=== block 1 ===
**Block 1: clock nets**

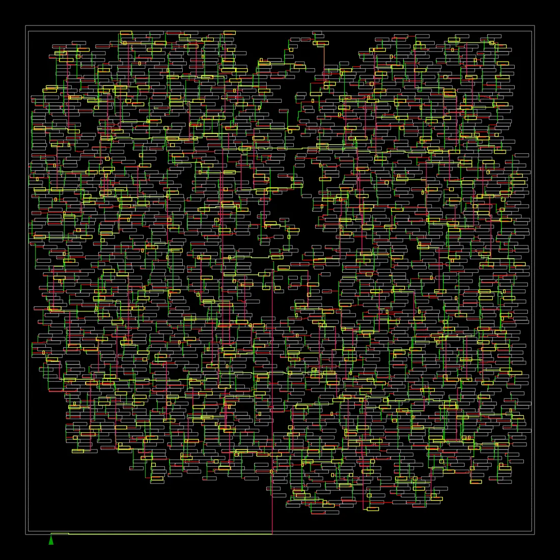

$ cat src/rtl/keypoint_collector.sv
// Keypoint collector: captures 3x3 extremum detections into a FIFO and streams
// each entry out as five bytes on a byte-strobe readout port.
module keypoint_collector #(
  parameter int FRAME_W = 640,
  parameter int FRAME_H = 480,
  parameter int DEPTH   = 64,
  parameter int BORDER  = 2
) (
  input  logic        clk,
  input  logic        rst,
  input  logic        en,
  input  logic        frame_rst,
  input  logic [10:0] pix_x,
  input  logic [10:0] pix_y,
  input  logic        ext_max,
  input  logic        ext_min,
  input  logic [7:0]  score,
  input  logic        rd_req,
  output logic [7:0]  rd_data,
  output logic        rd_valid,
  output logic        empty,
  output logic [9:0]  kp_count,
  output logic        overflow
);

  localparam int AW = $clog2(DEPTH);

  if (DEPTH < 2 || (DEPTH & (DEPTH - 1)) != 0) begin : g_bad_depth
    $error("keypoint_collector: DEPTH must be a power of two");
  end
  if (FRAME_W > 2048 || FRAME_H > 2048) begin : g_bad_frame
    $error("keypoint_collector: frame does not fit 11-bit coordinates");
  end

  typedef struct packed {
    logic        kp_type;
    logic [10:0] x;
    logic [10:0] y;
    logic        rsvd;
    logic [7:0]  score;
  } entry_t;

  typedef enum logic [2:0] {IDLE, B1, B2, B3, B4} state_t;

  entry_t          mem [DEPTH];
  entry_t          head;
  entry_t          new_entry;
  logic [AW-1:0]   wr_ptr;
  logic [AW-1:0]   rd_ptr;
  logic [AW:0]     count;
  logic [AW:0]     count_nxt;
  logic [31:0]     shadow;
  state_t          state;
  logic            capture;
  logic            full;
  logic            pop;
  logic            push;
  logic            drop;

  // NOTE: every always_comb output is assigned on every path, so no latch is inferred.
  always_comb begin
    capture = en && (ext_max ^ ext_min) && (pix_x >= 11'(BORDER)) &&
              (pix_y >= 11'(BORDER)) && !frame_rst;
    full    = (count == (AW+1)'(DEPTH));
    pop     = rd_req && (state == IDLE) && (count != '0);
    // A pop in the same cycle frees the slot, so a full FIFO still accepts.
    push    = capture && (!full || pop);
    drop    = capture && full && !pop;
    head    = mem[rd_ptr];
    new_entry         = '0;
    new_entry.kp_type = ext_max;
    new_entry.x       = pix_x - 11'd1;
    new_entry.y       = pix_y - 11'd1;
    new_entry.score   = score;
    count_nxt = count + (AW+1)'(push) - (AW+1)'(pop);
  end

  // NOTE: the storage array has no reset; count/pointers qualify its contents.
  always_ff @(posedge clk) begin
    if (push) mem[wr_ptr] <= new_entry;
  end

  // NOTE: sequential state uses non-blocking assignments only.
  always_ff @(posedge clk) begin
    if (rst) begin
      wr_ptr   <= '0;
      rd_ptr   <= '0;
      count    <= '0;
      empty    <= 1'b1;
      kp_count <= '0;
      overflow <= 1'b0;
      rd_data  <= 8'hFF;
      rd_valid <= 1'b0;
      shadow   <= '0;
      state    <= IDLE;
    end else begin
      if (push) wr_ptr <= wr_ptr + 1'b1;
      if (pop)  rd_ptr <= rd_ptr + 1'b1;
      count <= count_nxt;
      empty <= (count_nxt == '0);

      if (frame_rst) begin
        kp_count <= '0;
        overflow <= 1'b0;
      end else begin
        if (push && kp_count != 10'd1023) kp_count <= kp_count + 10'd1;
        if (drop) overflow <= 1'b1;
      end

      rd_valid <= rd_req;
      if (rd_req) begin
        case (state)
          IDLE: begin
            if (pop) begin
              rd_data <= {head.kp_type, 4'b0000, head.x[10:8]};
              shadow  <= {head.x[7:0], 5'b00000, head.y[10:8], head.y[7:0], head.score};
              state   <= B1;
            end else begin
              rd_data <= 8'hFF;
            end
          end
          B1: begin
            rd_data <= shadow[31:24];
            shadow  <= shadow << 8;
            state   <= B2;
          end
          B2: begin
            rd_data <= shadow[31:24];
            shadow  <= shadow << 8;
            state   <= B3;
          end
          B3: begin
            rd_data <= shadow[31:24];
            shadow  <= shadow << 8;
            state   <= B4;
          end
          B4: begin
            rd_data <= shadow[31:24];
            state   <= IDLE;
          end
          default: state <= IDLE;
        endcase
      end
    end
  end

endmodule
$ cat config.mk
export PLATFORM = sky130hd
export DESIGN_NAME = keypoint_collector
export DESIGN_NICKNAME = d
export VERILOG_FILES = /design/src/rtl/keypoint_collector.sv
export SDC_FILE = /design/constraint.sdc
export NUM_CORES = 2
export LEC_CHECK = 0
export CAP_MARGIN = 20
export CORE_MARGIN = 2
export CORE_UTILIZATION = 49
export CTS_CLUSTER_DIAMETER = 40
export DETAILED_ROUTE_END_ITERATION = 6
export PLACE_DENSITY_LB_ADDON = 0.15
export REMOVE_ABC_BUFFERS = 1
export SETUP_SLACK_MARGIN = 0.05
export SLEW_MARGIN = 15
export SYNTH_ARGS = -nofsm -noshare
export SYNTH_HDL_FRONTEND = slang
export SYNTH_SLANG_ARGS = --single-unit
export TNS_END_PERCENT = 50
$ cat constraint.sdc
create_clock -name clk -period 15.8 [get_ports clk]
set_input_delay 4.74 -clock clk [delete_from_list [all_inputs] [get_ports clk]]
set_output_delay 4.74 -clock clk [all_outputs]
set_load 0.01 [all_outputs]
=== block 2 ===
$ cat src/rtl/counter_seq_ctrl_pkg.sv
// rtl/counter_seq_ctrl_pkg.sv - shared state and mode encodings for counter_seq_ctrl
//
// Purpose: state_t FSM encoding (IDLE/RUN/PAUSE/DONE) and counting-mode constants.
// Ports: none (package).
package counter_seq_ctrl_pkg;

  typedef enum logic [1:0] {
    ST_IDLE  = 2'd0,
    ST_RUN   = 2'd1,
    ST_PAUSE = 2'd2,
    ST_DONE  = 2'd3
  } state_t;

  localparam logic MODE_ONESHOT  = 1'b0;
  localparam logic MODE_PERIODIC = 1'b1;

endpackage

$ cat src/rtl/prescaler_tick.sv
// rtl/prescaler_tick.sv - programmable prescaler producing one tick every div+1 enabled cycles
//
// Purpose: holds pre_cnt; tick is combinational so the top can act on it in the same cycle.
// Ports:
//   clk  in  clock, rising edge
//   rst  in  asynchronous reset, active-high
//   en   in  count enable (RUN and not paused); pre_cnt holds when low
//   clr  in  synchronous clear, wins over en
//   div  in  divide value; tick fires when pre_cnt == div
//   tick out one-cycle enable for the counter datapath
module prescaler_tick #(
  parameter int DIV_W = 8
) (
  input  logic             clk,
  input  logic             rst,
  input  logic             en,
  input  logic             clr,
  input  logic [DIV_W-1:0] div,
  output logic             tick
);

  logic [DIV_W-1:0] pre_cnt;

  assign tick = en && (pre_cnt == div);

  always_ff @(posedge clk or posedge rst) begin
    if (rst) begin
      pre_cnt <= '0;
    end else if (clr || tick) begin
      pre_cnt <= '0;
    end else if (en) begin
      pre_cnt <= pre_cnt + 1'b1;
    end
  end

endmodule

$ cat src/rtl/counter_seq_ctrl.sv
// rtl/counter_seq_ctrl.sv - start/stop/pause sequencer around a prescaled up-counter
//
// Purpose: FSM, shadowed configuration and count/terminal-count logic.
// Ports:
//   clk       in  clock, rising edge
//   rst       in  asynchronous reset, active-high
//   start     in  launch from IDLE or DONE (ignored while busy)
//   stop      in  abort to IDLE from any state, highest priority
//   pause     in  hold count while high (RUN/PAUSE)
//   cfg_top   in  terminal count, captured on launch
//   cfg_div   in  prescaler divide value, captured on launch
//   cfg_mode  in  0 one-shot, 1 periodic, captured on launch
//   po_cnt    out current count
//   tc_pulse  out one-cycle pulse when the terminal count is reached
//   busy      out high in RUN or PAUSE
//   done      out high in DONE
module counter_seq_ctrl
  import counter_seq_ctrl_pkg::*;
#(
  parameter int CNT_W = 4,
  parameter int DIV_W = 8
) (
  input  logic             clk,
  input  logic             rst,
  input  logic             start,
  input  logic             stop,
  input  logic             pause,
  input  logic [CNT_W-1:0] cfg_top,
  input  logic [DIV_W-1:0] cfg_div,
  input  logic             cfg_mode,
  output logic [CNT_W-1:0] po_cnt,
  output logic             tc_pulse,
  output logic             busy,
  output logic             done
);

  state_t           state;
  state_t           state_nx;
  logic [CNT_W-1:0] top_s;
  logic [DIV_W-1:0] div_s;
  logic             mode_s;
  logic             launch;
  logic             run_en;
  logic             tick;
  logic             at_top;

  // start only counts when not busy; stop overrides everything.
  assign launch = !stop && start && (state == ST_IDLE || state == ST_DONE);
  assign run_en = !stop && (state == ST_RUN) && !pause;
  assign at_top = (po_cnt == top_s);

  prescaler_tick #(
    .DIV_W (DIV_W)
  ) u_prescaler (
    .clk  (clk),
    .rst  (rst),
    .en   (run_en),
    .clr  (stop || launch),
    .div  (div_s),
    .tick (tick)
  );

  always_ff @(posedge clk or posedge rst) begin
    if (rst) begin
      state <= ST_IDLE;
    end else begin
      state <= state_nx;
    end
  end

  always_comb begin
    state_nx = state;
    if (stop) begin
      state_nx = ST_IDLE;
    end else begin
      case (state)
        ST_IDLE, ST_DONE: if (start) state_nx = ST_RUN;
        ST_RUN: begin
          if (pause) begin
            state_nx = ST_PAUSE;
          end else if (tick && at_top && mode_s == MODE_ONESHOT) begin
            state_nx = ST_DONE;
          end
        end
        ST_PAUSE: if (!pause) state_nx = ST_RUN;
        default: state_nx = ST_IDLE;
      endcase
    end
  end

  // busy/done decode the next state so they line up with the state register.
  always_ff @(posedge clk or posedge rst) begin
    if (rst) begin
      po_cnt   <= '0;
      tc_pulse <= 1'b0;
      busy     <= 1'b0;
      done     <= 1'b0;
      top_s    <= '0;
      div_s    <= '0;
      mode_s   <= MODE_ONESHOT;
    end else begin
      tc_pulse <= 1'b0;
      busy     <= (state_nx == ST_RUN) || (state_nx == ST_PAUSE);
      done     <= (state_nx == ST_DONE);
      if (stop) begin
        po_cnt <= '0;
      end else if (launch) begin
        po_cnt <= '0;
        top_s  <= cfg_top;
        div_s  <= cfg_div;
        mode_s <= cfg_mode;
      end else if (tick) begin
        if (at_top) begin
          tc_pulse <= 1'b1;
          // One-shot keeps top_s on display while parked in DONE.
          if (mode_s == MODE_PERIODIC) po_cnt <= '0;
        end else begin
          po_cnt <= po_cnt + 1'b1;
        end
      end
    end
  end

endmodule

$ cat config.mk
export PLATFORM = sky130hd
export DESIGN_NAME = counter_seq_ctrl
export DESIGN_NICKNAME = d
export VERILOG_FILES = /design/src/rtl/counter_seq_ctrl_pkg.sv /design/src/rtl/prescaler_tick.sv /design/src/rtl/counter_seq_ctrl.sv
export SDC_FILE = /design/constraint.sdc
export NUM_CORES = 1
export LEC_CHECK = 0
export CAP_MARGIN = 10
export CORE_AREA = 4 4 59 66
export CTS_BUF_LIST = sky130_fd_sc_hd__clkbuf_8
export DETAILED_ROUTE_END_ITERATION = 8
export DIE_AREA = 0 0 63 70
export PLACE_DENSITY = 0.73
export SLEW_MARGIN = 25
export SYNTH_ARGS = -nofsm -noshare
export SYNTH_HDL_FRONTEND = slang
export SYNTH_SLANG_ARGS = --single-unit
$ cat constraint.sdc
create_clock -name clk -period 3.2 [get_ports clk]
set_input_delay 0.32 -clock clk [delete_from_list [all_inputs] [get_ports clk]]
set_output_delay 0.32 -clock clk [all_outputs]
set_load 0.005 [all_outputs]
=== block 3 ===
==> src/rtl/control_pkg.sv <==
// Shared constants for the nic8 sequenced control unit: state codes,
// destination indices and instruction-field position helpers.
package control_pkg;

    localparam logic [1:0] FETCH = 2'd0;
    localparam logic [1:0] EXEC  = 2'd1;
    localparam logic [1:0] HALT  = 2'd2;

    localparam int DEST_PC = 0;
    localparam int DEST_A  = 2;

    // IR layout MSB..LSB: {jc, jz, src, dst, indexed}
    function automatic int ir_width(input int src_bits, input int dest_bits);
        return 3 + src_bits + dest_bits;
    endfunction

    function automatic int dst_lsb();
        return 1;
    endfunction

    function automatic int src_lsb(input int dest_bits);
        return dest_bits + 1;
    endfunction

    function automatic int dest_halt(input int dest_bits);
        return (2 ** dest_bits) - 1;
    endfunction

endpackage

==> src/rtl/control_seq_onehot_dec.sv <==
// Binary-to-one-hot decoder with enable; ACTIVE_LOW inverts the whole vector,
// so a disabled active-low decoder drives all ones.
module onehot_dec #(
    parameter int N_BITS     = 2,
    parameter bit ACTIVE_LOW = 1'b0
) (
    input  logic [N_BITS-1:0]      sel,
    input  logic                   en,
    output logic [2**N_BITS-1:0]   dec
);

    always_comb begin
        dec = '0;
        if (en) dec[sel] = 1'b1;
        if (ACTIVE_LOW) dec = ~dec;
    end

endmodule

==> src/rtl/control_seq.sv <==
// nic8 control unit: FETCH/EXEC/HALT sequencer with instruction register,
// registered carry/zero flags and combinational decode during EXEC.
module control_seq
    import control_pkg::*;
#(
    parameter int SRC_BITS  = 2,
    parameter int DEST_BITS = 3,
    parameter int DATA_W    = 8,
    parameter int FLAG_DEST = DEST_A
) (
    input  logic                    clk,
    input  logic                    reset,
    input  logic [DATA_W-1:0]       bus_in,
    input  logic                    alu_carry,
    input  logic                    alu_zero,
    input  logic                    resume,
    output logic                    ir_load,
    output logic                    pc_inc,
    output logic [2**DEST_BITS-1:0] load_en,
    output logic [2**SRC_BITS-1:0]  assert_bar,
    output logic                    immediate,
    output logic                    do_subtract,
    output logic                    do_jump,
    output logic                    flag_c,
    output logic                    flag_z,
    output logic                    halted
);

    localparam int IR_W  = ir_width(SRC_BITS, DEST_BITS);
    localparam int SRC_L = src_lsb(DEST_BITS);
    localparam int DST_L = dst_lsb();
    localparam logic [DEST_BITS-1:0] DST_HALT = DEST_BITS'(dest_halt(DEST_BITS));

    if (DATA_W < IR_W) begin : g_chk_width
        $error("control_seq: DATA_W must be at least IR_W");
    end
    if (FLAG_DEST == DEST_PC || FLAG_DEST >= dest_halt(DEST_BITS)) begin : g_chk_flag
        $error("control_seq: FLAG_DEST must be a non-PC, non-HALT destination");
    end

    logic [1:0]           state;
    logic [1:0]           cur;
    logic [IR_W-1:0]      ir;
    logic                 jc, jz, indexed;
    logic [SRC_BITS-1:0]  src;
    logic [DEST_BITS-1:0] dst;
    logic                 in_exec;
    logic [SRC_BITS-1:0]  src_sel;
    logic                 dest_en;

    assign jc      = ir[IR_W-1];
    assign jz      = ir[IR_W-2];
    assign src     = ir[SRC_L +: SRC_BITS];
    assign dst     = ir[DST_L +: DEST_BITS];
    assign indexed = ir[0];

    // Reset forces FETCH-style outputs in the same cycle it is asserted.
    assign cur     = reset ? FETCH : state;
    assign in_exec = (cur == EXEC);
    assign src_sel = in_exec ? src : '0;
    assign dest_en = in_exec && (dst != DST_HALT);

    onehot_dec #(.N_BITS(DEST_BITS), .ACTIVE_LOW(1'b0)) u_dest_dec (
        .sel (dst),
        .en  (dest_en),
        .dec (load_en)
    );

    onehot_dec #(.N_BITS(SRC_BITS), .ACTIVE_LOW(1'b1)) u_src_dec (
        .sel (src_sel),
        .en  (cur != HALT),
        .dec (assert_bar)
    );

    assign ir_load     = (cur == FETCH);
    assign halted      = (cur == HALT);
    assign immediate   = in_exec & ~indexed;
    assign do_subtract = in_exec & jz;
    assign do_jump     = load_en[DEST_PC] & ((jz & flag_z) | (jc & flag_c) | (jz & jc));
    assign pc_inc      = ir_load | (immediate & ~do_jump);

    always_ff @(posedge clk) begin
        if (reset) begin
            state  <= FETCH;
            ir     <= '0;
            flag_c <= 1'b0;
            flag_z <= 1'b0;
        end else begin
            case (state)
                FETCH: begin
                    ir    <= bus_in[IR_W-1:0];
                    state <= EXEC;
                end
                EXEC: begin
                    if (load_en[FLAG_DEST]) begin
                        flag_c <= alu_carry;
                        flag_z <= alu_zero;
                    end
                    state <= (dst == DST_HALT) ? HALT : FETCH;
                end
                HALT: begin
                    if (resume) state <= FETCH;
                end
                default: state <= FETCH;
            endcase
        end
    end

endmodule

==> config.mk <==
export PLATFORM = sky130hd
export DESIGN_NAME = control_seq
export DESIGN_NICKNAME = d
export VERILOG_FILES = /design/src/rtl/control_pkg.sv /design/src/rtl/control_seq_onehot_dec.sv /design/src/rtl/control_seq.sv
export SDC_FILE = /design/constraint.sdc
export NUM_CORES = 1
export LEC_CHECK = 0
export CAP_MARGIN = 20
export CORE_MARGIN = 2
export CORE_UTILIZATION = 30
export CTS_CLUSTER_SIZE = 12
export DETAILED_ROUTE_END_ITERATION = 12
export GPL_TIMING_DRIVEN = 0
export MAX_ROUTING_LAYER = met4
export PLACE_DENSITY = 0.64
export RECOVER_POWER = 100
export SLEW_MARGIN = 40
export SYNTH_ARGS = -nofsm -noshare
export SYNTH_HDL_FRONTEND = slang
export SYNTH_SLANG_ARGS = --single-unit
==> constraint.sdc <==
create_clock -name clk -period 4.7 [get_ports clk]
set_input_delay 1.175 -clock clk [delete_from_list [all_inputs] [get_ports clk]]
set_output_delay 1.175 -clock clk [all_outputs]
set_load 0.02 [all_outputs]
**Block 3: selected gate families**

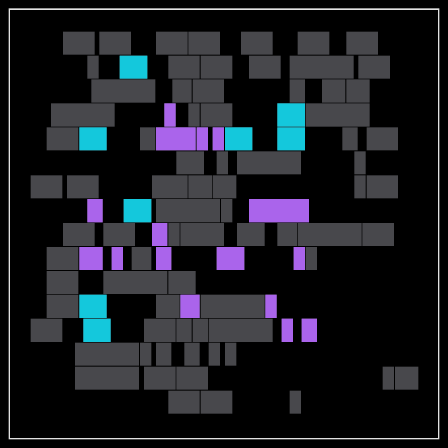
- AND-OR and OR-AND gates: cyan (cells 8)
- NOR gates: purple (cells 16)

==> flow_metrics.env, block 3 <==
# yosys + openroad results
export IMPL_status="completed"
export IMPL_nWellTaps=27
export IMPL_cts_buffers=3
export IMPL_io_buffers=30
export IMPL_met3_usage_pct=4.01
export IMPL_nNonClkInverters=4
export IMPL_dp_hpwl_mm=1.12
export IMPL_grt_usage_pct=15.0
export IMPL_aoi_share_pct=17.6
export IMPL_initCoreUtil_pct=31.1
export IMPL_timing_critical_path_buf_inv=2
export IMPL_cts_root_buf="clkbuf_4"
export IMPL_worstHoldPathCells=2
export IMPL_powerSeq_uw=114
export IMPL_worstSetupStartpointType="input port"
export IMPL_tightest_slew_ps=997
export IMPL_finalClockSkew_ps=8.14
export IMPL_synth_area_per_cell_um2=9.06
export IMPL_top_logic_kind="simple AND/OR/NAND/NOR gates"
export IMPL_power_frac_seq_pct=47.8
export IMPL_insertion_delay_ps=270
export IMPL_rsz0062_at_grt="false"
export IMPL_cp_max_fo=7
export IMPL_remaining_drc_errors=0
export IMPL_fin_cells=127
export IMPL_grtUsageMet1_pct=18.3
export IMPL_grt_pass1_vias=612
export IMPL_wl_met3_um=81
export IMPL_synth_simple_area_share_pct=36.6
export IMPL_wl_met2_um=710
export IMPL_max_stage_delay_ps=730
export IMPL_final_seq_area_um2=240
export IMPL_comb_area_share_pct=32.5
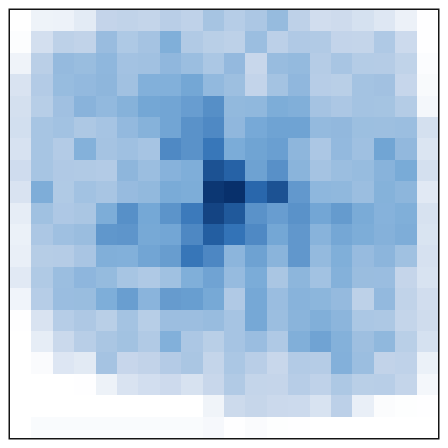
**Above:** block 1 (signal metal coverage by tile).
20 x 20 tiles, from white (low) to dark blue (high), scaled to the fullest tile. Values are wire area over tile area, all layers added.
- emptiest ninth of the die: lower left
- nearly empty tiles: 8.5%
- densest ninth of the die: centre
- fullest tile: 0.59
- tiles over half the peak: 16%

## Picture notes: 'clock nets' of block 1
seq_cells: 2065
CTS Sinks: 2065
clock buffers: 326
clock latency on the worst-skew pair: 900 ps
Num CTS Buffers: 278

==> flow_metrics.env, block 1 <==
# yosys + openroad results
export IMPL_cp_max_fo=31
export IMPL_path_depth=8
export IMPL_ys_seq_share_pct=76.9
export IMPL_powerSeq_uw=6130
export IMPL_syn_inst=3569
export IMPL_die_x_um=407
export IMPL_swShare_pct=24.2
export IMPL_logic_area_um2=18100
export IMPL_wl_met3_mm=14.1
export IMPL_routedWlPerCell_um=33.2
export IMPL_num_vias=38300
export IMPL_hold_viol=0
export IMPL_synth_lib_cells_used_distinct=59
export IMPL_warning_count=36
export IMPL_ys_cells=3569
export IMPL_power_density_nw_per_um2=151
export IMPL_status="completed"
export IMPL_fin_setup_tns_ps=0
export IMPL_mostFrequentLayoutCells="1984 x edfxtp_1, 555 x mux4_2, 287 x clkbuf_16"
export IMPL_synth_simple_area_share_pct=2.29
export IMPL_grt_antenna_before_repair=12
export IMPL_grt_max_degree=115
**Block 2: signal metal coverage by tile**

13 x 14 tiles, from white (low) to dark blue (high), scaled to the fullest tile. Values are wire area over tile area, all layers added.
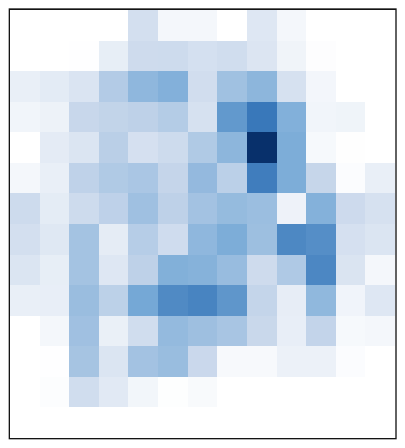
- mean over tiles: 0.11
- tiles over half the peak: 6.0%
- fullest tile: 0.56
- emptiest ninth of the die: lower right
- nearly empty tiles: 26%
- densest ninth of the die: centre

==> flow_metrics.env, block 2 <==
# yosys + openroad results
export IMPL_status="completed"
export IMPL_die_x_um=63
export IMPL_logic_gate_count=102
export IMPL_cts_resized=0
export IMPL_remaining_drc_errors=0
export IMPL_synth_lib_cells_used_distinct=34
export IMPL_crit_family="AND-OR/OR-AND gates"
export IMPL_cts_root_buf="clkbuf_8"
export IMPL_r2r_cells=7
export IMPL_top_power_group="sequential cells"
export IMPL_power_uw=1050
export IMPL_cts_tree="yes"
export IMPL_worst_slack_ps=1060
export IMPL_met3_usage_pct=4.66
export IMPL_signal_buffers=24
export IMPL_hold_slack_ps=434
export IMPL_top_cells_by_area="dfrtp_1 48%, xor2_1 11%, mux2_2 9.4%"
export IMPL_ys_cells=139
export IMPL_path_class="reg -> reg"
export IMPL_synth_adder_area_share_pct=4.02
export IMPL_io_pins=25
export IMPL_finalCoreUtilization_pct=58.7
export IMPL_powerComb_uw=251
export IMPL_grt_max_degree=31
export IMPL_seq_share_pct=39.0
export IMPL_p_sw_uw=309
export IMPL_cts_sinks=30
export IMPL_layout_top_cell="dfrtp_1"
export IMPL_initCoreUtil_pct=47.5
export IMPL_path_depth=7
export IMPL_comb_power_share_pct=24.0

=== block 4 ===
**Block 4: clock nets**

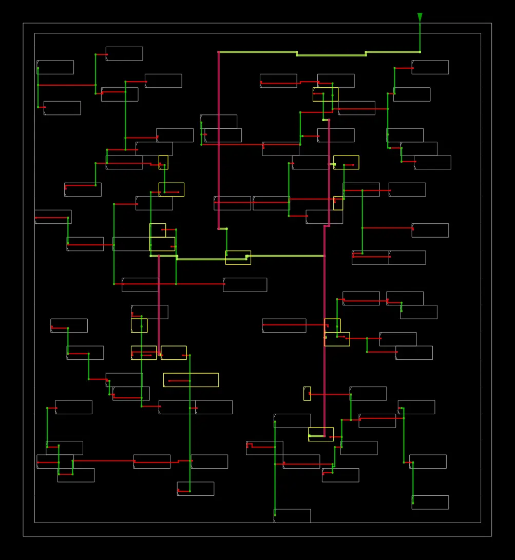

## config.mk

```make
export PLATFORM = sky130hd
export DESIGN_NAME = my_axis_dwidth_downsize
export DESIGN_NICKNAME = d
export VERILOG_FILES = /design/src/rtl/axis_dwidth_pkg.sv /design/src/rtl/my_axis_dwidth_downsize.sv
export SDC_FILE = /design/constraint.sdc
export NUM_CORES = 1
export LEC_CHECK = 0
export CAP_MARGIN = 20
export CELL_PAD_IN_SITES_DETAIL_PLACEMENT = 0
export CELL_PAD_IN_SITES_GLOBAL_PLACEMENT = 1
export CORE_ASPECT_RATIO = 1.1
export CORE_MARGIN = 2
export CORE_UTILIZATION = 39
export DETAILED_ROUTE_END_ITERATION = 12
export GPL_TIMING_DRIVEN = 0
export PLACE_DENSITY_LB_ADDON = 0.25
export REMOVE_ABC_BUFFERS = 1
export SETUP_SLACK_MARGIN = 0.5
export SYNTH_ARGS = -nofsm -noshare
export SYNTH_HDL_FRONTEND = slang
export SYNTH_SLANG_ARGS = --single-unit
export TNS_END_PERCENT = 10
```

## constraint.sdc

```tcl
create_clock -name aclk -period 2.5 [get_ports aclk]
set_clock_uncertainty 0.1 [all_clocks]
set_input_delay 0.25 -clock aclk [delete_from_list [all_inputs] [get_ports aclk]]
set_output_delay 0.25 -clock aclk [all_outputs]
set_load 0.02 [all_outputs]
```

## src/rtl/axis_dwidth_pkg.sv

```systemverilog
// Shared AXI4-Stream width-conversion helpers.
// Used by both the upsizer and the downsizer.
package axis_dwidth_pkg;

  typedef enum logic {
    EMPTY,
    SEND
  } state_e;

  localparam int SLICE_MAX = 1024;

  function automatic int idx_w(input int n);
    return (n > 1) ? $clog2(n) : 1;
  endfunction

  // Slice k counts from the most-significant end of the wide word
  function automatic logic [SLICE_MAX-1:0] slice(
    input logic [SLICE_MAX-1:0] data,
    input int                   k,
    input int                   width,
    input int                   num_reg
  );
    logic [SLICE_MAX-1:0] mask;
    mask = {SLICE_MAX{1'b1}} >> (SLICE_MAX - width);
    return (data >> (width * (num_reg - 1 - k))) & mask;
  endfunction

endpackage

```

## src/rtl/my_axis_dwidth_downsize.sv

```systemverilog
// AXI4-Stream downsizer: one wide beat in, NUM_REG narrow
// beats out, most-significant slice first.
module my_axis_dwidth_downsize
  import axis_dwidth_pkg::*;
#(
  parameter int WIDTH   = 32,
  parameter int NUM_REG = 2
) (
  input  logic                     aclk,
  input  logic                     areset,
  input  logic                     s_axis_tvalid,
  output logic                     s_axis_tready,
  input  logic [WIDTH*NUM_REG-1:0] s_axis_tdata,
  input  logic                     s_axis_tlast,
  output logic                     m_axis_tvalid,
  input  logic                     m_axis_tready,
  output logic [WIDTH-1:0]         m_axis_tdata,
  output logic                     m_axis_tlast
);

  localparam int IW = idx_w(NUM_REG);
  localparam logic [IW-1:0] LAST_IDX = IW'(NUM_REG - 1);

  state_e                   state;
  logic [WIDTH*NUM_REG-1:0] data_q;
  logic                     last_q;
  logic [IW-1:0]            idx;

  logic last_slice;
  logic s_hs;
  logic m_hs;

  always_comb begin
    last_slice    = (idx == LAST_IDX);
    m_axis_tvalid = (state == SEND);
    m_hs          = m_axis_tvalid && m_axis_tready;
    s_axis_tready = !areset &&
                    ((state == EMPTY) || (m_hs && last_slice));
    s_hs          = s_axis_tvalid && s_axis_tready;
    m_axis_tdata  = '0;
    m_axis_tlast  = 1'b0;
    if (m_axis_tvalid) begin
      m_axis_tdata = WIDTH'(slice(SLICE_MAX'(data_q),
                                  int'(idx), WIDTH, NUM_REG));
      m_axis_tlast = last_q && last_slice;
    end
  end

  // A new wide beat may replace the held one on its final slice
  always_ff @(posedge aclk) begin
    if (areset) begin
      state  <= EMPTY;
      data_q <= '0;
      last_q <= 1'b0;
      idx    <= '0;
    end else if (s_hs) begin
      state  <= SEND;
      data_q <= s_axis_tdata;
      last_q <= s_axis_tlast;
      idx    <= '0;
    end else if (m_hs) begin
      if (last_slice) begin
        state <= EMPTY;
        idx   <= '0;
      end else begin
        idx <= idx + 1'b1;
      end
    end
  end

endmodule

```

=== block 5 ===
`src/rtl/wb_pkg.sv`:
```
// Shared constants and helpers for the coalescing write buffer.
package wb_pkg;

  // Default configuration of the buffer.
  localparam int unsigned TAG_W_DEF  = 26;
  localparam int unsigned IDX_W_DEF  = 3;
  localparam int unsigned DATA_W_DEF = 64;
  localparam int unsigned DEPTH_DEF  = 8;

  // Entry layout for the default configuration: {tag, index, data}.
  localparam int unsigned ENTRY_W  = TAG_W_DEF + IDX_W_DEF + DATA_W_DEF;
  localparam int unsigned PTR_W    = $clog2(DEPTH_DEF);
  localparam int unsigned DATA_LSB = 0;
  localparam int unsigned IDX_LSB  = DATA_W_DEF;
  localparam int unsigned TAG_LSB  = DATA_W_DEF + IDX_W_DEF;

  // Widest tag/index the address compare supports; narrower fields are zero-extended.
  localparam int unsigned MATCH_TAG_W = 64;
  localparam int unsigned MATCH_IDX_W = 32;

  // Address equality: tag and index must both match.
  function automatic logic addr_match(
    input logic [MATCH_TAG_W-1:0] a_tag,
    input logic [MATCH_IDX_W-1:0] a_idx,
    input logic [MATCH_TAG_W-1:0] b_tag,
    input logic [MATCH_IDX_W-1:0] b_idx
  );
    return (a_tag == b_tag) && (a_idx == b_idx);
  endfunction

endpackage

```
`src/rtl/wb_match_cam.sv`:
```
// Associative address search over the buffer entries, reporting the youngest match.
module wb_match_cam
  import wb_pkg::*;
#(
  parameter  int unsigned TAG_W  = 26,
  parameter  int unsigned IDX_W  = 3,
  parameter  int unsigned DATA_W = 64,
  parameter  int unsigned DEPTH  = 8,
  localparam int unsigned E_BITS = TAG_W + IDX_W + DATA_W,
  localparam int unsigned P_BITS = $clog2(DEPTH)
) (
  input  logic [TAG_W-1:0]              tag,
  input  logic [IDX_W-1:0]              index,
  input  logic [DEPTH-1:0][E_BITS-1:0]  entries,
  input  logic [DEPTH-1:0]              valid,
  input  logic [P_BITS-1:0]             rd_ptr,
  input  logic [P_BITS-1:0]             wr_ptr,
  output logic                          hit,
  output logic [DEPTH-1:0]              youngest,
  output logic                          hit_nohead
);

  localparam int unsigned I_OFF = DATA_W;
  localparam int unsigned T_OFF = DATA_W + IDX_W;

  logic [DEPTH-1:0] match;
  logic [DEPTH-1:0] head_oh;

  // Per-entry address compare, qualified by the valid bit.
  always_comb begin
    match = '0;
    for (int i = 0; i < DEPTH; i++) begin
      match[i] = valid[i] && addr_match(MATCH_TAG_W'(entries[i][T_OFF +: TAG_W]),
                                        MATCH_IDX_W'(entries[i][I_OFF +: IDX_W]),
                                        MATCH_TAG_W'(tag),
                                        MATCH_IDX_W'(index));
    end
  end

  // Scan from the newest slot (wr_ptr-1) back towards the head; first match wins.
  always_comb begin
    logic                found;
    logic [P_BITS-1:0]   pos;
    youngest = '0;
    found    = 1'b0;
    pos      = '0;
    for (int k = 0; k < DEPTH; k++) begin
      pos = wr_ptr - P_BITS'(k + 1);
      if (!found && match[pos]) begin
        youngest[pos] = 1'b1;
        found         = 1'b1;
      end
    end
  end

  // The head may already be in flight to memory, so it is excluded for merging.
  always_comb begin
    head_oh    = DEPTH'(1) << rd_ptr;
    hit        = |match;
    hit_nohead = |(match & ~head_oh);
  end

endmodule

```
`src/rtl/write_buffer_coalesce.sv`:
```
// FIFO write buffer between L1 and memory with same-address coalescing and read-miss lookup.
module write_buffer_coalesce
  import wb_pkg::*;
#(
  parameter  int unsigned TAG_W    = 26,
  parameter  int unsigned IDX_W    = 3,
  parameter  int unsigned DATA_W   = 64,
  parameter  int unsigned DEPTH    = 8,
  parameter  int unsigned COALESCE = 1,
  localparam int unsigned P_BITS   = $clog2(DEPTH),
  localparam int unsigned C_BITS   = $clog2(DEPTH) + 1
) (
  input  logic              clk,
  input  logic              reset,
  input  logic              push_valid,
  output logic              push_ready,
  input  logic [TAG_W-1:0]  push_tag,
  input  logic [IDX_W-1:0]  push_index,
  input  logic [DATA_W-1:0] push_data,
  output logic              pop_valid,
  input  logic              pop_ready,
  output logic [TAG_W-1:0]  pop_tag,
  output logic [IDX_W-1:0]  pop_index,
  output logic [DATA_W-1:0] pop_data,
  input  logic [TAG_W-1:0]  lookup_tag,
  input  logic [IDX_W-1:0]  lookup_index,
  output logic              lookup_hit,
  output logic [DATA_W-1:0] lookup_data,
  output logic [C_BITS-1:0] count,
  output logic              full,
  output logic              empty
);

  localparam int unsigned E_BITS = TAG_W + IDX_W + DATA_W;
  localparam int unsigned I_OFF  = DATA_W;
  localparam int unsigned T_OFF  = DATA_W + IDX_W;

  logic [DEPTH-1:0][E_BITS-1:0] entries_q;
  logic [DEPTH-1:0]             valid_q;
  logic [P_BITS-1:0]            wr_ptr_q;
  logic [P_BITS-1:0]            rd_ptr_q;
  logic [C_BITS-1:0]            count_q;

  logic                         unused_push_hit;
  logic [DEPTH-1:0]             push_young;
  logic                         push_hit_nohead;
  logic                         lk_hit;
  logic [DEPTH-1:0]             lk_young;
  logic                         unused_lk_nohead;

  logic                         coalesce_hit;
  logic                         push_fire;
  logic                         alloc_fire;
  logic                         merge_fire;
  logic                         pop_fire;

  wb_match_cam #(
    .TAG_W  (TAG_W),
    .IDX_W  (IDX_W),
    .DATA_W (DATA_W),
    .DEPTH  (DEPTH)
  ) u_push_cam (
    .tag        (push_tag),
    .index      (push_index),
    .entries    (entries_q),
    .valid      (valid_q),
    .rd_ptr     (rd_ptr_q),
    .wr_ptr     (wr_ptr_q),
    .hit        (unused_push_hit),
    .youngest   (push_young),
    .hit_nohead (push_hit_nohead)
  );

  wb_match_cam #(
    .TAG_W  (TAG_W),
    .IDX_W  (IDX_W),
    .DATA_W (DATA_W),
    .DEPTH  (DEPTH)
  ) u_lookup_cam (
    .tag        (lookup_tag),
    .index      (lookup_index),
    .entries    (entries_q),
    .valid      (valid_q),
    .rd_ptr     (rd_ptr_q),
    .wr_ptr     (wr_ptr_q),
    .hit        (lk_hit),
    .youngest   (lk_young),
    .hit_nohead (unused_lk_nohead)
  );

  // Handshake decode; a full buffer only accepts merges, never a pass-through allocate.
  always_comb begin
    full         = (count_q == C_BITS'(DEPTH));
    empty        = (count_q == '0);
    coalesce_hit = (COALESCE != 0) && push_hit_nohead;
    push_ready   = !full || coalesce_hit;
    push_fire    = push_valid && push_ready;
    merge_fire   = push_fire && coalesce_hit;
    alloc_fire   = push_fire && !coalesce_hit;
    pop_valid    = !empty;
    pop_fire     = pop_valid && pop_ready;
  end

  // Head entry is presented to memory directly from storage.
  always_comb begin
    pop_tag   = entries_q[rd_ptr_q][T_OFF +: TAG_W];
    pop_index = entries_q[rd_ptr_q][I_OFF +: IDX_W];
    pop_data  = entries_q[rd_ptr_q][DATA_W-1:0];
    count     = count_q;
  end

  // Forward data of the youngest matching entry to a read miss; zero on no hit.
  always_comb begin
    lookup_hit  = lk_hit;
    lookup_data = '0;
    for (int i = 0; i < DEPTH; i++) begin
      if (lk_young[i]) begin
        lookup_data = lookup_data | entries_q[i][DATA_W-1:0];
      end
    end
  end

  // Storage, pointers and occupancy; updated on the falling edge.
  always_ff @(negedge clk or posedge reset) begin
    if (reset) begin
      entries_q <= '0;
      valid_q   <= '0;
      wr_ptr_q  <= '0;
      rd_ptr_q  <= '0;
      count_q   <= '0;
    end else begin
      if (pop_fire) begin
        valid_q[rd_ptr_q] <= 1'b0;
        rd_ptr_q          <= rd_ptr_q + P_BITS'(1);
      end
      if (merge_fire) begin
        for (int i = 0; i < DEPTH; i++) begin
          if (push_young[i]) begin
            entries_q[i][DATA_W-1:0] <= push_data;
          end
        end
      end
      if (alloc_fire) begin
        entries_q[wr_ptr_q] <= {push_tag, push_index, push_data};
        valid_q[wr_ptr_q]   <= 1'b1;
        wr_ptr_q            <= wr_ptr_q + P_BITS'(1);
      end
      count_q <= count_q + C_BITS'(alloc_fire) - C_BITS'(pop_fire);
    end
  end

endmodule
```
`config.mk`:
```
export PLATFORM = sky130hd
export DESIGN_NAME = write_buffer_coalesce
export DESIGN_NICKNAME = d
export VERILOG_FILES = /design/src/rtl/wb_pkg.sv /design/src/rtl/wb_match_cam.sv /design/src/rtl/write_buffer_coalesce.sv
export SDC_FILE = /design/constraint.sdc
export NUM_CORES = 2
export LEC_CHECK = 0
export CORE_MARGIN = 2
export CORE_UTILIZATION = 45
export DETAILED_ROUTE_END_ITERATION = 8
export DONT_BUFFER_PORTS = 1
export PLACE_DENSITY_LB_ADDON = 0.15
export SYNTH_ARGS = -nofsm -noshare
export SYNTH_HDL_FRONTEND = slang
export SYNTH_SLANG_ARGS = --single-unit
```
`constraint.sdc`:
```
create_clock -name clk -period 26.6 [get_ports clk]
set_input_delay 2.66 -clock clk [delete_from_list [all_inputs] [get_ports clk]]
set_output_delay 2.66 -clock clk [all_outputs]
set_load 0.05 [all_outputs]
```
=== block 6 ===
==> src/rtl/card_pkg.sv <==
// card_pkg
//   Shared definitions for the card dealer: FSM state type, shoe geometry
//   constants and the rank-to-blackjack-value mapping.
package card_pkg;

    typedef enum logic [1:0] {
        IDLE,
        PICK,
        DELIVER,
        SHUFFLE
    } state_t;

    localparam int NUM_RANKS      = 13;
    localparam int CARDS_PER_DECK = 52;
    localparam int CARD_W         = 5;

    // Rank 0 is the ace (value 1), ranks 1..8 are the pip cards 2..9,
    // ranks 9..12 are ten and the face cards, all worth 10.
    function automatic logic [CARD_W-1:0] rank_to_value(input logic [3:0] rank);
        logic [CARD_W-1:0] value;
        if (rank == 4'd0)
            value = 5'd1;
        else if (rank <= 4'd8)
            value = {1'b0, rank} + 5'd1;
        else
            value = 5'd10;
        return value;
    endfunction

endpackage

==> src/rtl/card_lfsr.sv <==
// card_lfsr
//   16-bit Galois LFSR (x^16 + x^14 + x^13 + x^11) used as the random source
//   for card selection. Steps on every clock edge.
// Ports:
//   clock    in   system clock
//   reset_n  in   asynchronous active-low reset, loads SEED
//   lfsr     out  current 16-bit LFSR state
module card_lfsr #(
    parameter logic [15:0] SEED = 16'hACE1
) (
    input  logic        clock,
    input  logic        reset_n,
    output logic [15:0] lfsr
);

    // Right-shifting Galois form: the bit falling out of position 0 is
    // folded back into the tap positions via the 0xB400 mask.
    always_ff @(posedge clock or negedge reset_n) begin
        if (!reset_n)
            lfsr <= SEED;
        else if (lfsr[0])
            lfsr <= (lfsr >> 1) ^ 16'hB400;
        else
            lfsr <= lfsr >> 1;
    end

endmodule

==> src/rtl/card_dealer.sv <==
// card_dealer
//   Card source for the blackjack game FSM. Holds a shoe of DECKS x 52 cards
//   as per-rank counts, draws without replacement on request, and presents
//   player/dealer card values (1..10) on registered outputs.
// Ports:
//   clock      in   system clock
//   reset_n    in   asynchronous active-low reset
//   p_req      in   one-cycle pulse, draw a card for the player
//   d_req      in   one-cycle pulse, draw a card for the dealer
//   shuffle    in   one-cycle pulse, refill the shoe
//   pcard      out  last player card value (held)
//   dcard      out  last dealer card value (held)
//   pvalid     out  one-cycle pulse when pcard updates
//   dvalid     out  one-cycle pulse when dcard updates
//   busy       out  high whenever the FSM is not idle
//   remaining  out  cards left in the shoe
//   empty_err  out  one-cycle pulse when a request hits an empty shoe
// Configuration:
//   AUTO_RESHUFFLE_EN  when defined, a delivery that empties the shoe is
//                      followed automatically by a shuffle; empty_err is 0.
module card_dealer
    import card_pkg::*;
#(
    parameter int          DECKS     = 1,
    parameter logic [15:0] LFSR_SEED = 16'hACE1
) (
    input  logic              clock,
    input  logic              reset_n,
    input  logic              p_req,
    input  logic              d_req,
    input  logic              shuffle,
    output logic [CARD_W-1:0] pcard,
    output logic [CARD_W-1:0] dcard,
    output logic              pvalid,
    output logic              dvalid,
    output logic              busy,
    output logic [6:0]        remaining,
    output logic              empty_err
);

    localparam logic [3:0] FULL_COUNT = 4'(4 * DECKS);
    localparam logic [6:0] FULL_SHOE  = 7'(CARDS_PER_DECK * DECKS);
    localparam logic [3:0] LAST_RANK  = 4'(NUM_RANKS - 1);

    state_t      state;
    state_t      next_state;
    logic [3:0]  rank;
    logic        target_p;
    logic        pend_p;
    logic        pend_d;
    logic        pend_s;
    logic [3:0]  counts [NUM_RANKS];
    logic [15:0] lfsr;
    logic        hit;
    logic        empty_hit;
    logic        start_draw;
    logic        clr_p;
    logic        clr_d;
    logic        clr_s;

    card_lfsr #(.SEED(LFSR_SEED)) u_lfsr (
        .clock   (clock),
        .reset_n (reset_n),
        .lfsr    (lfsr)
    );

    // Next-state and request bookkeeping. A pending shuffle always wins in
    // IDLE; an empty shoe turns a pending request into an error pulse and
    // drops it, player first when both are waiting.
    always_comb begin
        next_state = state;
        hit        = (counts[rank] != 4'd0);
        start_draw = 1'b0;
        empty_hit  = 1'b0;
        clr_p      = 1'b0;
        clr_d      = 1'b0;
        clr_s      = 1'b0;
        busy       = (state != IDLE);

        case (state)
            IDLE: begin
                if (pend_s) begin
                    clr_s      = 1'b1;
                    next_state = SHUFFLE;
                end else if (pend_p || pend_d) begin
                    if (remaining != 7'd0) begin
                        start_draw = 1'b1;
                        next_state = PICK;
                    end else begin
                        empty_hit = 1'b1;
                        clr_p     = pend_p;
                        clr_d     = !pend_p;
                    end
                end
            end
            PICK: begin
                if (hit) begin
                    clr_p      = target_p;
                    clr_d      = !target_p;
                    next_state = DELIVER;
                end
            end
            DELIVER: begin
`ifdef AUTO_RESHUFFLE_EN
                if (remaining == 7'd0)
                    next_state = SHUFFLE;
                else
                    next_state = IDLE;
`else
                next_state = IDLE;
`endif
            end
            SHUFFLE: begin
                if (rank == LAST_RANK)
                    next_state = IDLE;
            end
            default: next_state = IDLE;
        endcase
    end

    // State register.
    always_ff @(posedge clock or negedge reset_n) begin
        if (!reset_n)
            state <= IDLE;
        else
            state <= next_state;
    end

    // Datapath: pending flags, the shoe counts, the probing rank pointer
    // (also reused as the reload index while shuffling) and card outputs.
    // A new request pulse wins over a clear landing in the same cycle.
    always_ff @(posedge clock or negedge reset_n) begin
        if (!reset_n) begin
            pend_p    <= 1'b0;
            pend_d    <= 1'b0;
            pend_s    <= 1'b0;
            rank      <= 4'd0;
            target_p  <= 1'b0;
            remaining <= FULL_SHOE;
            pcard     <= '0;
            dcard     <= '0;
            pvalid    <= 1'b0;
            dvalid    <= 1'b0;
            empty_err <= 1'b0;
            for (int i = 0; i < NUM_RANKS; i++)
                counts[i] <= FULL_COUNT;
        end else begin
            pend_p <= p_req   | (pend_p & ~clr_p);
            pend_d <= d_req   | (pend_d & ~clr_d);
            pend_s <= shuffle | (pend_s & ~clr_s);
            pvalid <= 1'b0;
            dvalid <= 1'b0;
`ifdef AUTO_RESHUFFLE_EN
            empty_err <= 1'b0;
`else
            empty_err <= empty_hit;
`endif

            case (state)
                IDLE: begin
                    if (clr_s) begin
                        rank <= 4'd0;
                    end else if (start_draw) begin
                        rank     <= 4'(lfsr % 16'd13);
                        target_p <= pend_p;
                    end
                end
                PICK: begin
                    if (hit) begin
                        counts[rank] <= counts[rank] - 4'd1;
                        remaining    <= remaining - 7'd1;
                        if (target_p) begin
                            pcard  <= rank_to_value(rank);
                            pvalid <= 1'b1;
                        end else begin
                            dcard  <= rank_to_value(rank);
                            dvalid <= 1'b1;
                        end
                    end else begin
                        rank <= (rank == LAST_RANK) ? 4'd0 : rank + 4'd1;
                    end
                end
                DELIVER: begin
                    rank <= 4'd0;
                end
                SHUFFLE: begin
                    counts[rank] <= FULL_COUNT;
                    rank         <= rank + 4'd1;
                    if (rank == LAST_RANK)
                        remaining <= FULL_SHOE;
                end
                default: ;
            endcase
        end
    end

endmodule

==> config.mk <==
export PLATFORM = sky130hd
export DESIGN_NAME = card_dealer
export DESIGN_NICKNAME = d
export VERILOG_FILES = /design/src/rtl/card_pkg.sv /design/src/rtl/card_lfsr.sv /design/src/rtl/card_dealer.sv
export SDC_FILE = /design/constraint.sdc
export NUM_CORES = 1
export LEC_CHECK = 0
export ABC_AREA = 0
export CAP_MARGIN = 20
export CORE_UTILIZATION = 45
export CTS_CLUSTER_SIZE = 30
export DETAILED_ROUTE_END_ITERATION = 12
export HOLD_SLACK_MARGIN = 0.15
export SYNTH_ARGS = -nofsm -noshare
export SYNTH_HDL_FRONTEND = slang
export SYNTH_HIERARCHICAL = 1
export SYNTH_SLANG_ARGS = --single-unit
==> constraint.sdc <==
create_clock -name clock -period 7.67 [get_ports clock]
set_input_delay 2.301 -clock clock [delete_from_list [all_inputs] [get_ports clock]]
set_output_delay 2.301 -clock clock [all_outputs]
set_load 0.005 [all_outputs]
**Block 6: selected gate families**

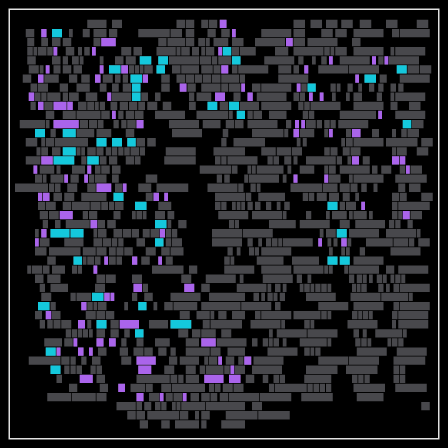
- NOR gates: purple (cells 98; where spread over the die)
- AND-OR and OR-AND gates: cyan (cells 44)

==> flow_metrics.env, block 6 <==
# yosys + openroad results
export IMPL_status="completed"
export IMPL_aoi_share_pct=28.9
export IMPL_p_clk_uw=444
export IMPL_placed_cells=1098
export IMPL_cts_tree="yes"
export IMPL_tightest_slew_ps=1100
export IMPL_power_uw=1970
export IMPL_setup_viol=0
export IMPL_top_layer="met4"
export IMPL_drt_iter0_markers=334
export IMPL_max_cap_viol_count=0
export IMPL_yosysWarnings=6
export IMPL_synth_nets=853
export IMPL_clockPowerShare_pct=22.5
export IMPL_hold_viol=0
export IMPL_comb_area_share_pct=51.8
export IMPL_largest_register_ffs=52
export IMPL_logic_area_um2=4730
export IMPL_worstHoldPathCells=0
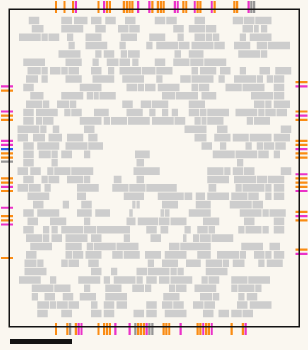
**Above:** block 4 (I/O pins on the die edge).
Bar = 20 um. Pins as bars across the die edge, other pins in grey.
- `m_axis_tdata`: magenta (pins 32; direction output; edge 9 top, 9 bottom, 7 left, 7 right)
- `s_axis_tlast`: blue (pins 1; direction input; edge left)
- `s_axis_tdata`: orange (pins 64; direction input; edge 21 top, 19 bottom, 13 right, 11 left)

**Block 4: zoomed window**

Bar = 5 um. Window x 37 to 57, y 62 to 82 um. Cells in grey, sequential cells in the stronger grey; small squares are vias.
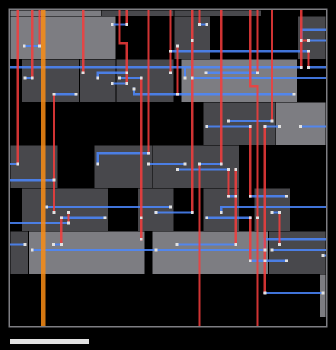
- met4: orange
- met1: blue
- met2: red
- netlist names of flops here include: `data_q` (4)
- most frequent: nor2b_1 (5), dfxtp_1 (4), clkdlybuf4s50_1 (3)
- cells with their middle in the window: 17
- sequential cells in the window: 4

Notes on 'clock nets' of block 4 above:
clock buffers: 10
clock latency on the worst-skew pair: 330 ps
seq_cells: 67
clock-net power: 889 uW
Num CTS Buffers: 9

==> flow_metrics.env, block 4 <==
# yosys + openroad results
export IMPL_tightest_slew_ps=553
export IMPL_area_growth_pct=40.7
export IMPL_busiest_layer="met2"
export IMPL_nNonClkInverters=0
export IMPL_die_x_um=93.7
export IMPL_synth_lib_cells_used_distinct=18
export IMPL_postSynth_asyncResetShare_pct=0
export IMPL_final_seq_area_um2=1350
export IMPL_cts_resized=5
export IMPL_mux_share_pct=36.2
export IMPL_rrSetupSlack_ps=510
export IMPL_top_power_group="sequential cells"
export IMPL_cp_slowest_cell="clkdlybuf4s50_1"
export IMPL_post_cts_buffers=5
export IMPL_cts_max_level=3
export IMPL_yosysWarnings=0
export IMPL_max_stage_delay_ps=610
export IMPL_layout_drive_gt1_share_pct=24.3
export IMPL_cts_tree="yes"
export IMPL_comb_area_share_pct=39.7
export IMPL_min_delay_start="s_axis_tdata[40]"
export IMPL_comb_power_share_pct=19.7
export IMPL_logic_gate_count=204
export IMPL_post_synth_top_area_cell="dfxtp_1"
export IMPL_r2r_cells=7
export IMPL_die_y_um=103
export IMPL_grtUsageMet1_pct=20.5
export IMPL_holdPathEnd="data_q[40]"
export IMPL_grt_max_degree=43
export IMPL_status="completed"
export IMPL_cellLeakagePower_uw=0.00199
**Block 5: I/O pins on the die edge**

Bar = 100 um. Pins as bars across the die edge, other pins in grey.
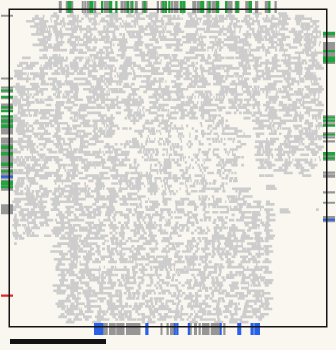
- `reset`: red (pins 1; direction input; edge left)
- `pop_data`: green (pins 64; direction output; edge 30 top, 20 left, 14 right)
- `pop_tag`: blue (pins 26; direction output; edge 24 bottom, 1 right, 1 left)
- all pins by edge: 95 top, 81 bottom, 71 left, 45 right

==> flow_metrics.env, block 5 <==
# yosys + openroad results
export IMPL_nNonClkInverters=216
export IMPL_synth_nets=4235
export IMPL_largest_register_ffs=744
export IMPL_largest_register="entries_q"
export IMPL_finalCoreUtilization_pct=48.6
export IMPL_tightest_slew_ps=1250
export IMPL_cts_sinks=762
export IMPL_grtUsageMet1_pct=45.3
export IMPL_placed_cells=5224
export IMPL_grt_pass1_wl_mm=250
export IMPL_fin_cells=5385
export IMPL_setup_viol=0
export IMPL_comb_area_share_pct=50.7
export IMPL_hold_viol=0
export IMPL_ff_type="dfrtn_1"
export IMPL_top_power_group="combinational cells"
export IMPL_grt_usage_pct=31.5
export IMPL_totalWireLength_mm=172
export IMPL_max_cap_viol_count=0
export IMPL_postLayoutCellArea_um2=51000
export IMPL_ys_ff=762
export IMPL_crit_family="simple AND/OR/NAND/NOR gates"
export IMPL_status="completed"
export IMPL_powerSeq_uw=2460

## Gallery

Signal metal coverage by tile.
picture 1
19 x 21 tiles, from white (low) to dark blue (high), scaled to the fullest tile. Values are wire area over tile area, all layers added.
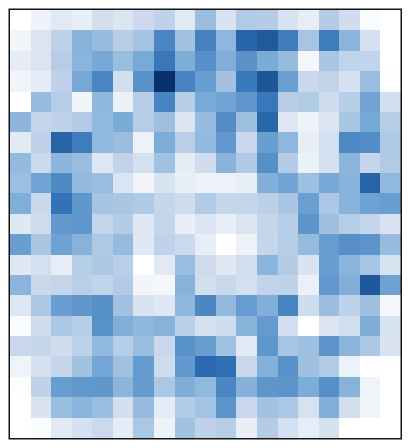
picture 2
33 x 33 tiles, from white (low) to dark blue (high), scaled to the fullest tile. Values are wire area over tile area, all layers added.
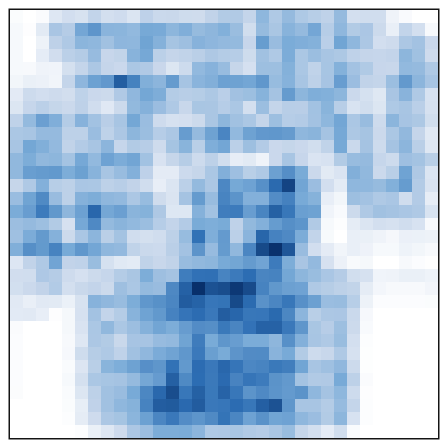
picture 3
26 x 26 tiles, from white (low) to dark blue (high), scaled to the fullest tile. Values are wire area over tile area, all layers added.
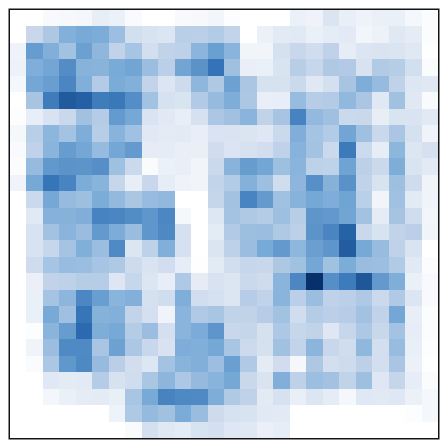
block 6: picture 3
block 4: picture 1
block 5: picture 2

Key to picture 1:
- fullest tile: 0.35
- nearly empty tiles: 5.0%
- densest ninth of the die: top centre


=== block 7 ===
<file path="config.mk">
export PLATFORM = sky130hd
export DESIGN_NAME = instr_fetch_cache
export DESIGN_NICKNAME = d
export VERILOG_FILES = /design/src/rtl/instr_fetch_cache.sv
export SDC_FILE = /design/constraint.sdc
export NUM_CORES = 1
export LEC_CHECK = 0
export CORE_MARGIN = 3
export CORE_UTILIZATION = 58
export DETAILED_ROUTE_END_ITERATION = 12
export MAX_ROUTING_LAYER = met4
export PLACE_DENSITY_LB_ADDON = 0.3
export SLEW_MARGIN = 20
export SYNTH_ARGS = -nofsm -noshare
export SYNTH_HDL_FRONTEND = slang
export SYNTH_SLANG_ARGS = --single-unit
</file>
<file path="constraint.sdc">
create_clock -name clk -period 8.21 [get_ports clk]
set_clock_uncertainty 0.1 [all_clocks]
set_input_delay 1.2315 -clock clk [delete_from_list [all_inputs] [get_ports clk]]
set_output_delay 1.2315 -clock clk [all_outputs]
set_load 0.005 [all_outputs]
</file>
<file path="src/rtl/instr_fetch_cache.sv">
// Direct-mapped, one-word-per-line instruction cache in front of a single-cycle core.
// Hits are served combinationally; misses stall the core while a req/ack fetch fills the line.
module instr_fetch_cache #(
    parameter int          LINES = 8,
    parameter logic [31:0] NOP   = 32'h00000013
) (
    input  logic        clk,
    input  logic        rst_n,
    input  logic [31:0] PC,
    input  logic        Flush,
    output logic [31:0] Instruction,
    output logic        Stall,
    output logic        MemReq,
    output logic [31:0] MemAddr,
    input  logic        MemAck,
    input  logic [31:0] MemRData,
    output logic [15:0] HitCount,
    output logic [15:0] MissCount
);
    // state   | meaning
    // S_IDLE  | lookup PC every cycle; hit serves, miss launches a fetch
    // S_FETCH | request outstanding, waiting for MemAck to fill the line
    localparam int IDXW = $clog2(LINES);
    localparam int TAGW = 30 - IDXW;

    typedef enum logic {S_IDLE, S_FETCH} state_t;

    state_t state_q, state_d;

    logic [LINES-1:0] valid_q, valid_d;
    logic [TAGW-1:0]  tag_q  [LINES];
    logic [31:0]      data_q [LINES];
    logic             mem_req_q, mem_req_d;
    logic [31:0]      mem_addr_q, mem_addr_d;
    logic             discard_q, discard_d;
    logic [15:0]      hit_cnt_q, hit_cnt_d;
    logic [15:0]      miss_cnt_q, miss_cnt_d;

    logic [IDXW-1:0] pc_idx;
    logic [TAGW-1:0] pc_tag;
    logic [IDXW-1:0] fill_idx;
    logic [TAGW-1:0] fill_tag;
    logic            hit;
    logic            ack;
    logic            start_fetch;
    logic            fill_we;

    assign pc_idx   = PC[IDXW+1:2];
    assign pc_tag   = PC[31:IDXW+2];
    assign fill_idx = mem_addr_q[IDXW+1:2];
    assign fill_tag = mem_addr_q[31:IDXW+2];

    assign hit = (state_q == S_IDLE) && valid_q[pc_idx] && (tag_q[pc_idx] == pc_tag) && !Flush;
    assign ack = (state_q == S_FETCH) && mem_req_q && MemAck;

    always_ff @(posedge clk or negedge rst_n) begin
        if (!rst_n) begin
            state_q <= S_IDLE;
        end else begin
            state_q <= state_d;
        end
    end

    always_comb begin
        state_d = state_q;
        case (state_q)
            S_IDLE:  if (!hit && !Flush) state_d = S_FETCH;
            S_FETCH: if (ack)            state_d = S_IDLE;
            default:                     state_d = S_IDLE;
        endcase
    end

    // Outputs are forced quiet while reset is held, independent of array contents.
    always_comb begin
        Instruction = NOP;
        Stall       = rst_n;
        start_fetch = 1'b0;
        fill_we     = 1'b0;
        case (state_q)
            S_IDLE: begin
                if (hit) begin
                    Instruction = data_q[pc_idx];
                    Stall       = 1'b0;
                end else if (!Flush) begin
                    start_fetch = 1'b1;
                end
            end
            S_FETCH: begin
                fill_we = ack && !discard_q && !Flush;
            end
            default: ;
        endcase
    end

    always_comb begin
        valid_d    = valid_q;
        mem_req_d  = mem_req_q;
        mem_addr_d = mem_addr_q;
        discard_d  = discard_q;
        hit_cnt_d  = hit_cnt_q;
        miss_cnt_d = miss_cnt_q;

        if (hit && hit_cnt_q != 16'hFFFF) hit_cnt_d = hit_cnt_q + 16'd1;

        if (start_fetch) begin
            mem_req_d  = 1'b1;
            mem_addr_d = {PC[31:2], 2'b00};
            if (miss_cnt_q != 16'hFFFF) miss_cnt_d = miss_cnt_q + 16'd1;
        end

        if (state_q == S_FETCH) begin
            if (ack) begin
                mem_req_d = 1'b0;
                discard_d = 1'b0;
            end else if (Flush) begin
                discard_d = 1'b1;
            end
        end

        // Flush beats a same-cycle fill so a stale word can never become valid.
        if (Flush) begin
            valid_d = '0;
        end else if (fill_we) begin
            valid_d[fill_idx] = 1'b1;
        end
    end

    always_ff @(posedge clk or negedge rst_n) begin
        if (!rst_n) begin
            valid_q    <= '0;
            mem_req_q  <= 1'b0;
            mem_addr_q <= 32'd0;
            discard_q  <= 1'b0;
            hit_cnt_q  <= 16'd0;
            miss_cnt_q <= 16'd0;
        end else begin
            valid_q    <= valid_d;
            mem_req_q  <= mem_req_d;
            mem_addr_q <= mem_addr_d;
            discard_q  <= discard_d;
            hit_cnt_q  <= hit_cnt_d;
            miss_cnt_q <= miss_cnt_d;
        end
    end

    // Tag/data need no reset: nothing reads them unless the matching valid bit is set.
    always_ff @(posedge clk) begin
        if (fill_we) begin
            tag_q[fill_idx]  <= fill_tag;
            data_q[fill_idx] <= MemRData;
        end
    end

    assign MemReq    = mem_req_q;
    assign MemAddr   = mem_addr_q;
    assign HitCount  = hit_cnt_q;
    assign MissCount = miss_cnt_q;

endmodule
</file>
=== block 8 ===
### config.mk
export PLATFORM = sky130hd
export DESIGN_NAME = cmp_minmax_frame_flat
export DESIGN_NICKNAME = d
export VERILOG_FILES = /design/src/rtl/cmp_minmax_frame_if.sv /design/src/rtl/cmp_minmax_frame.sv /design/src/flat_wrapper.sv
export SDC_FILE = /design/constraint.sdc
export NUM_CORES = 1
export LEC_CHECK = 0
export ABC_AREA = 1
export CORE_UTILIZATION = 50
export DETAILED_ROUTE_END_ITERATION = 12
export PLACE_DENSITY = 0.77
export SLEW_MARGIN = 20
export SYNTH_ARGS = -nofsm -noshare
export SYNTH_HDL_FRONTEND = slang
export SYNTH_SLANG_ARGS = --single-unit
### constraint.sdc
create_clock -name clk -period 2.9 [get_ports clk]
set_clock_uncertainty 0.2 [all_clocks]
set_input_delay 0.87 -clock clk [delete_from_list [all_inputs] [get_ports clk]]
set_output_delay 0.87 -clock clk [all_outputs]
set_load 0.05 [all_outputs]
### src/rtl/cmp_minmax_frame_if.sv
// Sample input and frame-result output handshakes for cmp_minmax_frame.
// The slave modport is the analyser; the master modport is its producer/consumer.
interface cmp_minmax_frame_if;
  logic       in_valid;
  logic       in_ready;
  logic [3:0] in_data;
  logic       in_last;
  logic       out_valid;
  logic       out_ready;
  logic [3:0] out_min;
  logic [3:0] out_max;
  logic [3:0] out_min_idx;
  logic [3:0] out_max_idx;
  logic [3:0] out_len;

  modport master (
    output in_valid, in_data, in_last, out_ready,
    input  in_ready, out_valid, out_min, out_max, out_min_idx, out_max_idx, out_len
  );

  modport slave (
    input  in_valid, in_data, in_last, out_ready,
    output in_ready, out_valid, out_min, out_max, out_min_idx, out_max_idx, out_len
  );
endinterface

### src/rtl/cmp_minmax_frame.sv
// Per-frame min/max analyser built around two 4-bit magnitude comparators.
// Results are latched into separate output registers so they stay frozen while the next frame accumulates.
module cmp4b (
  input  logic [3:0] a,
  input  logic [3:0] b,
  output logic       lt,
  output logic       eq,
  output logic       gt
);
  assign lt = (a < b);
  assign eq = (a == b);
  assign gt = (a > b);
endmodule

module cmp_minmax_frame #(
  parameter int FRAME_LEN = 8
) (
  input  logic               clk,
  input  logic               rst_n,
  cmp_minmax_frame_if.slave  bus
);
  localparam logic [0:0] ACC      = 1'b0;
  localparam logic [0:0] HOLD     = 1'b1;
  localparam logic [3:0] LAST_IDX = 4'(FRAME_LEN - 1);

  logic [0:0] state_reg;
  logic [3:0] cnt_reg;
  logic [3:0] min_reg, max_reg, min_idx_reg, max_idx_reg;
  logic [3:0] min_next, max_next, min_idx_next, max_idx_next;
  logic [3:0] out_min_reg, out_max_reg, out_min_idx_reg, out_max_idx_reg, out_len_reg;

  logic min_lt, min_eq, min_gt;
  logic max_lt, max_eq, max_gt;
  logic first, accept, frame_end;
  logic unused_ok;

  cmp4b u_cmp_min (.a(bus.in_data), .b(min_reg), .lt(min_lt), .eq(min_eq), .gt(min_gt));
  cmp4b u_cmp_max (.a(bus.in_data), .b(max_reg), .lt(max_lt), .eq(max_eq), .gt(max_gt));

  // Only the strict lt/gt results matter; equality keeps the earlier index.
  assign unused_ok = &{1'b0, min_eq, min_gt, max_lt, max_eq};

  assign bus.in_ready  = (state_reg == ACC);
  assign bus.out_valid = (state_reg == HOLD);
  assign accept        = bus.in_valid && bus.in_ready;
  assign first         = (cnt_reg == 4'd0);
  assign frame_end     = accept && (bus.in_last || (cnt_reg == LAST_IDX));

  always_comb begin
    min_next     = min_reg;
    min_idx_next = min_idx_reg;
    max_next     = max_reg;
    max_idx_next = max_idx_reg;
    if (first) begin
      min_next     = bus.in_data;
      max_next     = bus.in_data;
      min_idx_next = 4'd0;
      max_idx_next = 4'd0;
    end else begin
      if (min_lt) begin
        min_next     = bus.in_data;
        min_idx_next = cnt_reg;
      end
      if (max_gt) begin
        max_next     = bus.in_data;
        max_idx_next = cnt_reg;
      end
    end
  end

  always_ff @(posedge clk or negedge rst_n) begin
    if (!rst_n) begin
      state_reg       <= ACC;
      cnt_reg         <= 4'd0;
      min_reg         <= 4'd0;
      max_reg         <= 4'd0;
      min_idx_reg     <= 4'd0;
      max_idx_reg     <= 4'd0;
      out_min_reg     <= 4'd0;
      out_max_reg     <= 4'd0;
      out_min_idx_reg <= 4'd0;
      out_max_idx_reg <= 4'd0;
      out_len_reg     <= 4'd0;
    end else begin
      if (accept) begin
        min_reg     <= min_next;
        max_reg     <= max_next;
        min_idx_reg <= min_idx_next;
        max_idx_reg <= max_idx_next;
        cnt_reg     <= frame_end ? 4'd0 : cnt_reg + 4'd1;
      end
      if (frame_end) begin
        out_min_reg     <= min_next;
        out_max_reg     <= max_next;
        out_min_idx_reg <= min_idx_next;
        out_max_idx_reg <= max_idx_next;
        out_len_reg     <= cnt_reg + 4'd1;
        state_reg       <= HOLD;
      end else if ((state_reg == HOLD) && bus.out_ready) begin
        state_reg <= ACC;
      end
    end
  end

  assign bus.out_min     = out_min_reg;
  assign bus.out_max     = out_max_reg;
  assign bus.out_min_idx = out_min_idx_reg;
  assign bus.out_max_idx = out_max_idx_reg;
  assign bus.out_len     = out_len_reg;
endmodule

### src/flat_wrapper.sv
// flat-port wrapper written by rule: the top's interface ports become plain ports
module cmp_minmax_frame_flat 
#(
  parameter int FRAME_LEN = 8
)
  (clk, rst_n, bus_in_valid, bus_in_data, bus_in_last, bus_out_ready, bus_in_ready, bus_out_valid, bus_out_min, bus_out_max, bus_out_min_idx, bus_out_max_idx, bus_out_len);
  cmp_minmax_frame_if bus_i ();
  input  logic clk;
  input  logic rst_n;
  input wire logic [$bits(bus_i.in_valid)-1:0] bus_in_valid;
  input wire logic [$bits(bus_i.in_data)-1:0] bus_in_data;
  input wire logic [$bits(bus_i.in_last)-1:0] bus_in_last;
  input wire logic [$bits(bus_i.out_ready)-1:0] bus_out_ready;
  output wire logic [$bits(bus_i.in_ready)-1:0] bus_in_ready;
  output wire logic [$bits(bus_i.out_valid)-1:0] bus_out_valid;
  output wire logic [$bits(bus_i.out_min)-1:0] bus_out_min;
  output wire logic [$bits(bus_i.out_max)-1:0] bus_out_max;
  output wire logic [$bits(bus_i.out_min_idx)-1:0] bus_out_min_idx;
  output wire logic [$bits(bus_i.out_max_idx)-1:0] bus_out_max_idx;
  output wire logic [$bits(bus_i.out_len)-1:0] bus_out_len;
  assign bus_i.in_valid = bus_in_valid;
  assign bus_i.in_data = bus_in_data;
  assign bus_i.in_last = bus_in_last;
  assign bus_i.out_ready = bus_out_ready;
  assign bus_in_ready = bus_i.in_ready;
  assign bus_out_valid = bus_i.out_valid;
  assign bus_out_min = bus_i.out_min;
  assign bus_out_max = bus_i.out_max;
  assign bus_out_min_idx = bus_i.out_min_idx;
  assign bus_out_max_idx = bus_i.out_max_idx;
  assign bus_out_len = bus_i.out_len;
  cmp_minmax_frame #(.FRAME_LEN(FRAME_LEN)) u_core (.clk(clk), .rst_n(rst_n), .bus(bus_i));
endmodule
**Block 7: clock nets**

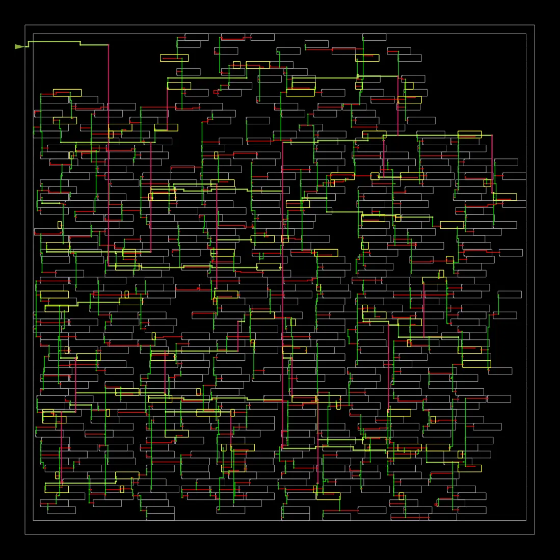
seq_cells: 545
clock buffers: 65
clock-net power: 2390 uW
Num CTS Buffers: 53

**Block 7: I/O pins on the die edge**

Bar = 50 um. Pins as bars across the die edge, other pins in grey.
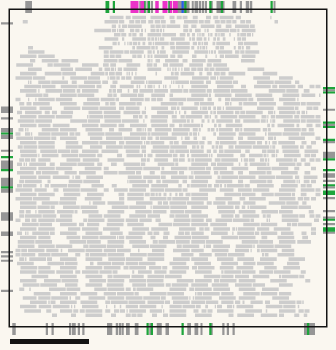
- `HitCount`: magenta (pins 16; direction output; edge top)
- `MemAddr`: green (pins 32; direction output; edge 13 right, 10 top, 5 bottom, 4 left)
- `MemReq`: blue (pins 1; direction output; edge top)

==> flow_metrics.env, block 7 <==
# yosys + openroad results
export IMPL_busiest_layer="met2"
export IMPL_nWellTaps=468
export IMPL_postLayoutCellArea_um2=25500
export IMPL_viasPerCell=6.09
export IMPL_placement_cell_area_um2=23700
export IMPL_hold_slack_ps=393
export IMPL_power_density_nw_per_um2=259
export IMPL_cts_tree="yes"
export IMPL_layout_drive_gt1_share_pct=17.6
export IMPL_power_frac_seq_pct=53.7
export IMPL_status="completed"
export IMPL_grt_overflow=0
export IMPL_rrSetupSlack_ps=4270
export IMPL_wl_met1_mm=18.1
export IMPL_ys_sh_xor_pct=1.42
export IMPL_worstHoldPathType="reg -> reg"
export IMPL_setup_viol=0
export IMPL_powerSeq_uw=3540
export IMPL_crit_start="PC[4]"
export IMPL_cts_resized=0
export IMPL_cp_slowest_cell="buf_6"
export IMPL_yosys_area_top_type_share_pct=65.4
export IMPL_postSynth_asyncResetShare_pct=13.4
export IMPL_die_y_um=199
export IMPL_initCoreUtil_pct=59.0
export IMPL_crit_required_ps=6880
export IMPL_wl_met3_mm=3.11
export IMPL_timing_critical_path_buf_inv=4
export IMPL_synth_simple_area_share_pct=5.37
export IMPL_crit_family="buffers and inverters"
export IMPL_cts_root_buf="clkbuf_16"
export IMPL_clockBufferDepth=3
export IMPL_core_area_um2=36700
export IMPL_period_needed_ps=6390
export IMPL_drtPass1Iterations=5
export IMPL_fin_setup_tns_ps=0
export IMPL_grt_antenna_before_repair=0
export IMPL_finalCoreUtilization_pct=69.5
export IMPL_min_delay_start="HitCount[10]"
export IMPL_grt_pass1_vias=11300
export IMPL_routedWlPerCell_um=24.0
export IMPL_met3_usage_pct=4.94
export IMPL_r2r_start="tag_q[5][1]"
**Block 8: zoomed window**

Bar = 5 um. Window x 23 to 43, y 37 to 57 um. Cells in grey, sequential cells in the stronger grey; small squares are vias.
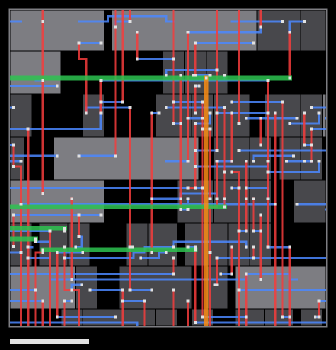
- met1: blue
- met4: orange
- met2: red
- met3: green
- cells with their middle in the window: 34
- netlist names of flops here include: `u_core.max_reg` (2)
- most frequent: nand2_1 (11), inv_1 (6), nand4_1 (6)
- sequential cells in the window: 5

**Block 8: selected gate families**

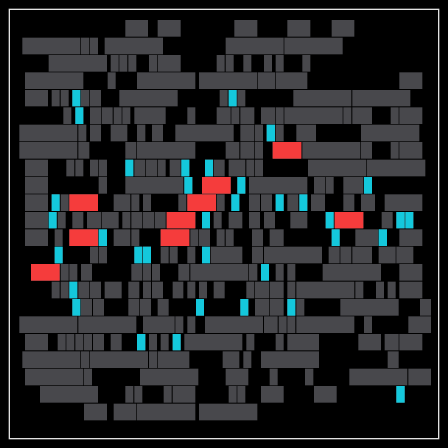
- inverters: cyan (cells 35)
- adder and majority cells: red (cells 9)

==> flow_metrics.env, block 8 <==
# yosys + openroad results
export IMPL_hold_slack_ps=275
export IMPL_status="completed"
export IMPL_largestClassByArea="registers"
export IMPL_vdd_drop_max_v=0.000647
export IMPL_routedWlPerCell_um=13.0
export IMPL_p_sw_uw=1390
export IMPL_yosys_area_top_type_share_pct=48.9
export IMPL_grt_pass1_vias=1700
export IMPL_totalWireLength_mm=4.56
export IMPL_nClkBuffers=7
export IMPL_worst_slack_ps=265
export IMPL_busiest_layer="met2"
export IMPL_holdPathEnd="u_core.bus.out_len[2]"
export IMPL_fin_cells=352
export IMPL_grt_overflow=0
export IMPL_end_kind="primary output"
export IMPL_synth_area_per_cell_um2=8.01
export IMPL_timing_fmax_ghz=0.379
export IMPL_netlist_area_um2=2100
export IMPL_ant_nets=0
export IMPL_crit_arrival_ps=1570
export IMPL_ys_top_cells_by_count="100 x nand2_1, 41 x dfrtp_1, 39 x nand3_1"
export IMPL_clkTransAtPathRegs_ps=80
export IMPL_mux_share_pct=0
export IMPL_cts_tree="yes"
export IMPL_nWellTaps=50

=== block 9 ===
**Block 9: clock nets**

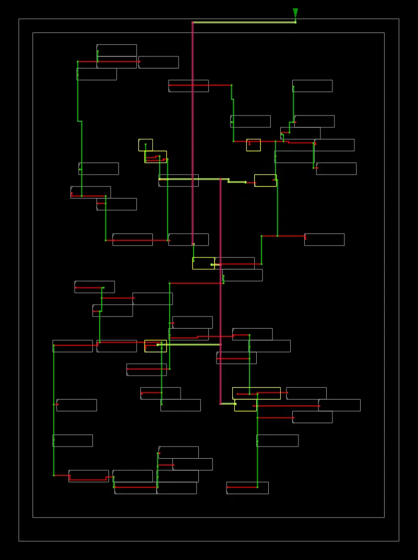

==> src/rtl/chan_512_start_ctrl.sv <==
// Run controller for the 512-channel channelizer.
// Arms on a software start edge and runs frame-aligned from the next sync.
module chan_512_start_ctrl #(
  parameter int NCHAN     = 512,
  parameter int CHAN_BITS = 9
) (
  input  logic                 user_clk,
  input  logic                 user_rst_n,
  input  logic [31:0]          ctrl_word,
  input  logic                 sync_in,
  output logic                 run,
  output logic [CHAN_BITS-1:0] chan_idx,
  output logic                 frame_start,
  output logic [31:0]          frame_cnt,
  output logic [31:0]          status_word
);

  typedef enum logic [1:0] {
    S_IDLE  = 2'd0,
    S_ARMED = 2'd1,
    S_RUN   = 2'd2,
    S_DONE  = 2'd3
  } state_t;

  localparam logic [CHAN_BITS-1:0] LAST =
    CHAN_BITS'(NCHAN - 1);

  state_t               r_state;
  state_t               w_state_nxt;
  logic                 r_start_q;
  logic                 r_stop_q;
  logic [CHAN_BITS-1:0] r_chan_idx;
  logic [CHAN_BITS-1:0] w_chan_nxt;
  logic [31:0]          r_frame_cnt;
  logic [31:0]          w_cnt_nxt;
  logic                 r_sync_err;
  logic                 w_err_nxt;
  logic                 r_run;
  logic                 r_frame_start;
  logic [31:0]          r_status;

  logic                 w_start_rise;
  logic                 w_stop_rise;
  logic                 w_single;
  logic [15:0]          w_nframes;
  logic [16:0]          w_target;
  logic                 w_last;
  logic                 w_misalign;
  logic [31:0]          w_cnt_inc;
  logic                 w_complete;
  logic                 w_unused_ok;

  assign w_start_rise = ctrl_word[0] & ~r_start_q;
  assign w_stop_rise  = ctrl_word[1] & ~r_stop_q;
  assign w_single     = ctrl_word[2];
  assign w_nframes    = ctrl_word[31:16];
  assign w_unused_ok  = ^ctrl_word[15:3];

  // nframes of zero stands for a full 65536-frame run
  assign w_target   = (w_nframes == 16'd0) ? 17'h10000
                                           : {1'b0, w_nframes};
  assign w_last     = (r_chan_idx == LAST);
  assign w_misalign = sync_in & ~w_last;
  assign w_cnt_inc  = r_frame_cnt + 32'd1;
  assign w_complete = w_single &
                      (w_cnt_inc == {15'd0, w_target});

  always_ff @(posedge user_clk or negedge user_rst_n) begin
    if (!user_rst_n) begin
      r_start_q <= 1'b1;
      r_stop_q  <= 1'b1;
    end else begin
      r_start_q <= ctrl_word[0];
      r_stop_q  <= ctrl_word[1];
    end
  end

  always_comb begin
    w_state_nxt = r_state;
    w_chan_nxt  = r_chan_idx;
    w_cnt_nxt   = r_frame_cnt;
    w_err_nxt   = r_sync_err;
    if (w_stop_rise) begin
      w_state_nxt = S_IDLE;
    end else begin
      unique case (r_state)
        S_IDLE, S_DONE: begin
          if (w_start_rise) begin
            w_state_nxt = S_ARMED;
            w_cnt_nxt   = '0;
            w_err_nxt   = 1'b0;
          end
        end
        S_ARMED: begin
          if (sync_in) begin
            w_state_nxt = S_RUN;
            w_chan_nxt  = '0;
          end
        end
        S_RUN: begin
          if (w_misalign) begin
            // realign without counting a frame
            w_chan_nxt = '0;
            w_err_nxt  = 1'b1;
          end else begin
            w_chan_nxt = r_chan_idx + CHAN_BITS'(1);
            if (w_last) begin
              w_cnt_nxt = w_cnt_inc;
              if (w_complete) begin
                w_state_nxt = S_DONE;
              end
            end
          end
        end
        default: begin
          w_state_nxt = S_IDLE;
        end
      endcase
    end
  end

  always_ff @(posedge user_clk or negedge user_rst_n) begin
    if (!user_rst_n) begin
      r_state       <= S_IDLE;
      r_chan_idx    <= '0;
      r_frame_cnt   <= '0;
      r_sync_err    <= 1'b0;
      r_run         <= 1'b0;
      r_frame_start <= 1'b0;
      r_status      <= '0;
    end else begin
      r_state       <= w_state_nxt;
      r_chan_idx    <= w_chan_nxt;
      r_frame_cnt   <= w_cnt_nxt;
      r_sync_err    <= w_err_nxt;
      r_run         <= (w_state_nxt == S_RUN);
      r_frame_start <= (w_state_nxt == S_RUN) &&
                       (w_chan_nxt == '0);
      r_status      <= {w_cnt_nxt[15:0], 13'd0,
                        w_err_nxt, w_state_nxt};
    end
  end

  assign run         = r_run;
  assign chan_idx    = r_chan_idx;
  assign frame_start = r_frame_start;
  assign frame_cnt   = r_frame_cnt;
  assign status_word = r_status;

endmodule
==> config.mk <==
export PLATFORM = sky130hd
export DESIGN_NAME = chan_512_start_ctrl
export DESIGN_NICKNAME = d
export VERILOG_FILES = /design/src/rtl/chan_512_start_ctrl.sv
export SDC_FILE = /design/constraint.sdc
export NUM_CORES = 1
export LEC_CHECK = 0
export CAP_MARGIN = 20
export CORE_ASPECT_RATIO = 1.4
export CORE_MARGIN = 3
export CORE_UTILIZATION = 39
export CTS_BUF_LIST = sky130_fd_sc_hd__clkbuf_8
export DETAILED_ROUTE_END_ITERATION = 8
export PLACE_DENSITY = 0.68
export SETUP_SLACK_MARGIN = 0.5
export SYNTH_ARGS = -nofsm -noshare
export SYNTH_HDL_FRONTEND = slang
export SYNTH_SLANG_ARGS = --single-unit
export TNS_END_PERCENT = 30
==> constraint.sdc <==
create_clock -name user_clk -period 3.65 [get_ports user_clk]
set_input_delay 0.73 -clock user_clk [delete_from_list [all_inputs] [get_ports user_clk]]
set_output_delay 0.73 -clock user_clk [all_outputs]
set_load 0.02 [all_outputs]
=== block 10 ===
<file path="config.mk">
export PLATFORM = sky130hd
export DESIGN_NAME = dm_access_ctrl
export DESIGN_NICKNAME = d
export VERILOG_FILES = /design/src/rtl/dm_access_ctrl.sv
export SDC_FILE = /design/constraint.sdc
export NUM_CORES = 1
export LEC_CHECK = 0
export CORE_MARGIN = 2
export CORE_UTILIZATION = 44
export DETAILED_ROUTE_END_ITERATION = 6
export GPL_ROUTABILITY_DRIVEN = 1
export PLACE_DENSITY = 0.8
export SYNTH_ARGS = -nofsm -noshare
export SYNTH_HDL_FRONTEND = slang
export SYNTH_SLANG_ARGS = --single-unit
export TNS_END_PERCENT = 50
</file>
<file path="constraint.sdc">
create_clock -name clk -period 6.11 [get_ports clk]
set_input_delay 0.9165 -clock clk [delete_from_list [all_inputs] [get_ports clk]]
set_output_delay 0.9165 -clock clk [all_outputs]
set_load 0.05 [all_outputs]
</file>
<file path="src/rtl/dm_access_ctrl.sv">
// Data-memory access controller: turns a load/store into a request/ack
// handshake, stalls the CPU until writeback and flags sticky timeouts.
module dm_access_ctrl #(
    parameter int WIDTH       = 32,
    parameter int TIMEOUT_CYC = 16
) (
    input  logic             clk,
    input  logic             rst,
    input  logic [1:0]       mem_op,
    input  logic [WIDTH-1:0] addr,
    input  logic [WIDTH-1:0] wdata,
    input  logic [WIDTH-1:0] alu_result,
    input  logic             rd_en,
    output logic             dm_req,
    output logic             dm_we,
    output logic [WIDTH-1:0] dm_addr,
    output logic [WIDTH-1:0] dm_wdata,
    input  logic             dm_ack,
    input  logic [WIDTH-1:0] dm_rdata,
    output logic             result_src,
    output logic [WIDTH-1:0] result,
    output logic             reg_we,
    output logic             stall,
    output logic             err
);
    localparam int CW = $clog2(TIMEOUT_CYC + 1);

    typedef enum logic [1:0] {IDLE, ACCESS, WB} state_t;
    state_t state, state_nxt;

    logic [WIDTH-1:0] cap_addr, cap_wdata, cap_alu, cap_rdata;
    logic             cap_rd_en, cap_load, tmo;
    logic [CW-1:0]    cnt;
    logic             mem_go, tmo_hit;

    assign mem_go  = (state == IDLE) && (mem_op == 2'b01 || mem_op == 2'b10);
    // An ack on the last allowed cycle wins over the timeout.
    assign tmo_hit = (state == ACCESS) && !dm_ack && (cnt == CW'(TIMEOUT_CYC - 1));

    assign dm_addr  = cap_addr;
    assign dm_wdata = cap_wdata;

    always_ff @(posedge clk or posedge rst) begin
        if (rst) state <= IDLE;
        else     state <= state_nxt;
    end

    always_comb begin
        state_nxt  = state;
        dm_req     = 1'b0;
        dm_we      = 1'b0;
        stall      = 1'b0;
        result_src = 1'b0;
        result     = alu_result;
        reg_we     = 1'b0;
        case (state)
            IDLE: begin
                if (mem_go) begin
                    stall     = 1'b1;
                    state_nxt = ACCESS;
                end else begin
                    reg_we = rd_en;
                end
            end
            ACCESS: begin
                dm_req = 1'b1;
                dm_we  = !cap_load;
                stall  = 1'b1;
                result = cap_alu;
                if (dm_ack || tmo_hit) state_nxt = WB;
            end
            WB: begin
                state_nxt = IDLE;
                if (tmo) begin
                    result_src = 1'b1;
                    result     = '0;
                end else if (cap_load) begin
                    result_src = 1'b1;
                    result     = cap_rdata;
                    reg_we     = cap_rd_en;
                end else begin
                    result = cap_alu;
                end
            end
            default: state_nxt = IDLE;
        endcase
    end

    always_ff @(posedge clk or posedge rst) begin
        if (rst) begin
            cap_addr  <= '0;
            cap_wdata <= '0;
            cap_alu   <= '0;
            cap_rdata <= '0;
            cap_rd_en <= 1'b0;
            cap_load  <= 1'b0;
            tmo       <= 1'b0;
            cnt       <= '0;
            err       <= 1'b0;
        end else begin
            case (state)
                IDLE: begin
                    if (mem_go) begin
                        cap_addr  <= addr;
                        cap_wdata <= wdata;
                        cap_alu   <= alu_result;
                        cap_rd_en <= rd_en;
                        cap_load  <= (mem_op == 2'b01);
                        tmo       <= 1'b0;
                        cnt       <= '0;
                    end
                end
                ACCESS: begin
                    if (dm_ack) begin
                        if (cap_load) cap_rdata <= dm_rdata;
                    end else if (tmo_hit) begin
                        tmo <= 1'b1;
                        err <= 1'b1;
                    end else begin
                        cnt <= cnt + CW'(1);
                    end
                end
                default: ;
            endcase
        end
    end
endmodule

</file>
=== block 11 ===
==> config.mk <==
export PLATFORM = sky130hd
export DESIGN_NAME = fpu_unpack_flat
export DESIGN_NICKNAME = d
export VERILOG_FILES = /design/src/rtl/fpu_unpack_pkg.sv /design/src/rtl/fpu_unpack_if.sv /design/src/rtl/fpu_unpack_classify.sv /design/src/rtl/fpu_unpack.sv /design/src/flat_wrapper.sv
export SDC_FILE = /design/constraint.sdc
export NUM_CORES = 1
export LEC_CHECK = 0
export CORE_UTILIZATION = 51
export DETAILED_ROUTE_END_ITERATION = 8
export PLACE_DENSITY = 0.73
export REMOVE_ABC_BUFFERS = 1
export SKIP_CTS_REPAIR_TIMING = 1
export SYNTH_ARGS = -nofsm -noshare
export SYNTH_HDL_FRONTEND = slang
export SYNTH_SLANG_ARGS = --single-unit
==> constraint.sdc <==
create_clock -name clk -period 16.9 [get_ports clk]
set_input_delay 1.69 -clock clk [delete_from_list [all_inputs] [get_ports clk]]
set_output_delay 1.69 -clock clk [all_outputs]
set_load 0.03 [all_outputs]
==> src/rtl/fpu_unpack_pkg.sv <==
// Shared FPU types for the unpack stage: rounding modes, the unpacked operand layout
// consumed by the rounding stage, and a 24-bit leading-zero counter.
package fpu_unpack_pkg;

    localparam int FPU_EXP_MAX      = 255;
    localparam int FPU_UNPACK_EXP_W = 10;

    typedef enum logic [2:0] {
        FPU_RNE = 3'd0,
        FPU_RTZ = 3'd1,
        FPU_RDN = 3'd2,
        FPU_RUP = 3'd3,
        FPU_RMM = 3'd4
    } fpu_round_mode_t;

    typedef struct packed {
        logic                        sign;
        logic [FPU_UNPACK_EXP_W-1:0] exponent;
        logic [23:0]                 mantissa;
        logic [2:0]                  guard;
        fpu_round_mode_t             mode;
        logic                        nan;
        logic                        snan;
        logic                        inf;
        logic                        zero;
        logic                        subnormal;
    } fpu_unpacked_t;

    typedef enum logic {
        UNPACK_IDLE = 1'b0,
        UNPACK_NORM = 1'b1
    } unpack_state_e;

    // Returns 24 for an all-zero input.
    function automatic logic [4:0] fpu_lzc24(input logic [23:0] v);
        logic [4:0] n;
        logic       found;
        n     = 5'd0;
        found = 1'b0;
        for (int i = 23; i >= 0; i--) begin
            if (v[i]) begin
                found = 1'b1;
            end else if (!found) begin
                n = n + 5'd1;
            end
        end
        return n;
    endfunction

endpackage

==> src/rtl/fpu_unpack_if.sv <==
// Operand-in / unpacked-result-out handshake bundle of the FPU front end.
interface fpu_unpack_if;
    import fpu_unpack_pkg::*;

    logic            in_valid;
    logic            in_ready;
    logic [31:0]     in_data;
    fpu_round_mode_t in_mode;
    logic            out_valid;
    logic            out_ready;
    logic            out_sign;
    logic [9:0]      out_exponent;
    logic [23:0]     out_mantissa;
    logic [2:0]      out_guard;
    fpu_round_mode_t out_mode;
    logic            out_nan;
    logic            out_snan;
    logic            out_inf;
    logic            out_zero;
    logic            out_subnormal;

    modport slave (
        input  in_valid, in_data, in_mode, out_ready,
        output in_ready, out_valid, out_sign, out_exponent, out_mantissa, out_guard,
               out_mode, out_nan, out_snan, out_inf, out_zero, out_subnormal
    );

    modport master (
        output in_valid, in_data, in_mode, out_ready,
        input  in_ready, out_valid, out_sign, out_exponent, out_mantissa, out_guard,
               out_mode, out_nan, out_snan, out_inf, out_zero, out_subnormal
    );

endinterface

==> src/rtl/fpu_unpack_classify.sv <==
// Combinational split of a packed single into unpacked fields plus class flags.
// Subnormals come out un-normalized: mantissa {0,F}, exponent 1.
module fpu_unpack_classify
    import fpu_unpack_pkg::*;
(
    input  logic [31:0]     data_i,
    input  fpu_round_mode_t mode_i,
    output fpu_unpacked_t   fields_o
);

    logic [7:0]  exp_f;
    logic [22:0] frac_f;

    assign exp_f  = data_i[30:23];
    assign frac_f = data_i[22:0];

    always_comb begin
        // NOTE: full default first so every path assigns every field -- no latches.
        fields_o      = '0;
        fields_o.sign = data_i[31];
        fields_o.mode = mode_i;
        if (exp_f == 8'(FPU_EXP_MAX)) begin
            fields_o.exponent = 10'(FPU_EXP_MAX);
            fields_o.mantissa = {1'b1, frac_f};
            if (frac_f != 23'd0) begin
                fields_o.nan  = 1'b1;
                fields_o.snan = !frac_f[22];
            end else begin
                fields_o.inf  = 1'b1;
            end
        end else if (exp_f == 8'd0) begin
            if (frac_f == 23'd0) begin
                fields_o.zero      = 1'b1;
            end else begin
                fields_o.subnormal = 1'b1;
                fields_o.exponent  = 10'd1;
                fields_o.mantissa  = {1'b0, frac_f};
            end
        end else begin
            fields_o.exponent = {2'b00, exp_f};
            fields_o.mantissa = {1'b1, frac_f};
        end
    end

endmodule

==> src/rtl/fpu_unpack.sv <==
// Pipelined single-precision unpacker: one normal/special per cycle, subnormals
// left-normalized by an iterative shifter that stalls the input side.
module fpu_unpack
    import fpu_unpack_pkg::*;
#(
    parameter int SHIFT_STEP = 4
) (
    input logic          clk,
    input logic          rst,
    fpu_unpack_if.slave  bus
);

    localparam logic [4:0] STEP_MAX = 5'(SHIFT_STEP);

    unpack_state_e state_q, state_d;
    fpu_unpacked_t work_q, work_d;
    fpu_unpacked_t out_q, out_d;
    logic          out_valid_q, out_valid_d;

    fpu_unpacked_t cls;
    fpu_unpacked_t norm_res;
    logic [4:0]    lz;
    logic [4:0]    step_amt;
    logic          out_free;
    logic          accept;

    fpu_unpack_classify u_classify (
        .data_i   (bus.in_data),
        .mode_i   (bus.in_mode),
        .fields_o (cls)
    );

    assign out_free     = !out_valid_q || bus.out_ready;
    assign bus.in_ready = (state_q == UNPACK_IDLE) && out_free;
    assign accept       = bus.in_valid && bus.in_ready;

    // Exponent starts at 1 and drops by each shift, giving 1 - (total shift).
    assign lz       = fpu_lzc24(work_q.mantissa);
    assign step_amt = (lz > STEP_MAX) ? STEP_MAX : lz;

    always_comb begin
        norm_res          = work_q;
        norm_res.mantissa = work_q.mantissa << step_amt;
        norm_res.exponent = work_q.exponent - {5'd0, step_amt};
    end

    always_comb begin
        state_d     = state_q;
        work_d      = work_q;
        out_d       = out_q;
        out_valid_d = out_valid_q;
        if (out_valid_q && bus.out_ready) begin
            out_valid_d = 1'b0;
        end
        case (state_q)
            UNPACK_IDLE: begin
                if (accept) begin
                    if (cls.subnormal) begin
                        work_d  = cls;
                        state_d = UNPACK_NORM;
                    end else begin
                        out_d       = cls;
                        out_valid_d = 1'b1;
                    end
                end
            end
            UNPACK_NORM: begin
                if (!norm_res.mantissa[23]) begin
                    work_d = norm_res;
                end else if (out_free) begin
                    out_d       = norm_res;
                    out_valid_d = 1'b1;
                    state_d     = UNPACK_IDLE;
                end
            end
            default: state_d = UNPACK_IDLE;
        endcase
    end

    always_ff @(posedge clk) begin
        // NOTE: sequential state uses non-blocking assignments only.
        if (!rst) begin
            state_q     <= UNPACK_IDLE;
            work_q      <= '0;
            out_q       <= '0;
            out_valid_q <= 1'b0;
        end else begin
            state_q     <= state_d;
            work_q      <= work_d;
            out_q       <= out_d;
            out_valid_q <= out_valid_d;
        end
    end

    assign bus.out_valid     = out_valid_q;
    assign bus.out_sign      = out_q.sign;
    assign bus.out_exponent  = out_q.exponent;
    assign bus.out_mantissa  = out_q.mantissa;
    assign bus.out_guard     = out_q.guard;
    assign bus.out_mode      = out_q.mode;
    assign bus.out_nan       = out_q.nan;
    assign bus.out_snan      = out_q.snan;
    assign bus.out_inf       = out_q.inf;
    assign bus.out_zero      = out_q.zero;
    assign bus.out_subnormal = out_q.subnormal;

endmodule

==> src/flat_wrapper.sv <==
// flat-port wrapper written by rule: the top's interface ports become plain ports
module fpu_unpack_flat import fpu_unpack_pkg::*;
#(
    parameter int SHIFT_STEP = 4
)
  (clk, rst, bus_in_valid, bus_in_data, bus_in_mode, bus_out_ready, bus_in_ready, bus_out_valid, bus_out_sign, bus_out_exponent, bus_out_mantissa, bus_out_guard, bus_out_mode, bus_out_nan, bus_out_snan, bus_out_inf, bus_out_zero, bus_out_subnormal);
  fpu_unpack_if bus_i ();
  input logic clk;
  input logic rst;
  input wire logic [$bits(bus_i.in_valid)-1:0] bus_in_valid;
  input wire logic [$bits(bus_i.in_data)-1:0] bus_in_data;
  input wire logic [$bits(bus_i.in_mode)-1:0] bus_in_mode;
  input wire logic [$bits(bus_i.out_ready)-1:0] bus_out_ready;
  output wire logic [$bits(bus_i.in_ready)-1:0] bus_in_ready;
  output wire logic [$bits(bus_i.out_valid)-1:0] bus_out_valid;
  output wire logic [$bits(bus_i.out_sign)-1:0] bus_out_sign;
  output wire logic [$bits(bus_i.out_exponent)-1:0] bus_out_exponent;
  output wire logic [$bits(bus_i.out_mantissa)-1:0] bus_out_mantissa;
  output wire logic [$bits(bus_i.out_guard)-1:0] bus_out_guard;
  output wire logic [$bits(bus_i.out_mode)-1:0] bus_out_mode;
  output wire logic [$bits(bus_i.out_nan)-1:0] bus_out_nan;
  output wire logic [$bits(bus_i.out_snan)-1:0] bus_out_snan;
  output wire logic [$bits(bus_i.out_inf)-1:0] bus_out_inf;
  output wire logic [$bits(bus_i.out_zero)-1:0] bus_out_zero;
  output wire logic [$bits(bus_i.out_subnormal)-1:0] bus_out_subnormal;
  assign bus_i.in_valid = bus_in_valid;
  assign bus_i.in_data = bus_in_data;
  assign bus_i.in_mode = bus_in_mode;
  assign bus_i.out_ready = bus_out_ready;
  assign bus_in_ready = bus_i.in_ready;
  assign bus_out_valid = bus_i.out_valid;
  assign bus_out_sign = bus_i.out_sign;
  assign bus_out_exponent = bus_i.out_exponent;
  assign bus_out_mantissa = bus_i.out_mantissa;
  assign bus_out_guard = bus_i.out_guard;
  assign bus_out_mode = bus_i.out_mode;
  assign bus_out_nan = bus_i.out_nan;
  assign bus_out_snan = bus_i.out_snan;
  assign bus_out_inf = bus_i.out_inf;
  assign bus_out_zero = bus_i.out_zero;
  assign bus_out_subnormal = bus_i.out_subnormal;
  fpu_unpack #(.SHIFT_STEP(SHIFT_STEP)) u_core (.clk(clk), .rst(rst), .bus(bus_i));
endmodule
**Block 11: zoomed window**

Bar = 5 um. Window x 53 to 73, y 78 to 98 um. Cells in grey, sequential cells in the stronger grey; small squares are vias.
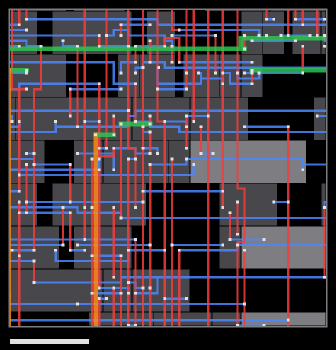
- met3: green
- met1: blue
- met4: orange
- met2: red
- sequential cells in the window: 2
- most frequent: mux2i_1 (6), nand2_1 (4)
- cells with their middle in the window: 27
- netlist names of flops here include: `u_core.work_q` (2)

==> flow_metrics.env, block 11 <==
# yosys + openroad results
export IMPL_ys_cells=1011
export IMPL_final_seq_area_um2=1760
export IMPL_timing_fmax_ghz=0.0678
export IMPL_grtUsageMet1_pct=37.0
export IMPL_fin_setup_tns_ps=0
export IMPL_clockBufferDepth=2
export IMPL_grt_usage_pct=27.7
export IMPL_violations="DRC"
export IMPL_remaining_drc_errors=2
export IMPL_ys_top_cells_by_count="102 x nor2_1, 88 x dfxtp_1, 86 x nand2_1"
export IMPL_max_cap_viol_count=0
export IMPL_logic_gate_count=815
export IMPL_ys_seq_share_pct=22.6
export IMPL_nWellTaps=184
export IMPL_status="complete, but fails checks"
export IMPL_path_class="reg -> reg"
export IMPL_yosysWarnings=0
export IMPL_netlist_area_um2=7790
export IMPL_io_pins=87
export IMPL_drt_iter0_markers=655
export IMPL_top_cells_by_area="dfxtp_1 23%, mux2i_1 7.6%, nor2_1 4.9%"
export IMPL_insertion_delay_ps=350
export IMPL_chipArea_um2=15800
export IMPL_layout_top_cell="nor2_1"
**Block 10: I/O pins on the die edge**

Bar = 20 um. Pins as bars across the die edge, other pins in grey.
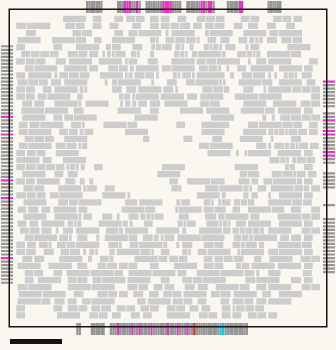
- `mem_op`: cyan (pins 2; direction input; edge bottom)
- `result`: magenta (pins 32; direction output; edge 14 top, 7 bottom, 6 right, 5 left)
- `rd_en`: red (pins 1; direction input; edge bottom)

==> flow_metrics.env, block 10 <==
# yosys + openroad results
export IMPL_holdPathEnd="err"
export IMPL_post_cts_buffers=0
export IMPL_ys_top_cells_by_count="139 x dfrtp_1, 131 x mux2_2, 34 x nand2_1, 34 x nor2_1, 34 x o21ai_0"
export IMPL_signal_buffers=239
export IMPL_crit_start="mem_op[1]"
export IMPL_path_cells="clkdlybuf4s50_1 > inv_1 > ha_1 > and2b_4 > or2_2 > clkdlybuf4s50_1"
export IMPL_fillers=1030
export IMPL_wl_met2_mm=8.19
export IMPL_ys_ff=139
export IMPL_crit_path_end="stall"
export IMPL_ff_count=139
export IMPL_chipArea_um2=14800
export IMPL_place_ws_ps=1760
export IMPL_ys_seq_share_pct=57.0
export IMPL_ys_area_um2=6100
export IMPL_place_gp_congestion=0.813
export IMPL_dp_hpwl_mm=10.8
export IMPL_clk_share_pct=6.58
export IMPL_wl_met3_mm=1.12
export IMPL_status="completed"
export IMPL_end_kind="primary output"
export IMPL_use_met2_pct=38.5
export IMPL_remaining_drc_errors=0
export IMPL_insertion_delay_ps=420
export IMPL_rsz0062_at_grt="false"
export IMPL_top_cells_by_area="dfrtp_1 57%, mux2_2 24%, a31oi_1 3.4%"
export IMPL_layout_top_cell="clkdlybuf4s50_1"
export IMPL_top_layer="met4"
export IMPL_setup_viol=0
export IMPL_buffer_area_share_pct=26.0
export IMPL_placed_cells=867
export IMPL_nWellTaps=180
export IMPL_die_x_um=122
export IMPL_wl_met1_mm=6.15
export IMPL_fin_cells=900
export IMPL_num_vias=4718
export IMPL_ys_cells=483
export IMPL_timing_critical_path_buf_inv=3
export IMPL_worstSetupStartpointType="input port"
**Block 9: zoomed window**

Bar = 5 um. Window x 34 to 54, y 74 to 94 um. Cells in grey, sequential cells in the stronger grey; small squares are vias.
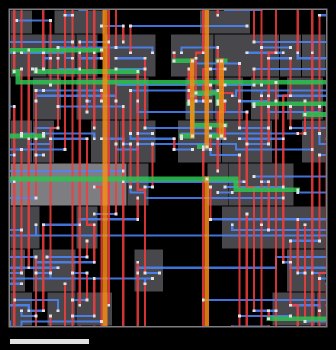
- met1: blue
- met3: green
- met4: orange
- met2: red
- cells with their middle in the window: 36
- netlist names of flops here include: `frame_cnt` (1)
- sequential cells in the window: 1

**Block 9: I/O pins on the die edge**

Bar = 20 um. Pins as bars across the die edge, other pins in grey.
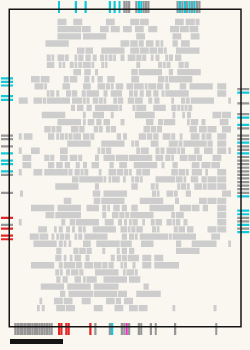
- `chan_idx`: red (pins 9; direction output; edge 5 bottom, 4 left)
- `run`: magenta (pins 1; direction output; edge bottom)
- `frame_cnt`: cyan (pins 32; direction output; edge 12 top, 10 right, 9 left, 1 bottom)
- all pins by edge: 34 bottom, 32 right, 25 top, 19 left

About 'clock nets' of block 9:
CTS Sinks: 48
seq_cells: 48

==> flow_metrics.env, block 9 <==
# yosys + openroad results
export IMPL_worst_slack_ps=683
export IMPL_nWellTaps=107
export IMPL_signal_buffers=96
export IMPL_end_kind="flip-flop"
export IMPL_top_logic_kind="simple AND/OR/NAND/NOR gates"
export IMPL_synth_simple_area_share_pct=27.7
export IMPL_worstHoldPathType="in -> async"
export IMPL_final_seq_area_um2=1210
export IMPL_ff_type="dfrtp_1"
export IMPL_status="completed"
export IMPL_diodes=0
export IMPL_finalCoreUtilization_pct=50.6
export IMPL_period_needed_ps=2970
export IMPL_use_met2_pct=32.8
export IMPL_layout_top_cell="clkdlybuf4s50_1"
export IMPL_slew_violations=0
export IMPL_syn_inst=450
export IMPL_grt_usage_pct=20.0
export IMPL_nClkBuffers=5
export IMPL_std_cell_rows=41
export IMPL_timing_fmax_ghz=0.337
export IMPL_fin_setup_tns_ps=0
export IMPL_postSynth_asyncResetShare_pct=100

## Gallery

Selected gate families.
(a)
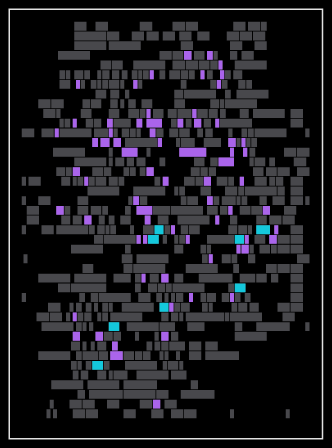
(b)
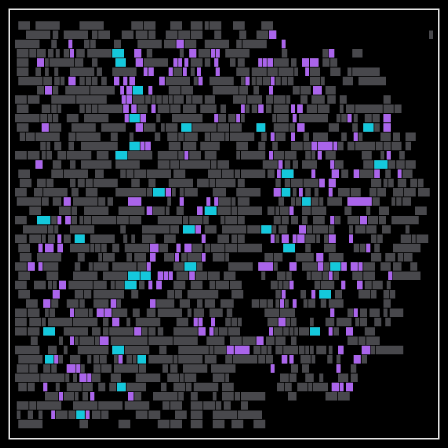
(c)
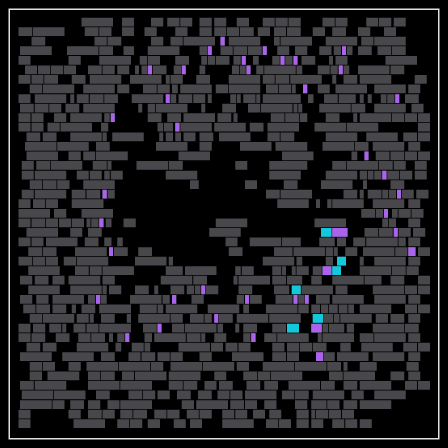
For block 9, see (a).
For block 10, see (c).
For block 11, see (b).
The one with the fewest cells is (a).
The one with the most cells is (b).

Key to (c):
- AND-OR and OR-AND gates: cyan (cells 6)
- NOR gates: purple (cells 39; where spread over the die)


=== block 12 ===
**Block 12: I/O pins on the die edge**

Bar = 20 um. Pins as bars across the die edge, other pins in grey.
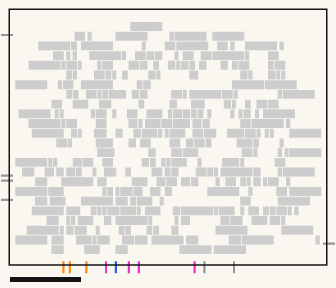

<file path="config.mk">
export PLATFORM = sky130hd
export DESIGN_NAME = melody_sequencer
export DESIGN_NICKNAME = d
export VERILOG_FILES = /design/src/rtl/melody_sequencer.sv
export SDC_FILE = /design/constraint.sdc
export NUM_CORES = 1
export LEC_CHECK = 0
export ABC_CLOCK_PERIOD_IN_PS = 5010
export CAP_MARGIN = 20
export CORE_ASPECT_RATIO = 0.8
export CORE_UTILIZATION = 45
export CTS_CLUSTER_DIAMETER = 200
export DETAILED_ROUTE_END_ITERATION = 10
export MAX_ROUTING_LAYER = met4
export RECOVER_POWER = 50
export SYNTH_ARGS = -nofsm -noshare
export SYNTH_HDL_FRONTEND = slang
export SYNTH_SLANG_ARGS = --single-unit
</file>
<file path="constraint.sdc">
create_clock -name clk -period 5.01 [get_ports clk]
set_input_delay 1.002 -clock clk [delete_from_list [all_inputs] [get_ports clk]]
set_output_delay 1.002 -clock clk [all_outputs]
set_load 0.05 [all_outputs]
</file>
<file path="src/rtl/melody_sequencer.sv">
// Song-table player feeding the DDS note index: times each note slot, silences its tail, reports status.
// Optional per-slot tempo selection is enabled by defining MELODY_TEMPO_EN.
module melody_sequencer #(
    parameter logic [31:0] BEAT_TICKS = 32'd12_500_000,
    parameter logic [31:0] GAP_TICKS  = 32'd1_250_000,
    parameter int          ADDR_W     = 4
) (
    input  logic              clk,
    input  logic              rst,
    input  logic              start,
    input  logic              stop,
    input  logic              loop_en,
`ifdef MELODY_TEMPO_EN
    input  logic [1:0]        tempo_sel,
`endif
    output logic [2:0]        note_bin,
    output logic              playing,
    output logic              note_strobe,
    output logic              song_done,
    output logic [ADDR_W-1:0] addr
);

    typedef enum logic [1:0] {
        ST_IDLE = 2'd0,
        ST_PLAY = 2'd1,
        ST_GAP  = 2'd2,
        ST_DONE = 2'd3
    } state_t;

    // Song table: entries 0..6 climb the scale one beat each, entry 7 is a two-beat tonic.
    function automatic logic [2:0] song_note(input logic [ADDR_W-1:0] a);
        logic [31:0] idx;
        logic [2:0]  n;
        idx = 32'(a);
        case (idx)
            32'd0:   n = 3'd1;
            32'd1:   n = 3'd2;
            32'd2:   n = 3'd3;
            32'd3:   n = 3'd4;
            32'd4:   n = 3'd5;
            32'd5:   n = 3'd6;
            32'd6:   n = 3'd7;
            32'd7:   n = 3'd1;
            default: n = 3'd0;
        endcase
        return n;
    endfunction

    function automatic logic [3:0] song_dur(input logic [ADDR_W-1:0] a);
        logic [31:0] idx;
        logic [3:0]  d;
        idx = 32'(a);
        case (idx)
            32'd0, 32'd1, 32'd2, 32'd3,
            32'd4, 32'd5, 32'd6: d = 4'd1;
            32'd7:               d = 4'd2;
            default:             d = 4'd0;
        endcase
        return d;
    endfunction

    state_t            state_r, state_nx_s;
    logic [31:0]       tick_r, tick_nx_s;
    logic [31:0]       beat_r, beat_nx_s, beat_eff_s;
    logic [ADDR_W-1:0] addr_r, addr_nx_s;
    logic [2:0]        note_r, note_nx_s;
    logic              playing_r, playing_nx_s;
    logic              strobe_r, strobe_nx_s;
    logic              done_r, done_nx_s;

    logic [31:0]       slot_s, gap_end_s;
    logic [ADDR_W:0]   addr_inc_s;
    logic [3:0]        succ_dur_s, entry0_dur_s, tgt_dur_s;
    logic [ADDR_W-1:0] tgt_addr_s;
    logic              slot_start_s;

    // Slot length uses the beat latched when the slot began.
    assign slot_s       = {28'd0, song_dur(addr_r)} * beat_r;
    assign gap_end_s    = slot_s - GAP_TICKS;
    assign addr_inc_s   = {1'b0, addr_r} + {{ADDR_W{1'b0}}, 1'b1};
    assign succ_dur_s   = addr_inc_s[ADDR_W] ? 4'd0 : song_dur(addr_inc_s[ADDR_W-1:0]);
    assign entry0_dur_s = song_dur({ADDR_W{1'b0}});

    // Effective beat for a slot that starts this cycle.
`ifdef MELODY_TEMPO_EN
    always_comb begin
        case (tempo_sel)
            2'd1:    beat_eff_s = BEAT_TICKS >> 1;
            2'd2:    beat_eff_s = BEAT_TICKS << 1;
            default: beat_eff_s = BEAT_TICKS;
        endcase
    end
`else
    assign beat_eff_s = BEAT_TICKS;
`endif

    // Pick the entry the next slot would play; an end marker falls back to entry 0 only when looping.
    always_comb begin
        if ((state_r == ST_GAP) && (succ_dur_s != 4'd0)) begin
            tgt_addr_s = addr_inc_s[ADDR_W-1:0];
            tgt_dur_s  = succ_dur_s;
        end else if ((state_r == ST_GAP) && !loop_en) begin
            tgt_addr_s = {ADDR_W{1'b0}};
            tgt_dur_s  = 4'd0;
        end else begin
            tgt_addr_s = {ADDR_W{1'b0}};
            tgt_dur_s  = entry0_dur_s;
        end
    end

    // State register together with the registered outputs.
    always_ff @(posedge clk or negedge rst) begin
        if (!rst) begin
            state_r   <= ST_IDLE;
            tick_r    <= 32'd0;
            beat_r    <= BEAT_TICKS;
            addr_r    <= {ADDR_W{1'b0}};
            note_r    <= 3'd0;
            playing_r <= 1'b0;
            strobe_r  <= 1'b0;
            done_r    <= 1'b0;
        end else begin
            state_r   <= state_nx_s;
            tick_r    <= tick_nx_s;
            beat_r    <= beat_nx_s;
            addr_r    <= addr_nx_s;
            note_r    <= note_nx_s;
            playing_r <= playing_nx_s;
            strobe_r  <= strobe_nx_s;
            done_r    <= done_nx_s;
        end
    end

    // Next-state decision; stop overrides everything else.
    always_comb begin
        state_nx_s = state_r;
        case (state_r)
            ST_IDLE: begin
                if (stop) begin
                    state_nx_s = ST_IDLE;
                end else if (start) begin
                    state_nx_s = (tgt_dur_s != 4'd0) ? ST_PLAY : ST_DONE;
                end else begin
                    state_nx_s = ST_IDLE;
                end
            end
            ST_PLAY: begin
                if (stop) begin
                    state_nx_s = ST_IDLE;
                end else if (tick_r == gap_end_s) begin
                    state_nx_s = ST_GAP;
                end else begin
                    state_nx_s = ST_PLAY;
                end
            end
            ST_GAP: begin
                if (stop) begin
                    state_nx_s = ST_IDLE;
                end else if (tick_r == slot_s) begin
                    state_nx_s = (tgt_dur_s != 4'd0) ? ST_PLAY : ST_DONE;
                end else begin
                    state_nx_s = ST_GAP;
                end
            end
            ST_DONE: state_nx_s = ST_IDLE;
            default: state_nx_s = ST_IDLE;
        endcase
    end

    // Next values of the registered outputs and the tick counter.
    always_comb begin
        slot_start_s = (state_nx_s == ST_PLAY) && (state_r != ST_PLAY);
        tick_nx_s    = tick_r;
        beat_nx_s    = beat_r;
        addr_nx_s    = addr_r;
        note_nx_s    = note_r;
        strobe_nx_s  = 1'b0;
        done_nx_s    = (state_nx_s == ST_DONE);
        playing_nx_s = (state_nx_s == ST_PLAY) || (state_nx_s == ST_GAP);
        if (slot_start_s) begin
            tick_nx_s   = 32'd1;
            beat_nx_s   = beat_eff_s;
            addr_nx_s   = tgt_addr_s;
            note_nx_s   = song_note(tgt_addr_s);
            strobe_nx_s = 1'b1;
        end else begin
            case (state_nx_s)
                ST_PLAY: tick_nx_s = tick_r + 32'd1;
                ST_GAP: begin
                    tick_nx_s = tick_r + 32'd1;
                    note_nx_s = 3'd0;
                end
                default: begin
                    tick_nx_s = 32'd0;
                    addr_nx_s = {ADDR_W{1'b0}};
                    note_nx_s = 3'd0;
                end
            endcase
        end
    end

    assign note_bin    = note_r;
    assign playing     = playing_r;
    assign note_strobe = strobe_r;
    assign song_done   = done_r;
    assign addr        = addr_r;

endmodule

</file>
=== block 13 ===
### src/rtl/spi_program_loader_if.sv
// Host handshake and processor link signals of the serial program loader.
// The loader uses the slave modport; the host/harness side uses master.
interface spi_program_loader_if;
  logic       frame_valid;
  logic       frame_is_data;
  logic [3:0] frame_addr;
  logic [7:0] frame_data;
  logic       frame_ready;
  logic       run_valid;
  logic       run_ready;
  logic       run_done;
  logic       run_timed_out;
  logic       busy;
  logic [1:0] link_sel;
  logic       link_mosi;
  logic       link_done;

  modport master (
    output frame_valid, frame_is_data, frame_addr, frame_data, run_valid, link_done,
    input  frame_ready, run_ready, run_done, run_timed_out, busy, link_sel, link_mosi
  );

  modport slave (
    input  frame_valid, frame_is_data, frame_addr, frame_data, run_valid, link_done,
    output frame_ready, run_ready, run_done, run_timed_out, busy, link_sel, link_mosi
  );
endinterface

### src/rtl/spi_program_loader.sv
// Serializes 12-bit load frames onto the processor's select/MOSI pins and
// supervises program runs, reporting completion or timeout to the host.
module spi_program_loader #(
  parameter int RUN_TIMEOUT = 1024
) (
  input logic                 clk,
  input logic                 rst_n,
  spi_program_loader_if.slave bus
);

  localparam int CNT_W = $clog2(RUN_TIMEOUT);
  localparam logic [CNT_W-1:0] CNT_LAST = CNT_W'(RUN_TIMEOUT - 1);
  localparam logic [CNT_W-1:0] CNT_MIN  = CNT_W'(2);

  localparam logic [1:0] SEL_IDLE = 2'b00;
  localparam logic [1:0] SEL_INSN = 2'b01;
  localparam logic [1:0] SEL_DATA = 2'b10;
  localparam logic [1:0] SEL_RUN  = 2'b11;

  typedef enum logic [2:0] {IDLE, SHIFT, GAP, RUN, FINISH} state_t;

  state_t           state, state_d;
  logic [10:0]      shreg, shreg_d;
  logic [3:0]       bit_cnt, bit_cnt_d;
  logic [CNT_W-1:0] cnt, cnt_d;
  logic [1:0]       sel_q, sel_d;
  logic             mosi_q, mosi_d;
  logic             done_q, done_d;
  logic             timed_q, timed_d;
  logic [11:0]      word;
  logic             frame_acc, run_acc;

  assign word              = {bus.frame_data, bus.frame_addr};
  assign bus.frame_ready   = (state == IDLE) || (state == GAP);
  assign bus.run_ready     = (state == IDLE) && !bus.frame_valid;
  assign bus.busy          = (state != IDLE);
  assign frame_acc         = bus.frame_valid && bus.frame_ready;
  assign run_acc           = bus.run_valid && bus.run_ready;
  assign bus.link_sel      = sel_q;
  assign bus.link_mosi     = mosi_q;
  assign bus.run_done      = done_q;
  assign bus.run_timed_out = timed_q;

  always_ff @(posedge clk or negedge rst_n) begin
    if (!rst_n) begin
      state   <= IDLE;
      shreg   <= '0;
      bit_cnt <= '0;
      cnt     <= '0;
      sel_q   <= SEL_IDLE;
      mosi_q  <= 1'b0;
      done_q  <= 1'b0;
      timed_q <= 1'b0;
    end else begin
      state   <= state_d;
      shreg   <= shreg_d;
      bit_cnt <= bit_cnt_d;
      cnt     <= cnt_d;
      sel_q   <= sel_d;
      mosi_q  <= mosi_d;
      done_q  <= done_d;
      timed_q <= timed_d;
    end
  end

  // Link outputs are computed one cycle ahead so they leave the registers cleanly.
  always_comb begin
    state_d   = state;
    shreg_d   = shreg;
    bit_cnt_d = bit_cnt;
    cnt_d     = cnt;
    sel_d     = SEL_IDLE;
    mosi_d    = 1'b0;
    done_d    = 1'b0;
    timed_d   = timed_q;
    case (state)
      IDLE, GAP: begin
        if (frame_acc) begin
          state_d   = SHIFT;
          shreg_d   = word[11:1];
          bit_cnt_d = 4'd0;
          sel_d     = bus.frame_is_data ? SEL_DATA : SEL_INSN;
          mosi_d    = word[0];
        end else if (run_acc) begin
          state_d = RUN;
          cnt_d   = '0;
          sel_d   = SEL_RUN;
          timed_d = 1'b0;
        end else begin
          state_d = IDLE;
        end
      end
      SHIFT: begin
        if (bit_cnt == 4'd11) begin
          state_d = GAP;
        end else begin
          bit_cnt_d = bit_cnt + 4'd1;
          sel_d     = sel_q;
          mosi_d    = shreg[0];
          shreg_d   = {1'b0, shreg[10:1]};
        end
      end
      RUN: begin
        // The processor's done pin lags enable, so early cycles are not trusted.
        if ((cnt >= CNT_MIN) && bus.link_done) begin
          state_d = FINISH;
          done_d  = 1'b1;
          timed_d = 1'b0;
        end else if (cnt == CNT_LAST) begin
          state_d = FINISH;
          done_d  = 1'b1;
          timed_d = 1'b1;
        end else begin
          cnt_d = cnt + 1'b1;
          sel_d = SEL_RUN;
        end
      end
      FINISH: state_d = IDLE;
      default: state_d = IDLE;
    endcase
  end

endmodule

### src/flat_wrapper.sv
// flat-port wrapper written by rule: the top's interface ports become plain ports
module spi_program_loader_flat 
#(
  parameter int RUN_TIMEOUT = 1024
)
  (clk, rst_n, bus_frame_valid, bus_frame_is_data, bus_frame_addr, bus_frame_data, bus_run_valid, bus_link_done, bus_frame_ready, bus_run_ready, bus_run_done, bus_run_timed_out, bus_busy, bus_link_sel, bus_link_mosi);
  spi_program_loader_if bus_i ();
  input logic clk;
  input logic rst_n;
  input wire logic [$bits(bus_i.frame_valid)-1:0] bus_frame_valid;
  input wire logic [$bits(bus_i.frame_is_data)-1:0] bus_frame_is_data;
  input wire logic [$bits(bus_i.frame_addr)-1:0] bus_frame_addr;
  input wire logic [$bits(bus_i.frame_data)-1:0] bus_frame_data;
  input wire logic [$bits(bus_i.run_valid)-1:0] bus_run_valid;
  input wire logic [$bits(bus_i.link_done)-1:0] bus_link_done;
  output wire logic [$bits(bus_i.frame_ready)-1:0] bus_frame_ready;
  output wire logic [$bits(bus_i.run_ready)-1:0] bus_run_ready;
  output wire logic [$bits(bus_i.run_done)-1:0] bus_run_done;
  output wire logic [$bits(bus_i.run_timed_out)-1:0] bus_run_timed_out;
  output wire logic [$bits(bus_i.busy)-1:0] bus_busy;
  output wire logic [$bits(bus_i.link_sel)-1:0] bus_link_sel;
  output wire logic [$bits(bus_i.link_mosi)-1:0] bus_link_mosi;
  assign bus_i.frame_valid = bus_frame_valid;
  assign bus_i.frame_is_data = bus_frame_is_data;
  assign bus_i.frame_addr = bus_frame_addr;
  assign bus_i.frame_data = bus_frame_data;
  assign bus_i.run_valid = bus_run_valid;
  assign bus_i.link_done = bus_link_done;
  assign bus_frame_ready = bus_i.frame_ready;
  assign bus_run_ready = bus_i.run_ready;
  assign bus_run_done = bus_i.run_done;
  assign bus_run_timed_out = bus_i.run_timed_out;
  assign bus_busy = bus_i.busy;
  assign bus_link_sel = bus_i.link_sel;
  assign bus_link_mosi = bus_i.link_mosi;
  spi_program_loader #(.RUN_TIMEOUT(RUN_TIMEOUT)) u_core (.clk(clk), .rst_n(rst_n), .bus(bus_i));
endmodule
### config.mk
export PLATFORM = sky130hd
export DESIGN_NAME = spi_program_loader_flat
export DESIGN_NICKNAME = d
export VERILOG_FILES = /design/src/rtl/spi_program_loader_if.sv /design/src/rtl/spi_program_loader.sv /design/src/flat_wrapper.sv
export SDC_FILE = /design/constraint.sdc
export NUM_CORES = 1
export LEC_CHECK = 0
export CAP_MARGIN = 20
export CORE_ASPECT_RATIO = 1.1
export CORE_MARGIN = 1
export CORE_UTILIZATION = 45
export DETAILED_ROUTE_END_ITERATION = 12
export PLACE_DENSITY = 0.69
export SYNTH_ARGS = -nofsm -noshare
export SYNTH_HDL_FRONTEND = slang
export SYNTH_SLANG_ARGS = --single-unit
### constraint.sdc
create_clock -name clk -period 2.5 [get_ports clk]
set_clock_uncertainty 0.05 [all_clocks]
set_input_delay 0.25 -clock clk [delete_from_list [all_inputs] [get_ports clk]]
set_output_delay 0.25 -clock clk [all_outputs]
set_load 0.02 [all_outputs]

==> layout pictures side by side <==
Signal metal coverage by tile.
Plate I
18 x 14 tiles, from white (low) to dark blue (high), scaled to the fullest tile. Values are wire area over tile area, all layers added.
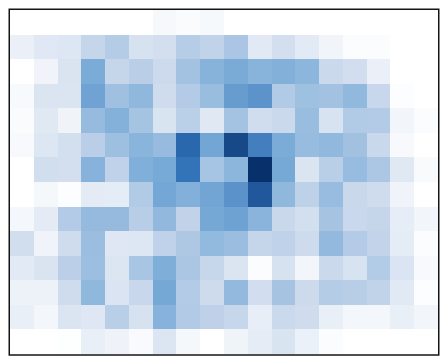
Plate II
12 x 13 tiles, from white (low) to dark blue (high), scaled to the fullest tile. Values are wire area over tile area, all layers added.
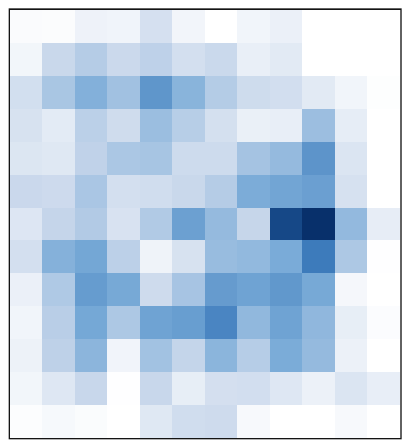
For block 12, see Plate I.
For block 13, see Plate II.

**Block 13: I/O pins on the die edge**

Bar = 20 um. Pins as bars across the die edge, other pins in grey.
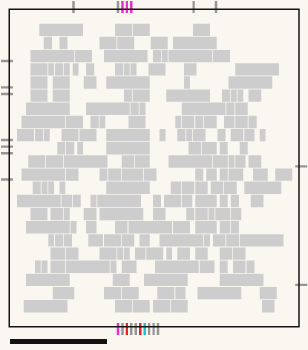
- `bus_frame_addr`: magenta (pins 4; direction input; edge 3 top, 1 bottom)
- `bus_link_sel`: red (pins 2; direction output; edge bottom)
- `bus_run_ready`: cyan (pins 1; direction output; edge bottom)
- all pins by edge: 10 bottom, 7 top, 7 left, 2 right

==> flow_metrics.env, block 13 <==
# yosys + openroad results
export IMPL_status="completed"
export IMPL_most_common_cell="dfrtp_1"
export IMPL_cp_common_cell="or4_1"
export IMPL_seq_share_pct=39.9
export IMPL_place_gp_congestion=0.845
export IMPL_tightest_slew_ps=453
export IMPL_cp_slowest_cell="or4_1"
export IMPL_grt_pass1_vias=1354
export IMPL_top_power_group="combinational cells"
export IMPL_largestClassByArea="registers"
export IMPL_ff_type="dfrtp_1"
export IMPL_timing_rr_end="u_core.cnt[3]"
export IMPL_setup_viol=0
export IMPL_postSynth_asyncResetShare_pct=100
export IMPL_drt_iter0_markers=69
export IMPL_top_logic_kind="simple AND/OR/NAND/NOR gates"
export IMPL_largest_register="u_core.shreg"
export IMPL_ys_seq_share_pct=50.4
export IMPL_ys_ff=33
export IMPL_syn_inst=164
export IMPL_diodes=0
export IMPL_largest_register_ffs=11
export IMPL_chipArea_um2=3890
export IMPL_num_vias=1422
export IMPL_nets=222
export IMPL_layout_drive_gt1_share_pct=9.90
export IMPL_cts_root_buf="clkbuf_4"
export IMPL_layout_top_cell="dfrtp_1"
export IMPL_slew_violations=0
export IMPL_end_kind="flip-flop"
export IMPL_power_frac_seq_pct=38.6
export IMPL_netlist_area_um2=1640
export IMPL_power_uw=2340
export IMPL_ys_area_um2=1640
export IMPL_busiest_layer="met2"
export IMPL_reg_top3="u_core.shreg: 11 flops, u_core.cnt: 10 flops, u_core.bit_cnt: 4 flops"
export IMPL_wl_met1_mm=1.49
export IMPL_nNonClkInverters=5
export IMPL_cp_max_fo=14
**Block 12: selected gate families**

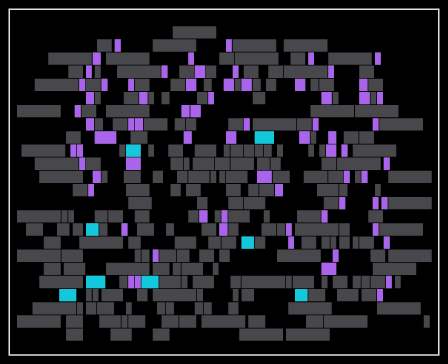
- AND-OR and OR-AND gates: cyan (cells 8)
- NOR gates: purple (cells 71)

**Block 12: zoomed window**

Bar = 5 um. Window x 34 to 54, y 40 to 60 um. Cells in grey, sequential cells in the stronger grey; small squares are vias.
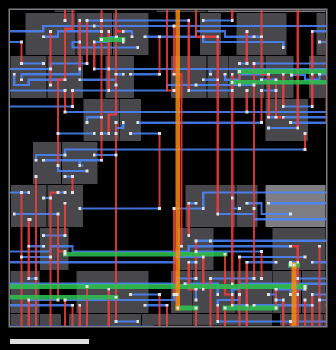
- met1: blue
- met3: green
- met2: red
- met4: orange
- sequential cells in the window: 0
- cells with their middle in the window: 31
- most frequent: nor4_1 (6), xnor2_1 (4), nand3_1 (4)

Notes on 'I/O pins on the die edge' of block 12 above:
- `note_bin`: orange (pins 3; direction output; edge bottom)
- `loop_en`: blue (pins 1; direction input; edge bottom)
- `addr`: magenta (pins 4; direction output; edge bottom)

==> flow_metrics.env, block 12 <==
# yosys + openroad results
export IMPL_status="completed"
export IMPL_buffer_area_share_pct=4.89
export IMPL_viasPerCell=5.41
export IMPL_place_ws_ps=728
export IMPL_finalClockSkew_ps=9.80
export IMPL_internal_power_uw=487
export IMPL_netlist_area_um2=2700
export IMPL_crit_start="addr[0]"
export IMPL_chipArea_um2=6310
export IMPL_ys_top_cells_by_count="44 x dfrtp_1, 43 x nor2_1, 31 x xnor2_1"
export IMPL_aoi_share_pct=6.54
export IMPL_placed_cells=373
export IMPL_ff_count=44
export IMPL_die_x_um=88.6
export IMPL_grt_usage_pct=21.4
export IMPL_dp_hpwl_mm=4.16


==> notes/layouts.md <==
Pictures saved along the way, in no particular order.

Clock nets.
panel A
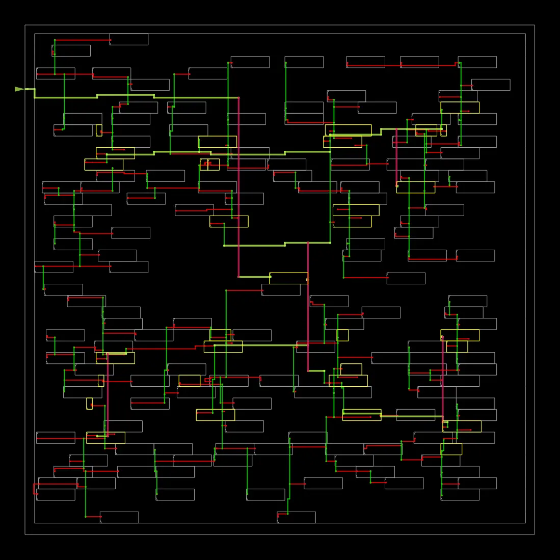
panel B
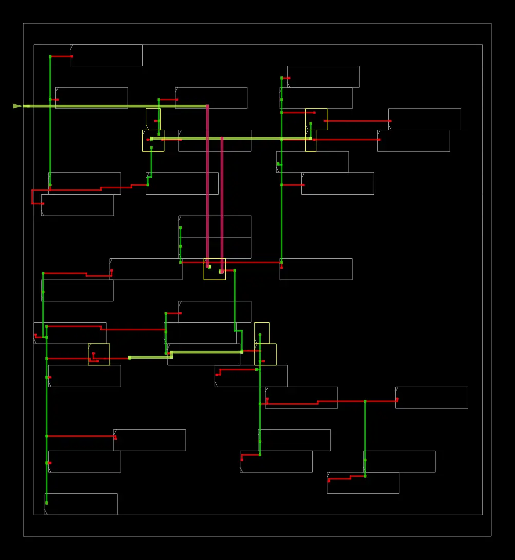
panel C
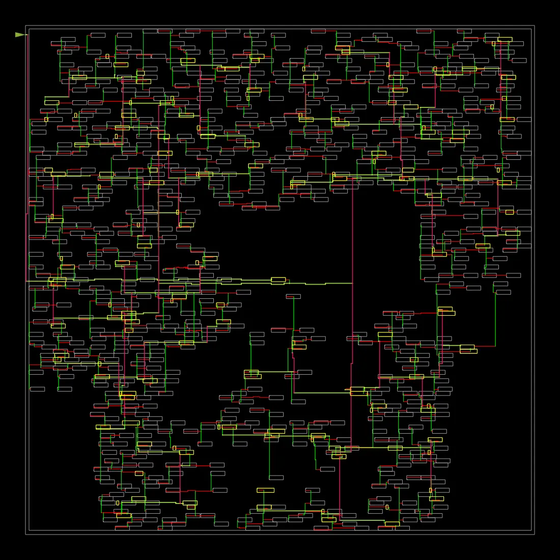
panel D
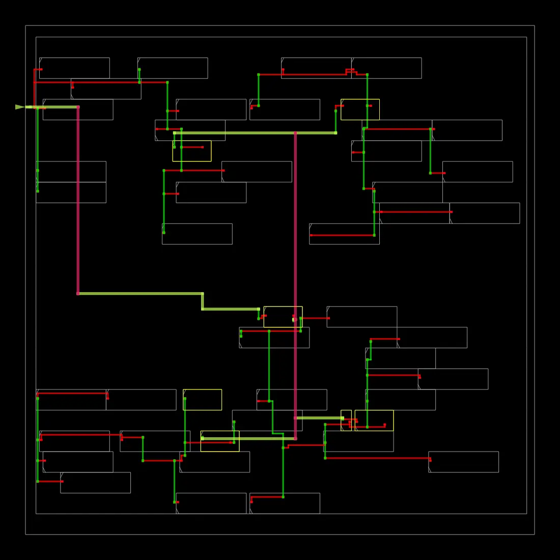
panel E
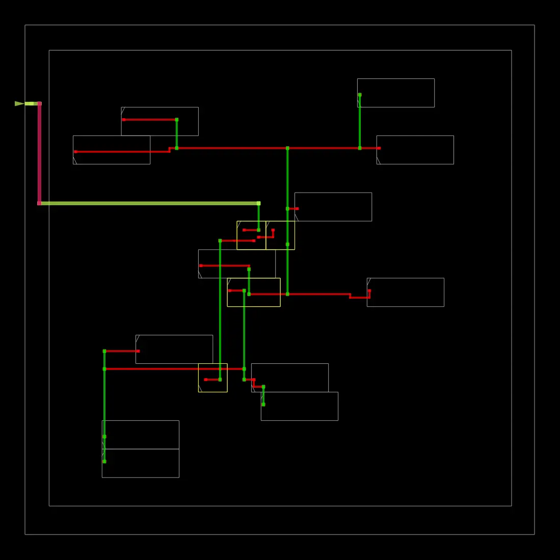
panel F
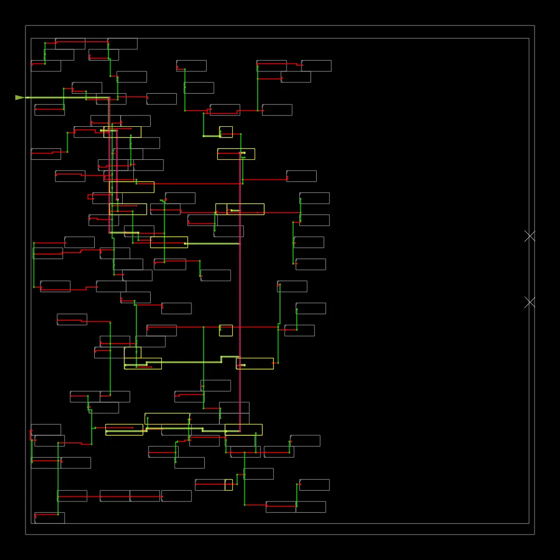
The one with the fewest sequential cells is panel E.
For block 8, see panel D.
For block 13, see panel B.
For block 5, see panel C.
For block 10, see panel A.
For block 11, see panel F.
For block 3, see panel E.


==> notes/layouts.md <==
Pictures saved along the way, in no particular order.

I/O pins on the die edge.
image #1
Bar = 20 um. Pins as bars across the die edge, other pins in grey.
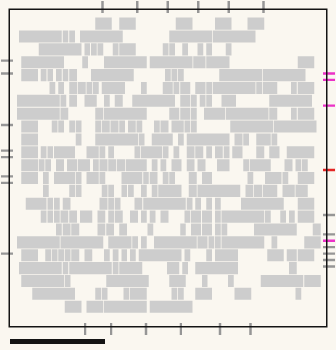
image #2
Bar = 50 um. Pins as bars across the die edge, other pins in grey.
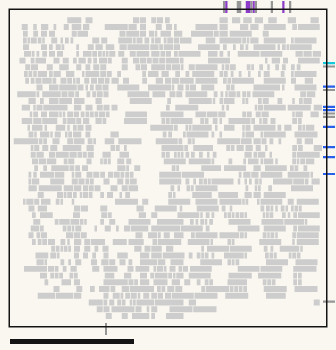
image #3
Bar = 100 um. Pins as bars across the die edge, other pins in grey.
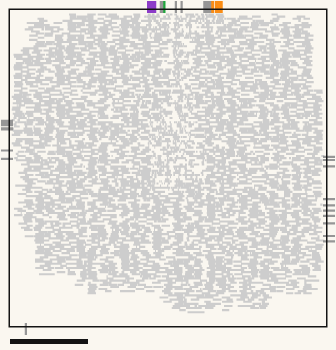
image #4
Bar = 10 um. Pins as bars across the die edge, other pins in grey.
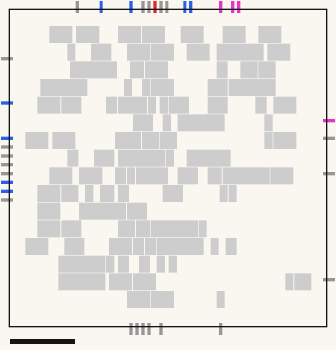
image #5
Bar = 50 um. Pins as bars across the die edge, other pins in grey.
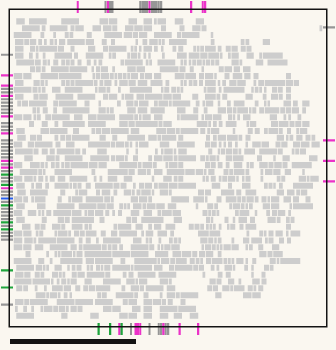
image #6
Bar = 20 um. Pins as bars across the die edge, other pins in grey.
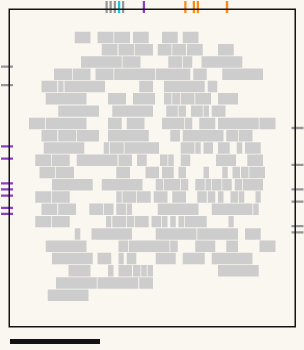
Image #3 is block 1.
Image #2 is block 6.
Image #1 is block 8.
Image #4 is block 3.
Image #6 is block 2.
Image #5 is block 11.
Of these, smallest die: image #4

Key to image #6:
- `po_cnt`: orange (pins 4; direction output; edge top)
- `cfg_mode`: cyan (pins 1; direction input; edge top)
- `cfg_div`: purple (pins 8; direction input; edge 7 left, 1 top)

Power figures rest on the tool's default switching activity, not on a simulated workload.
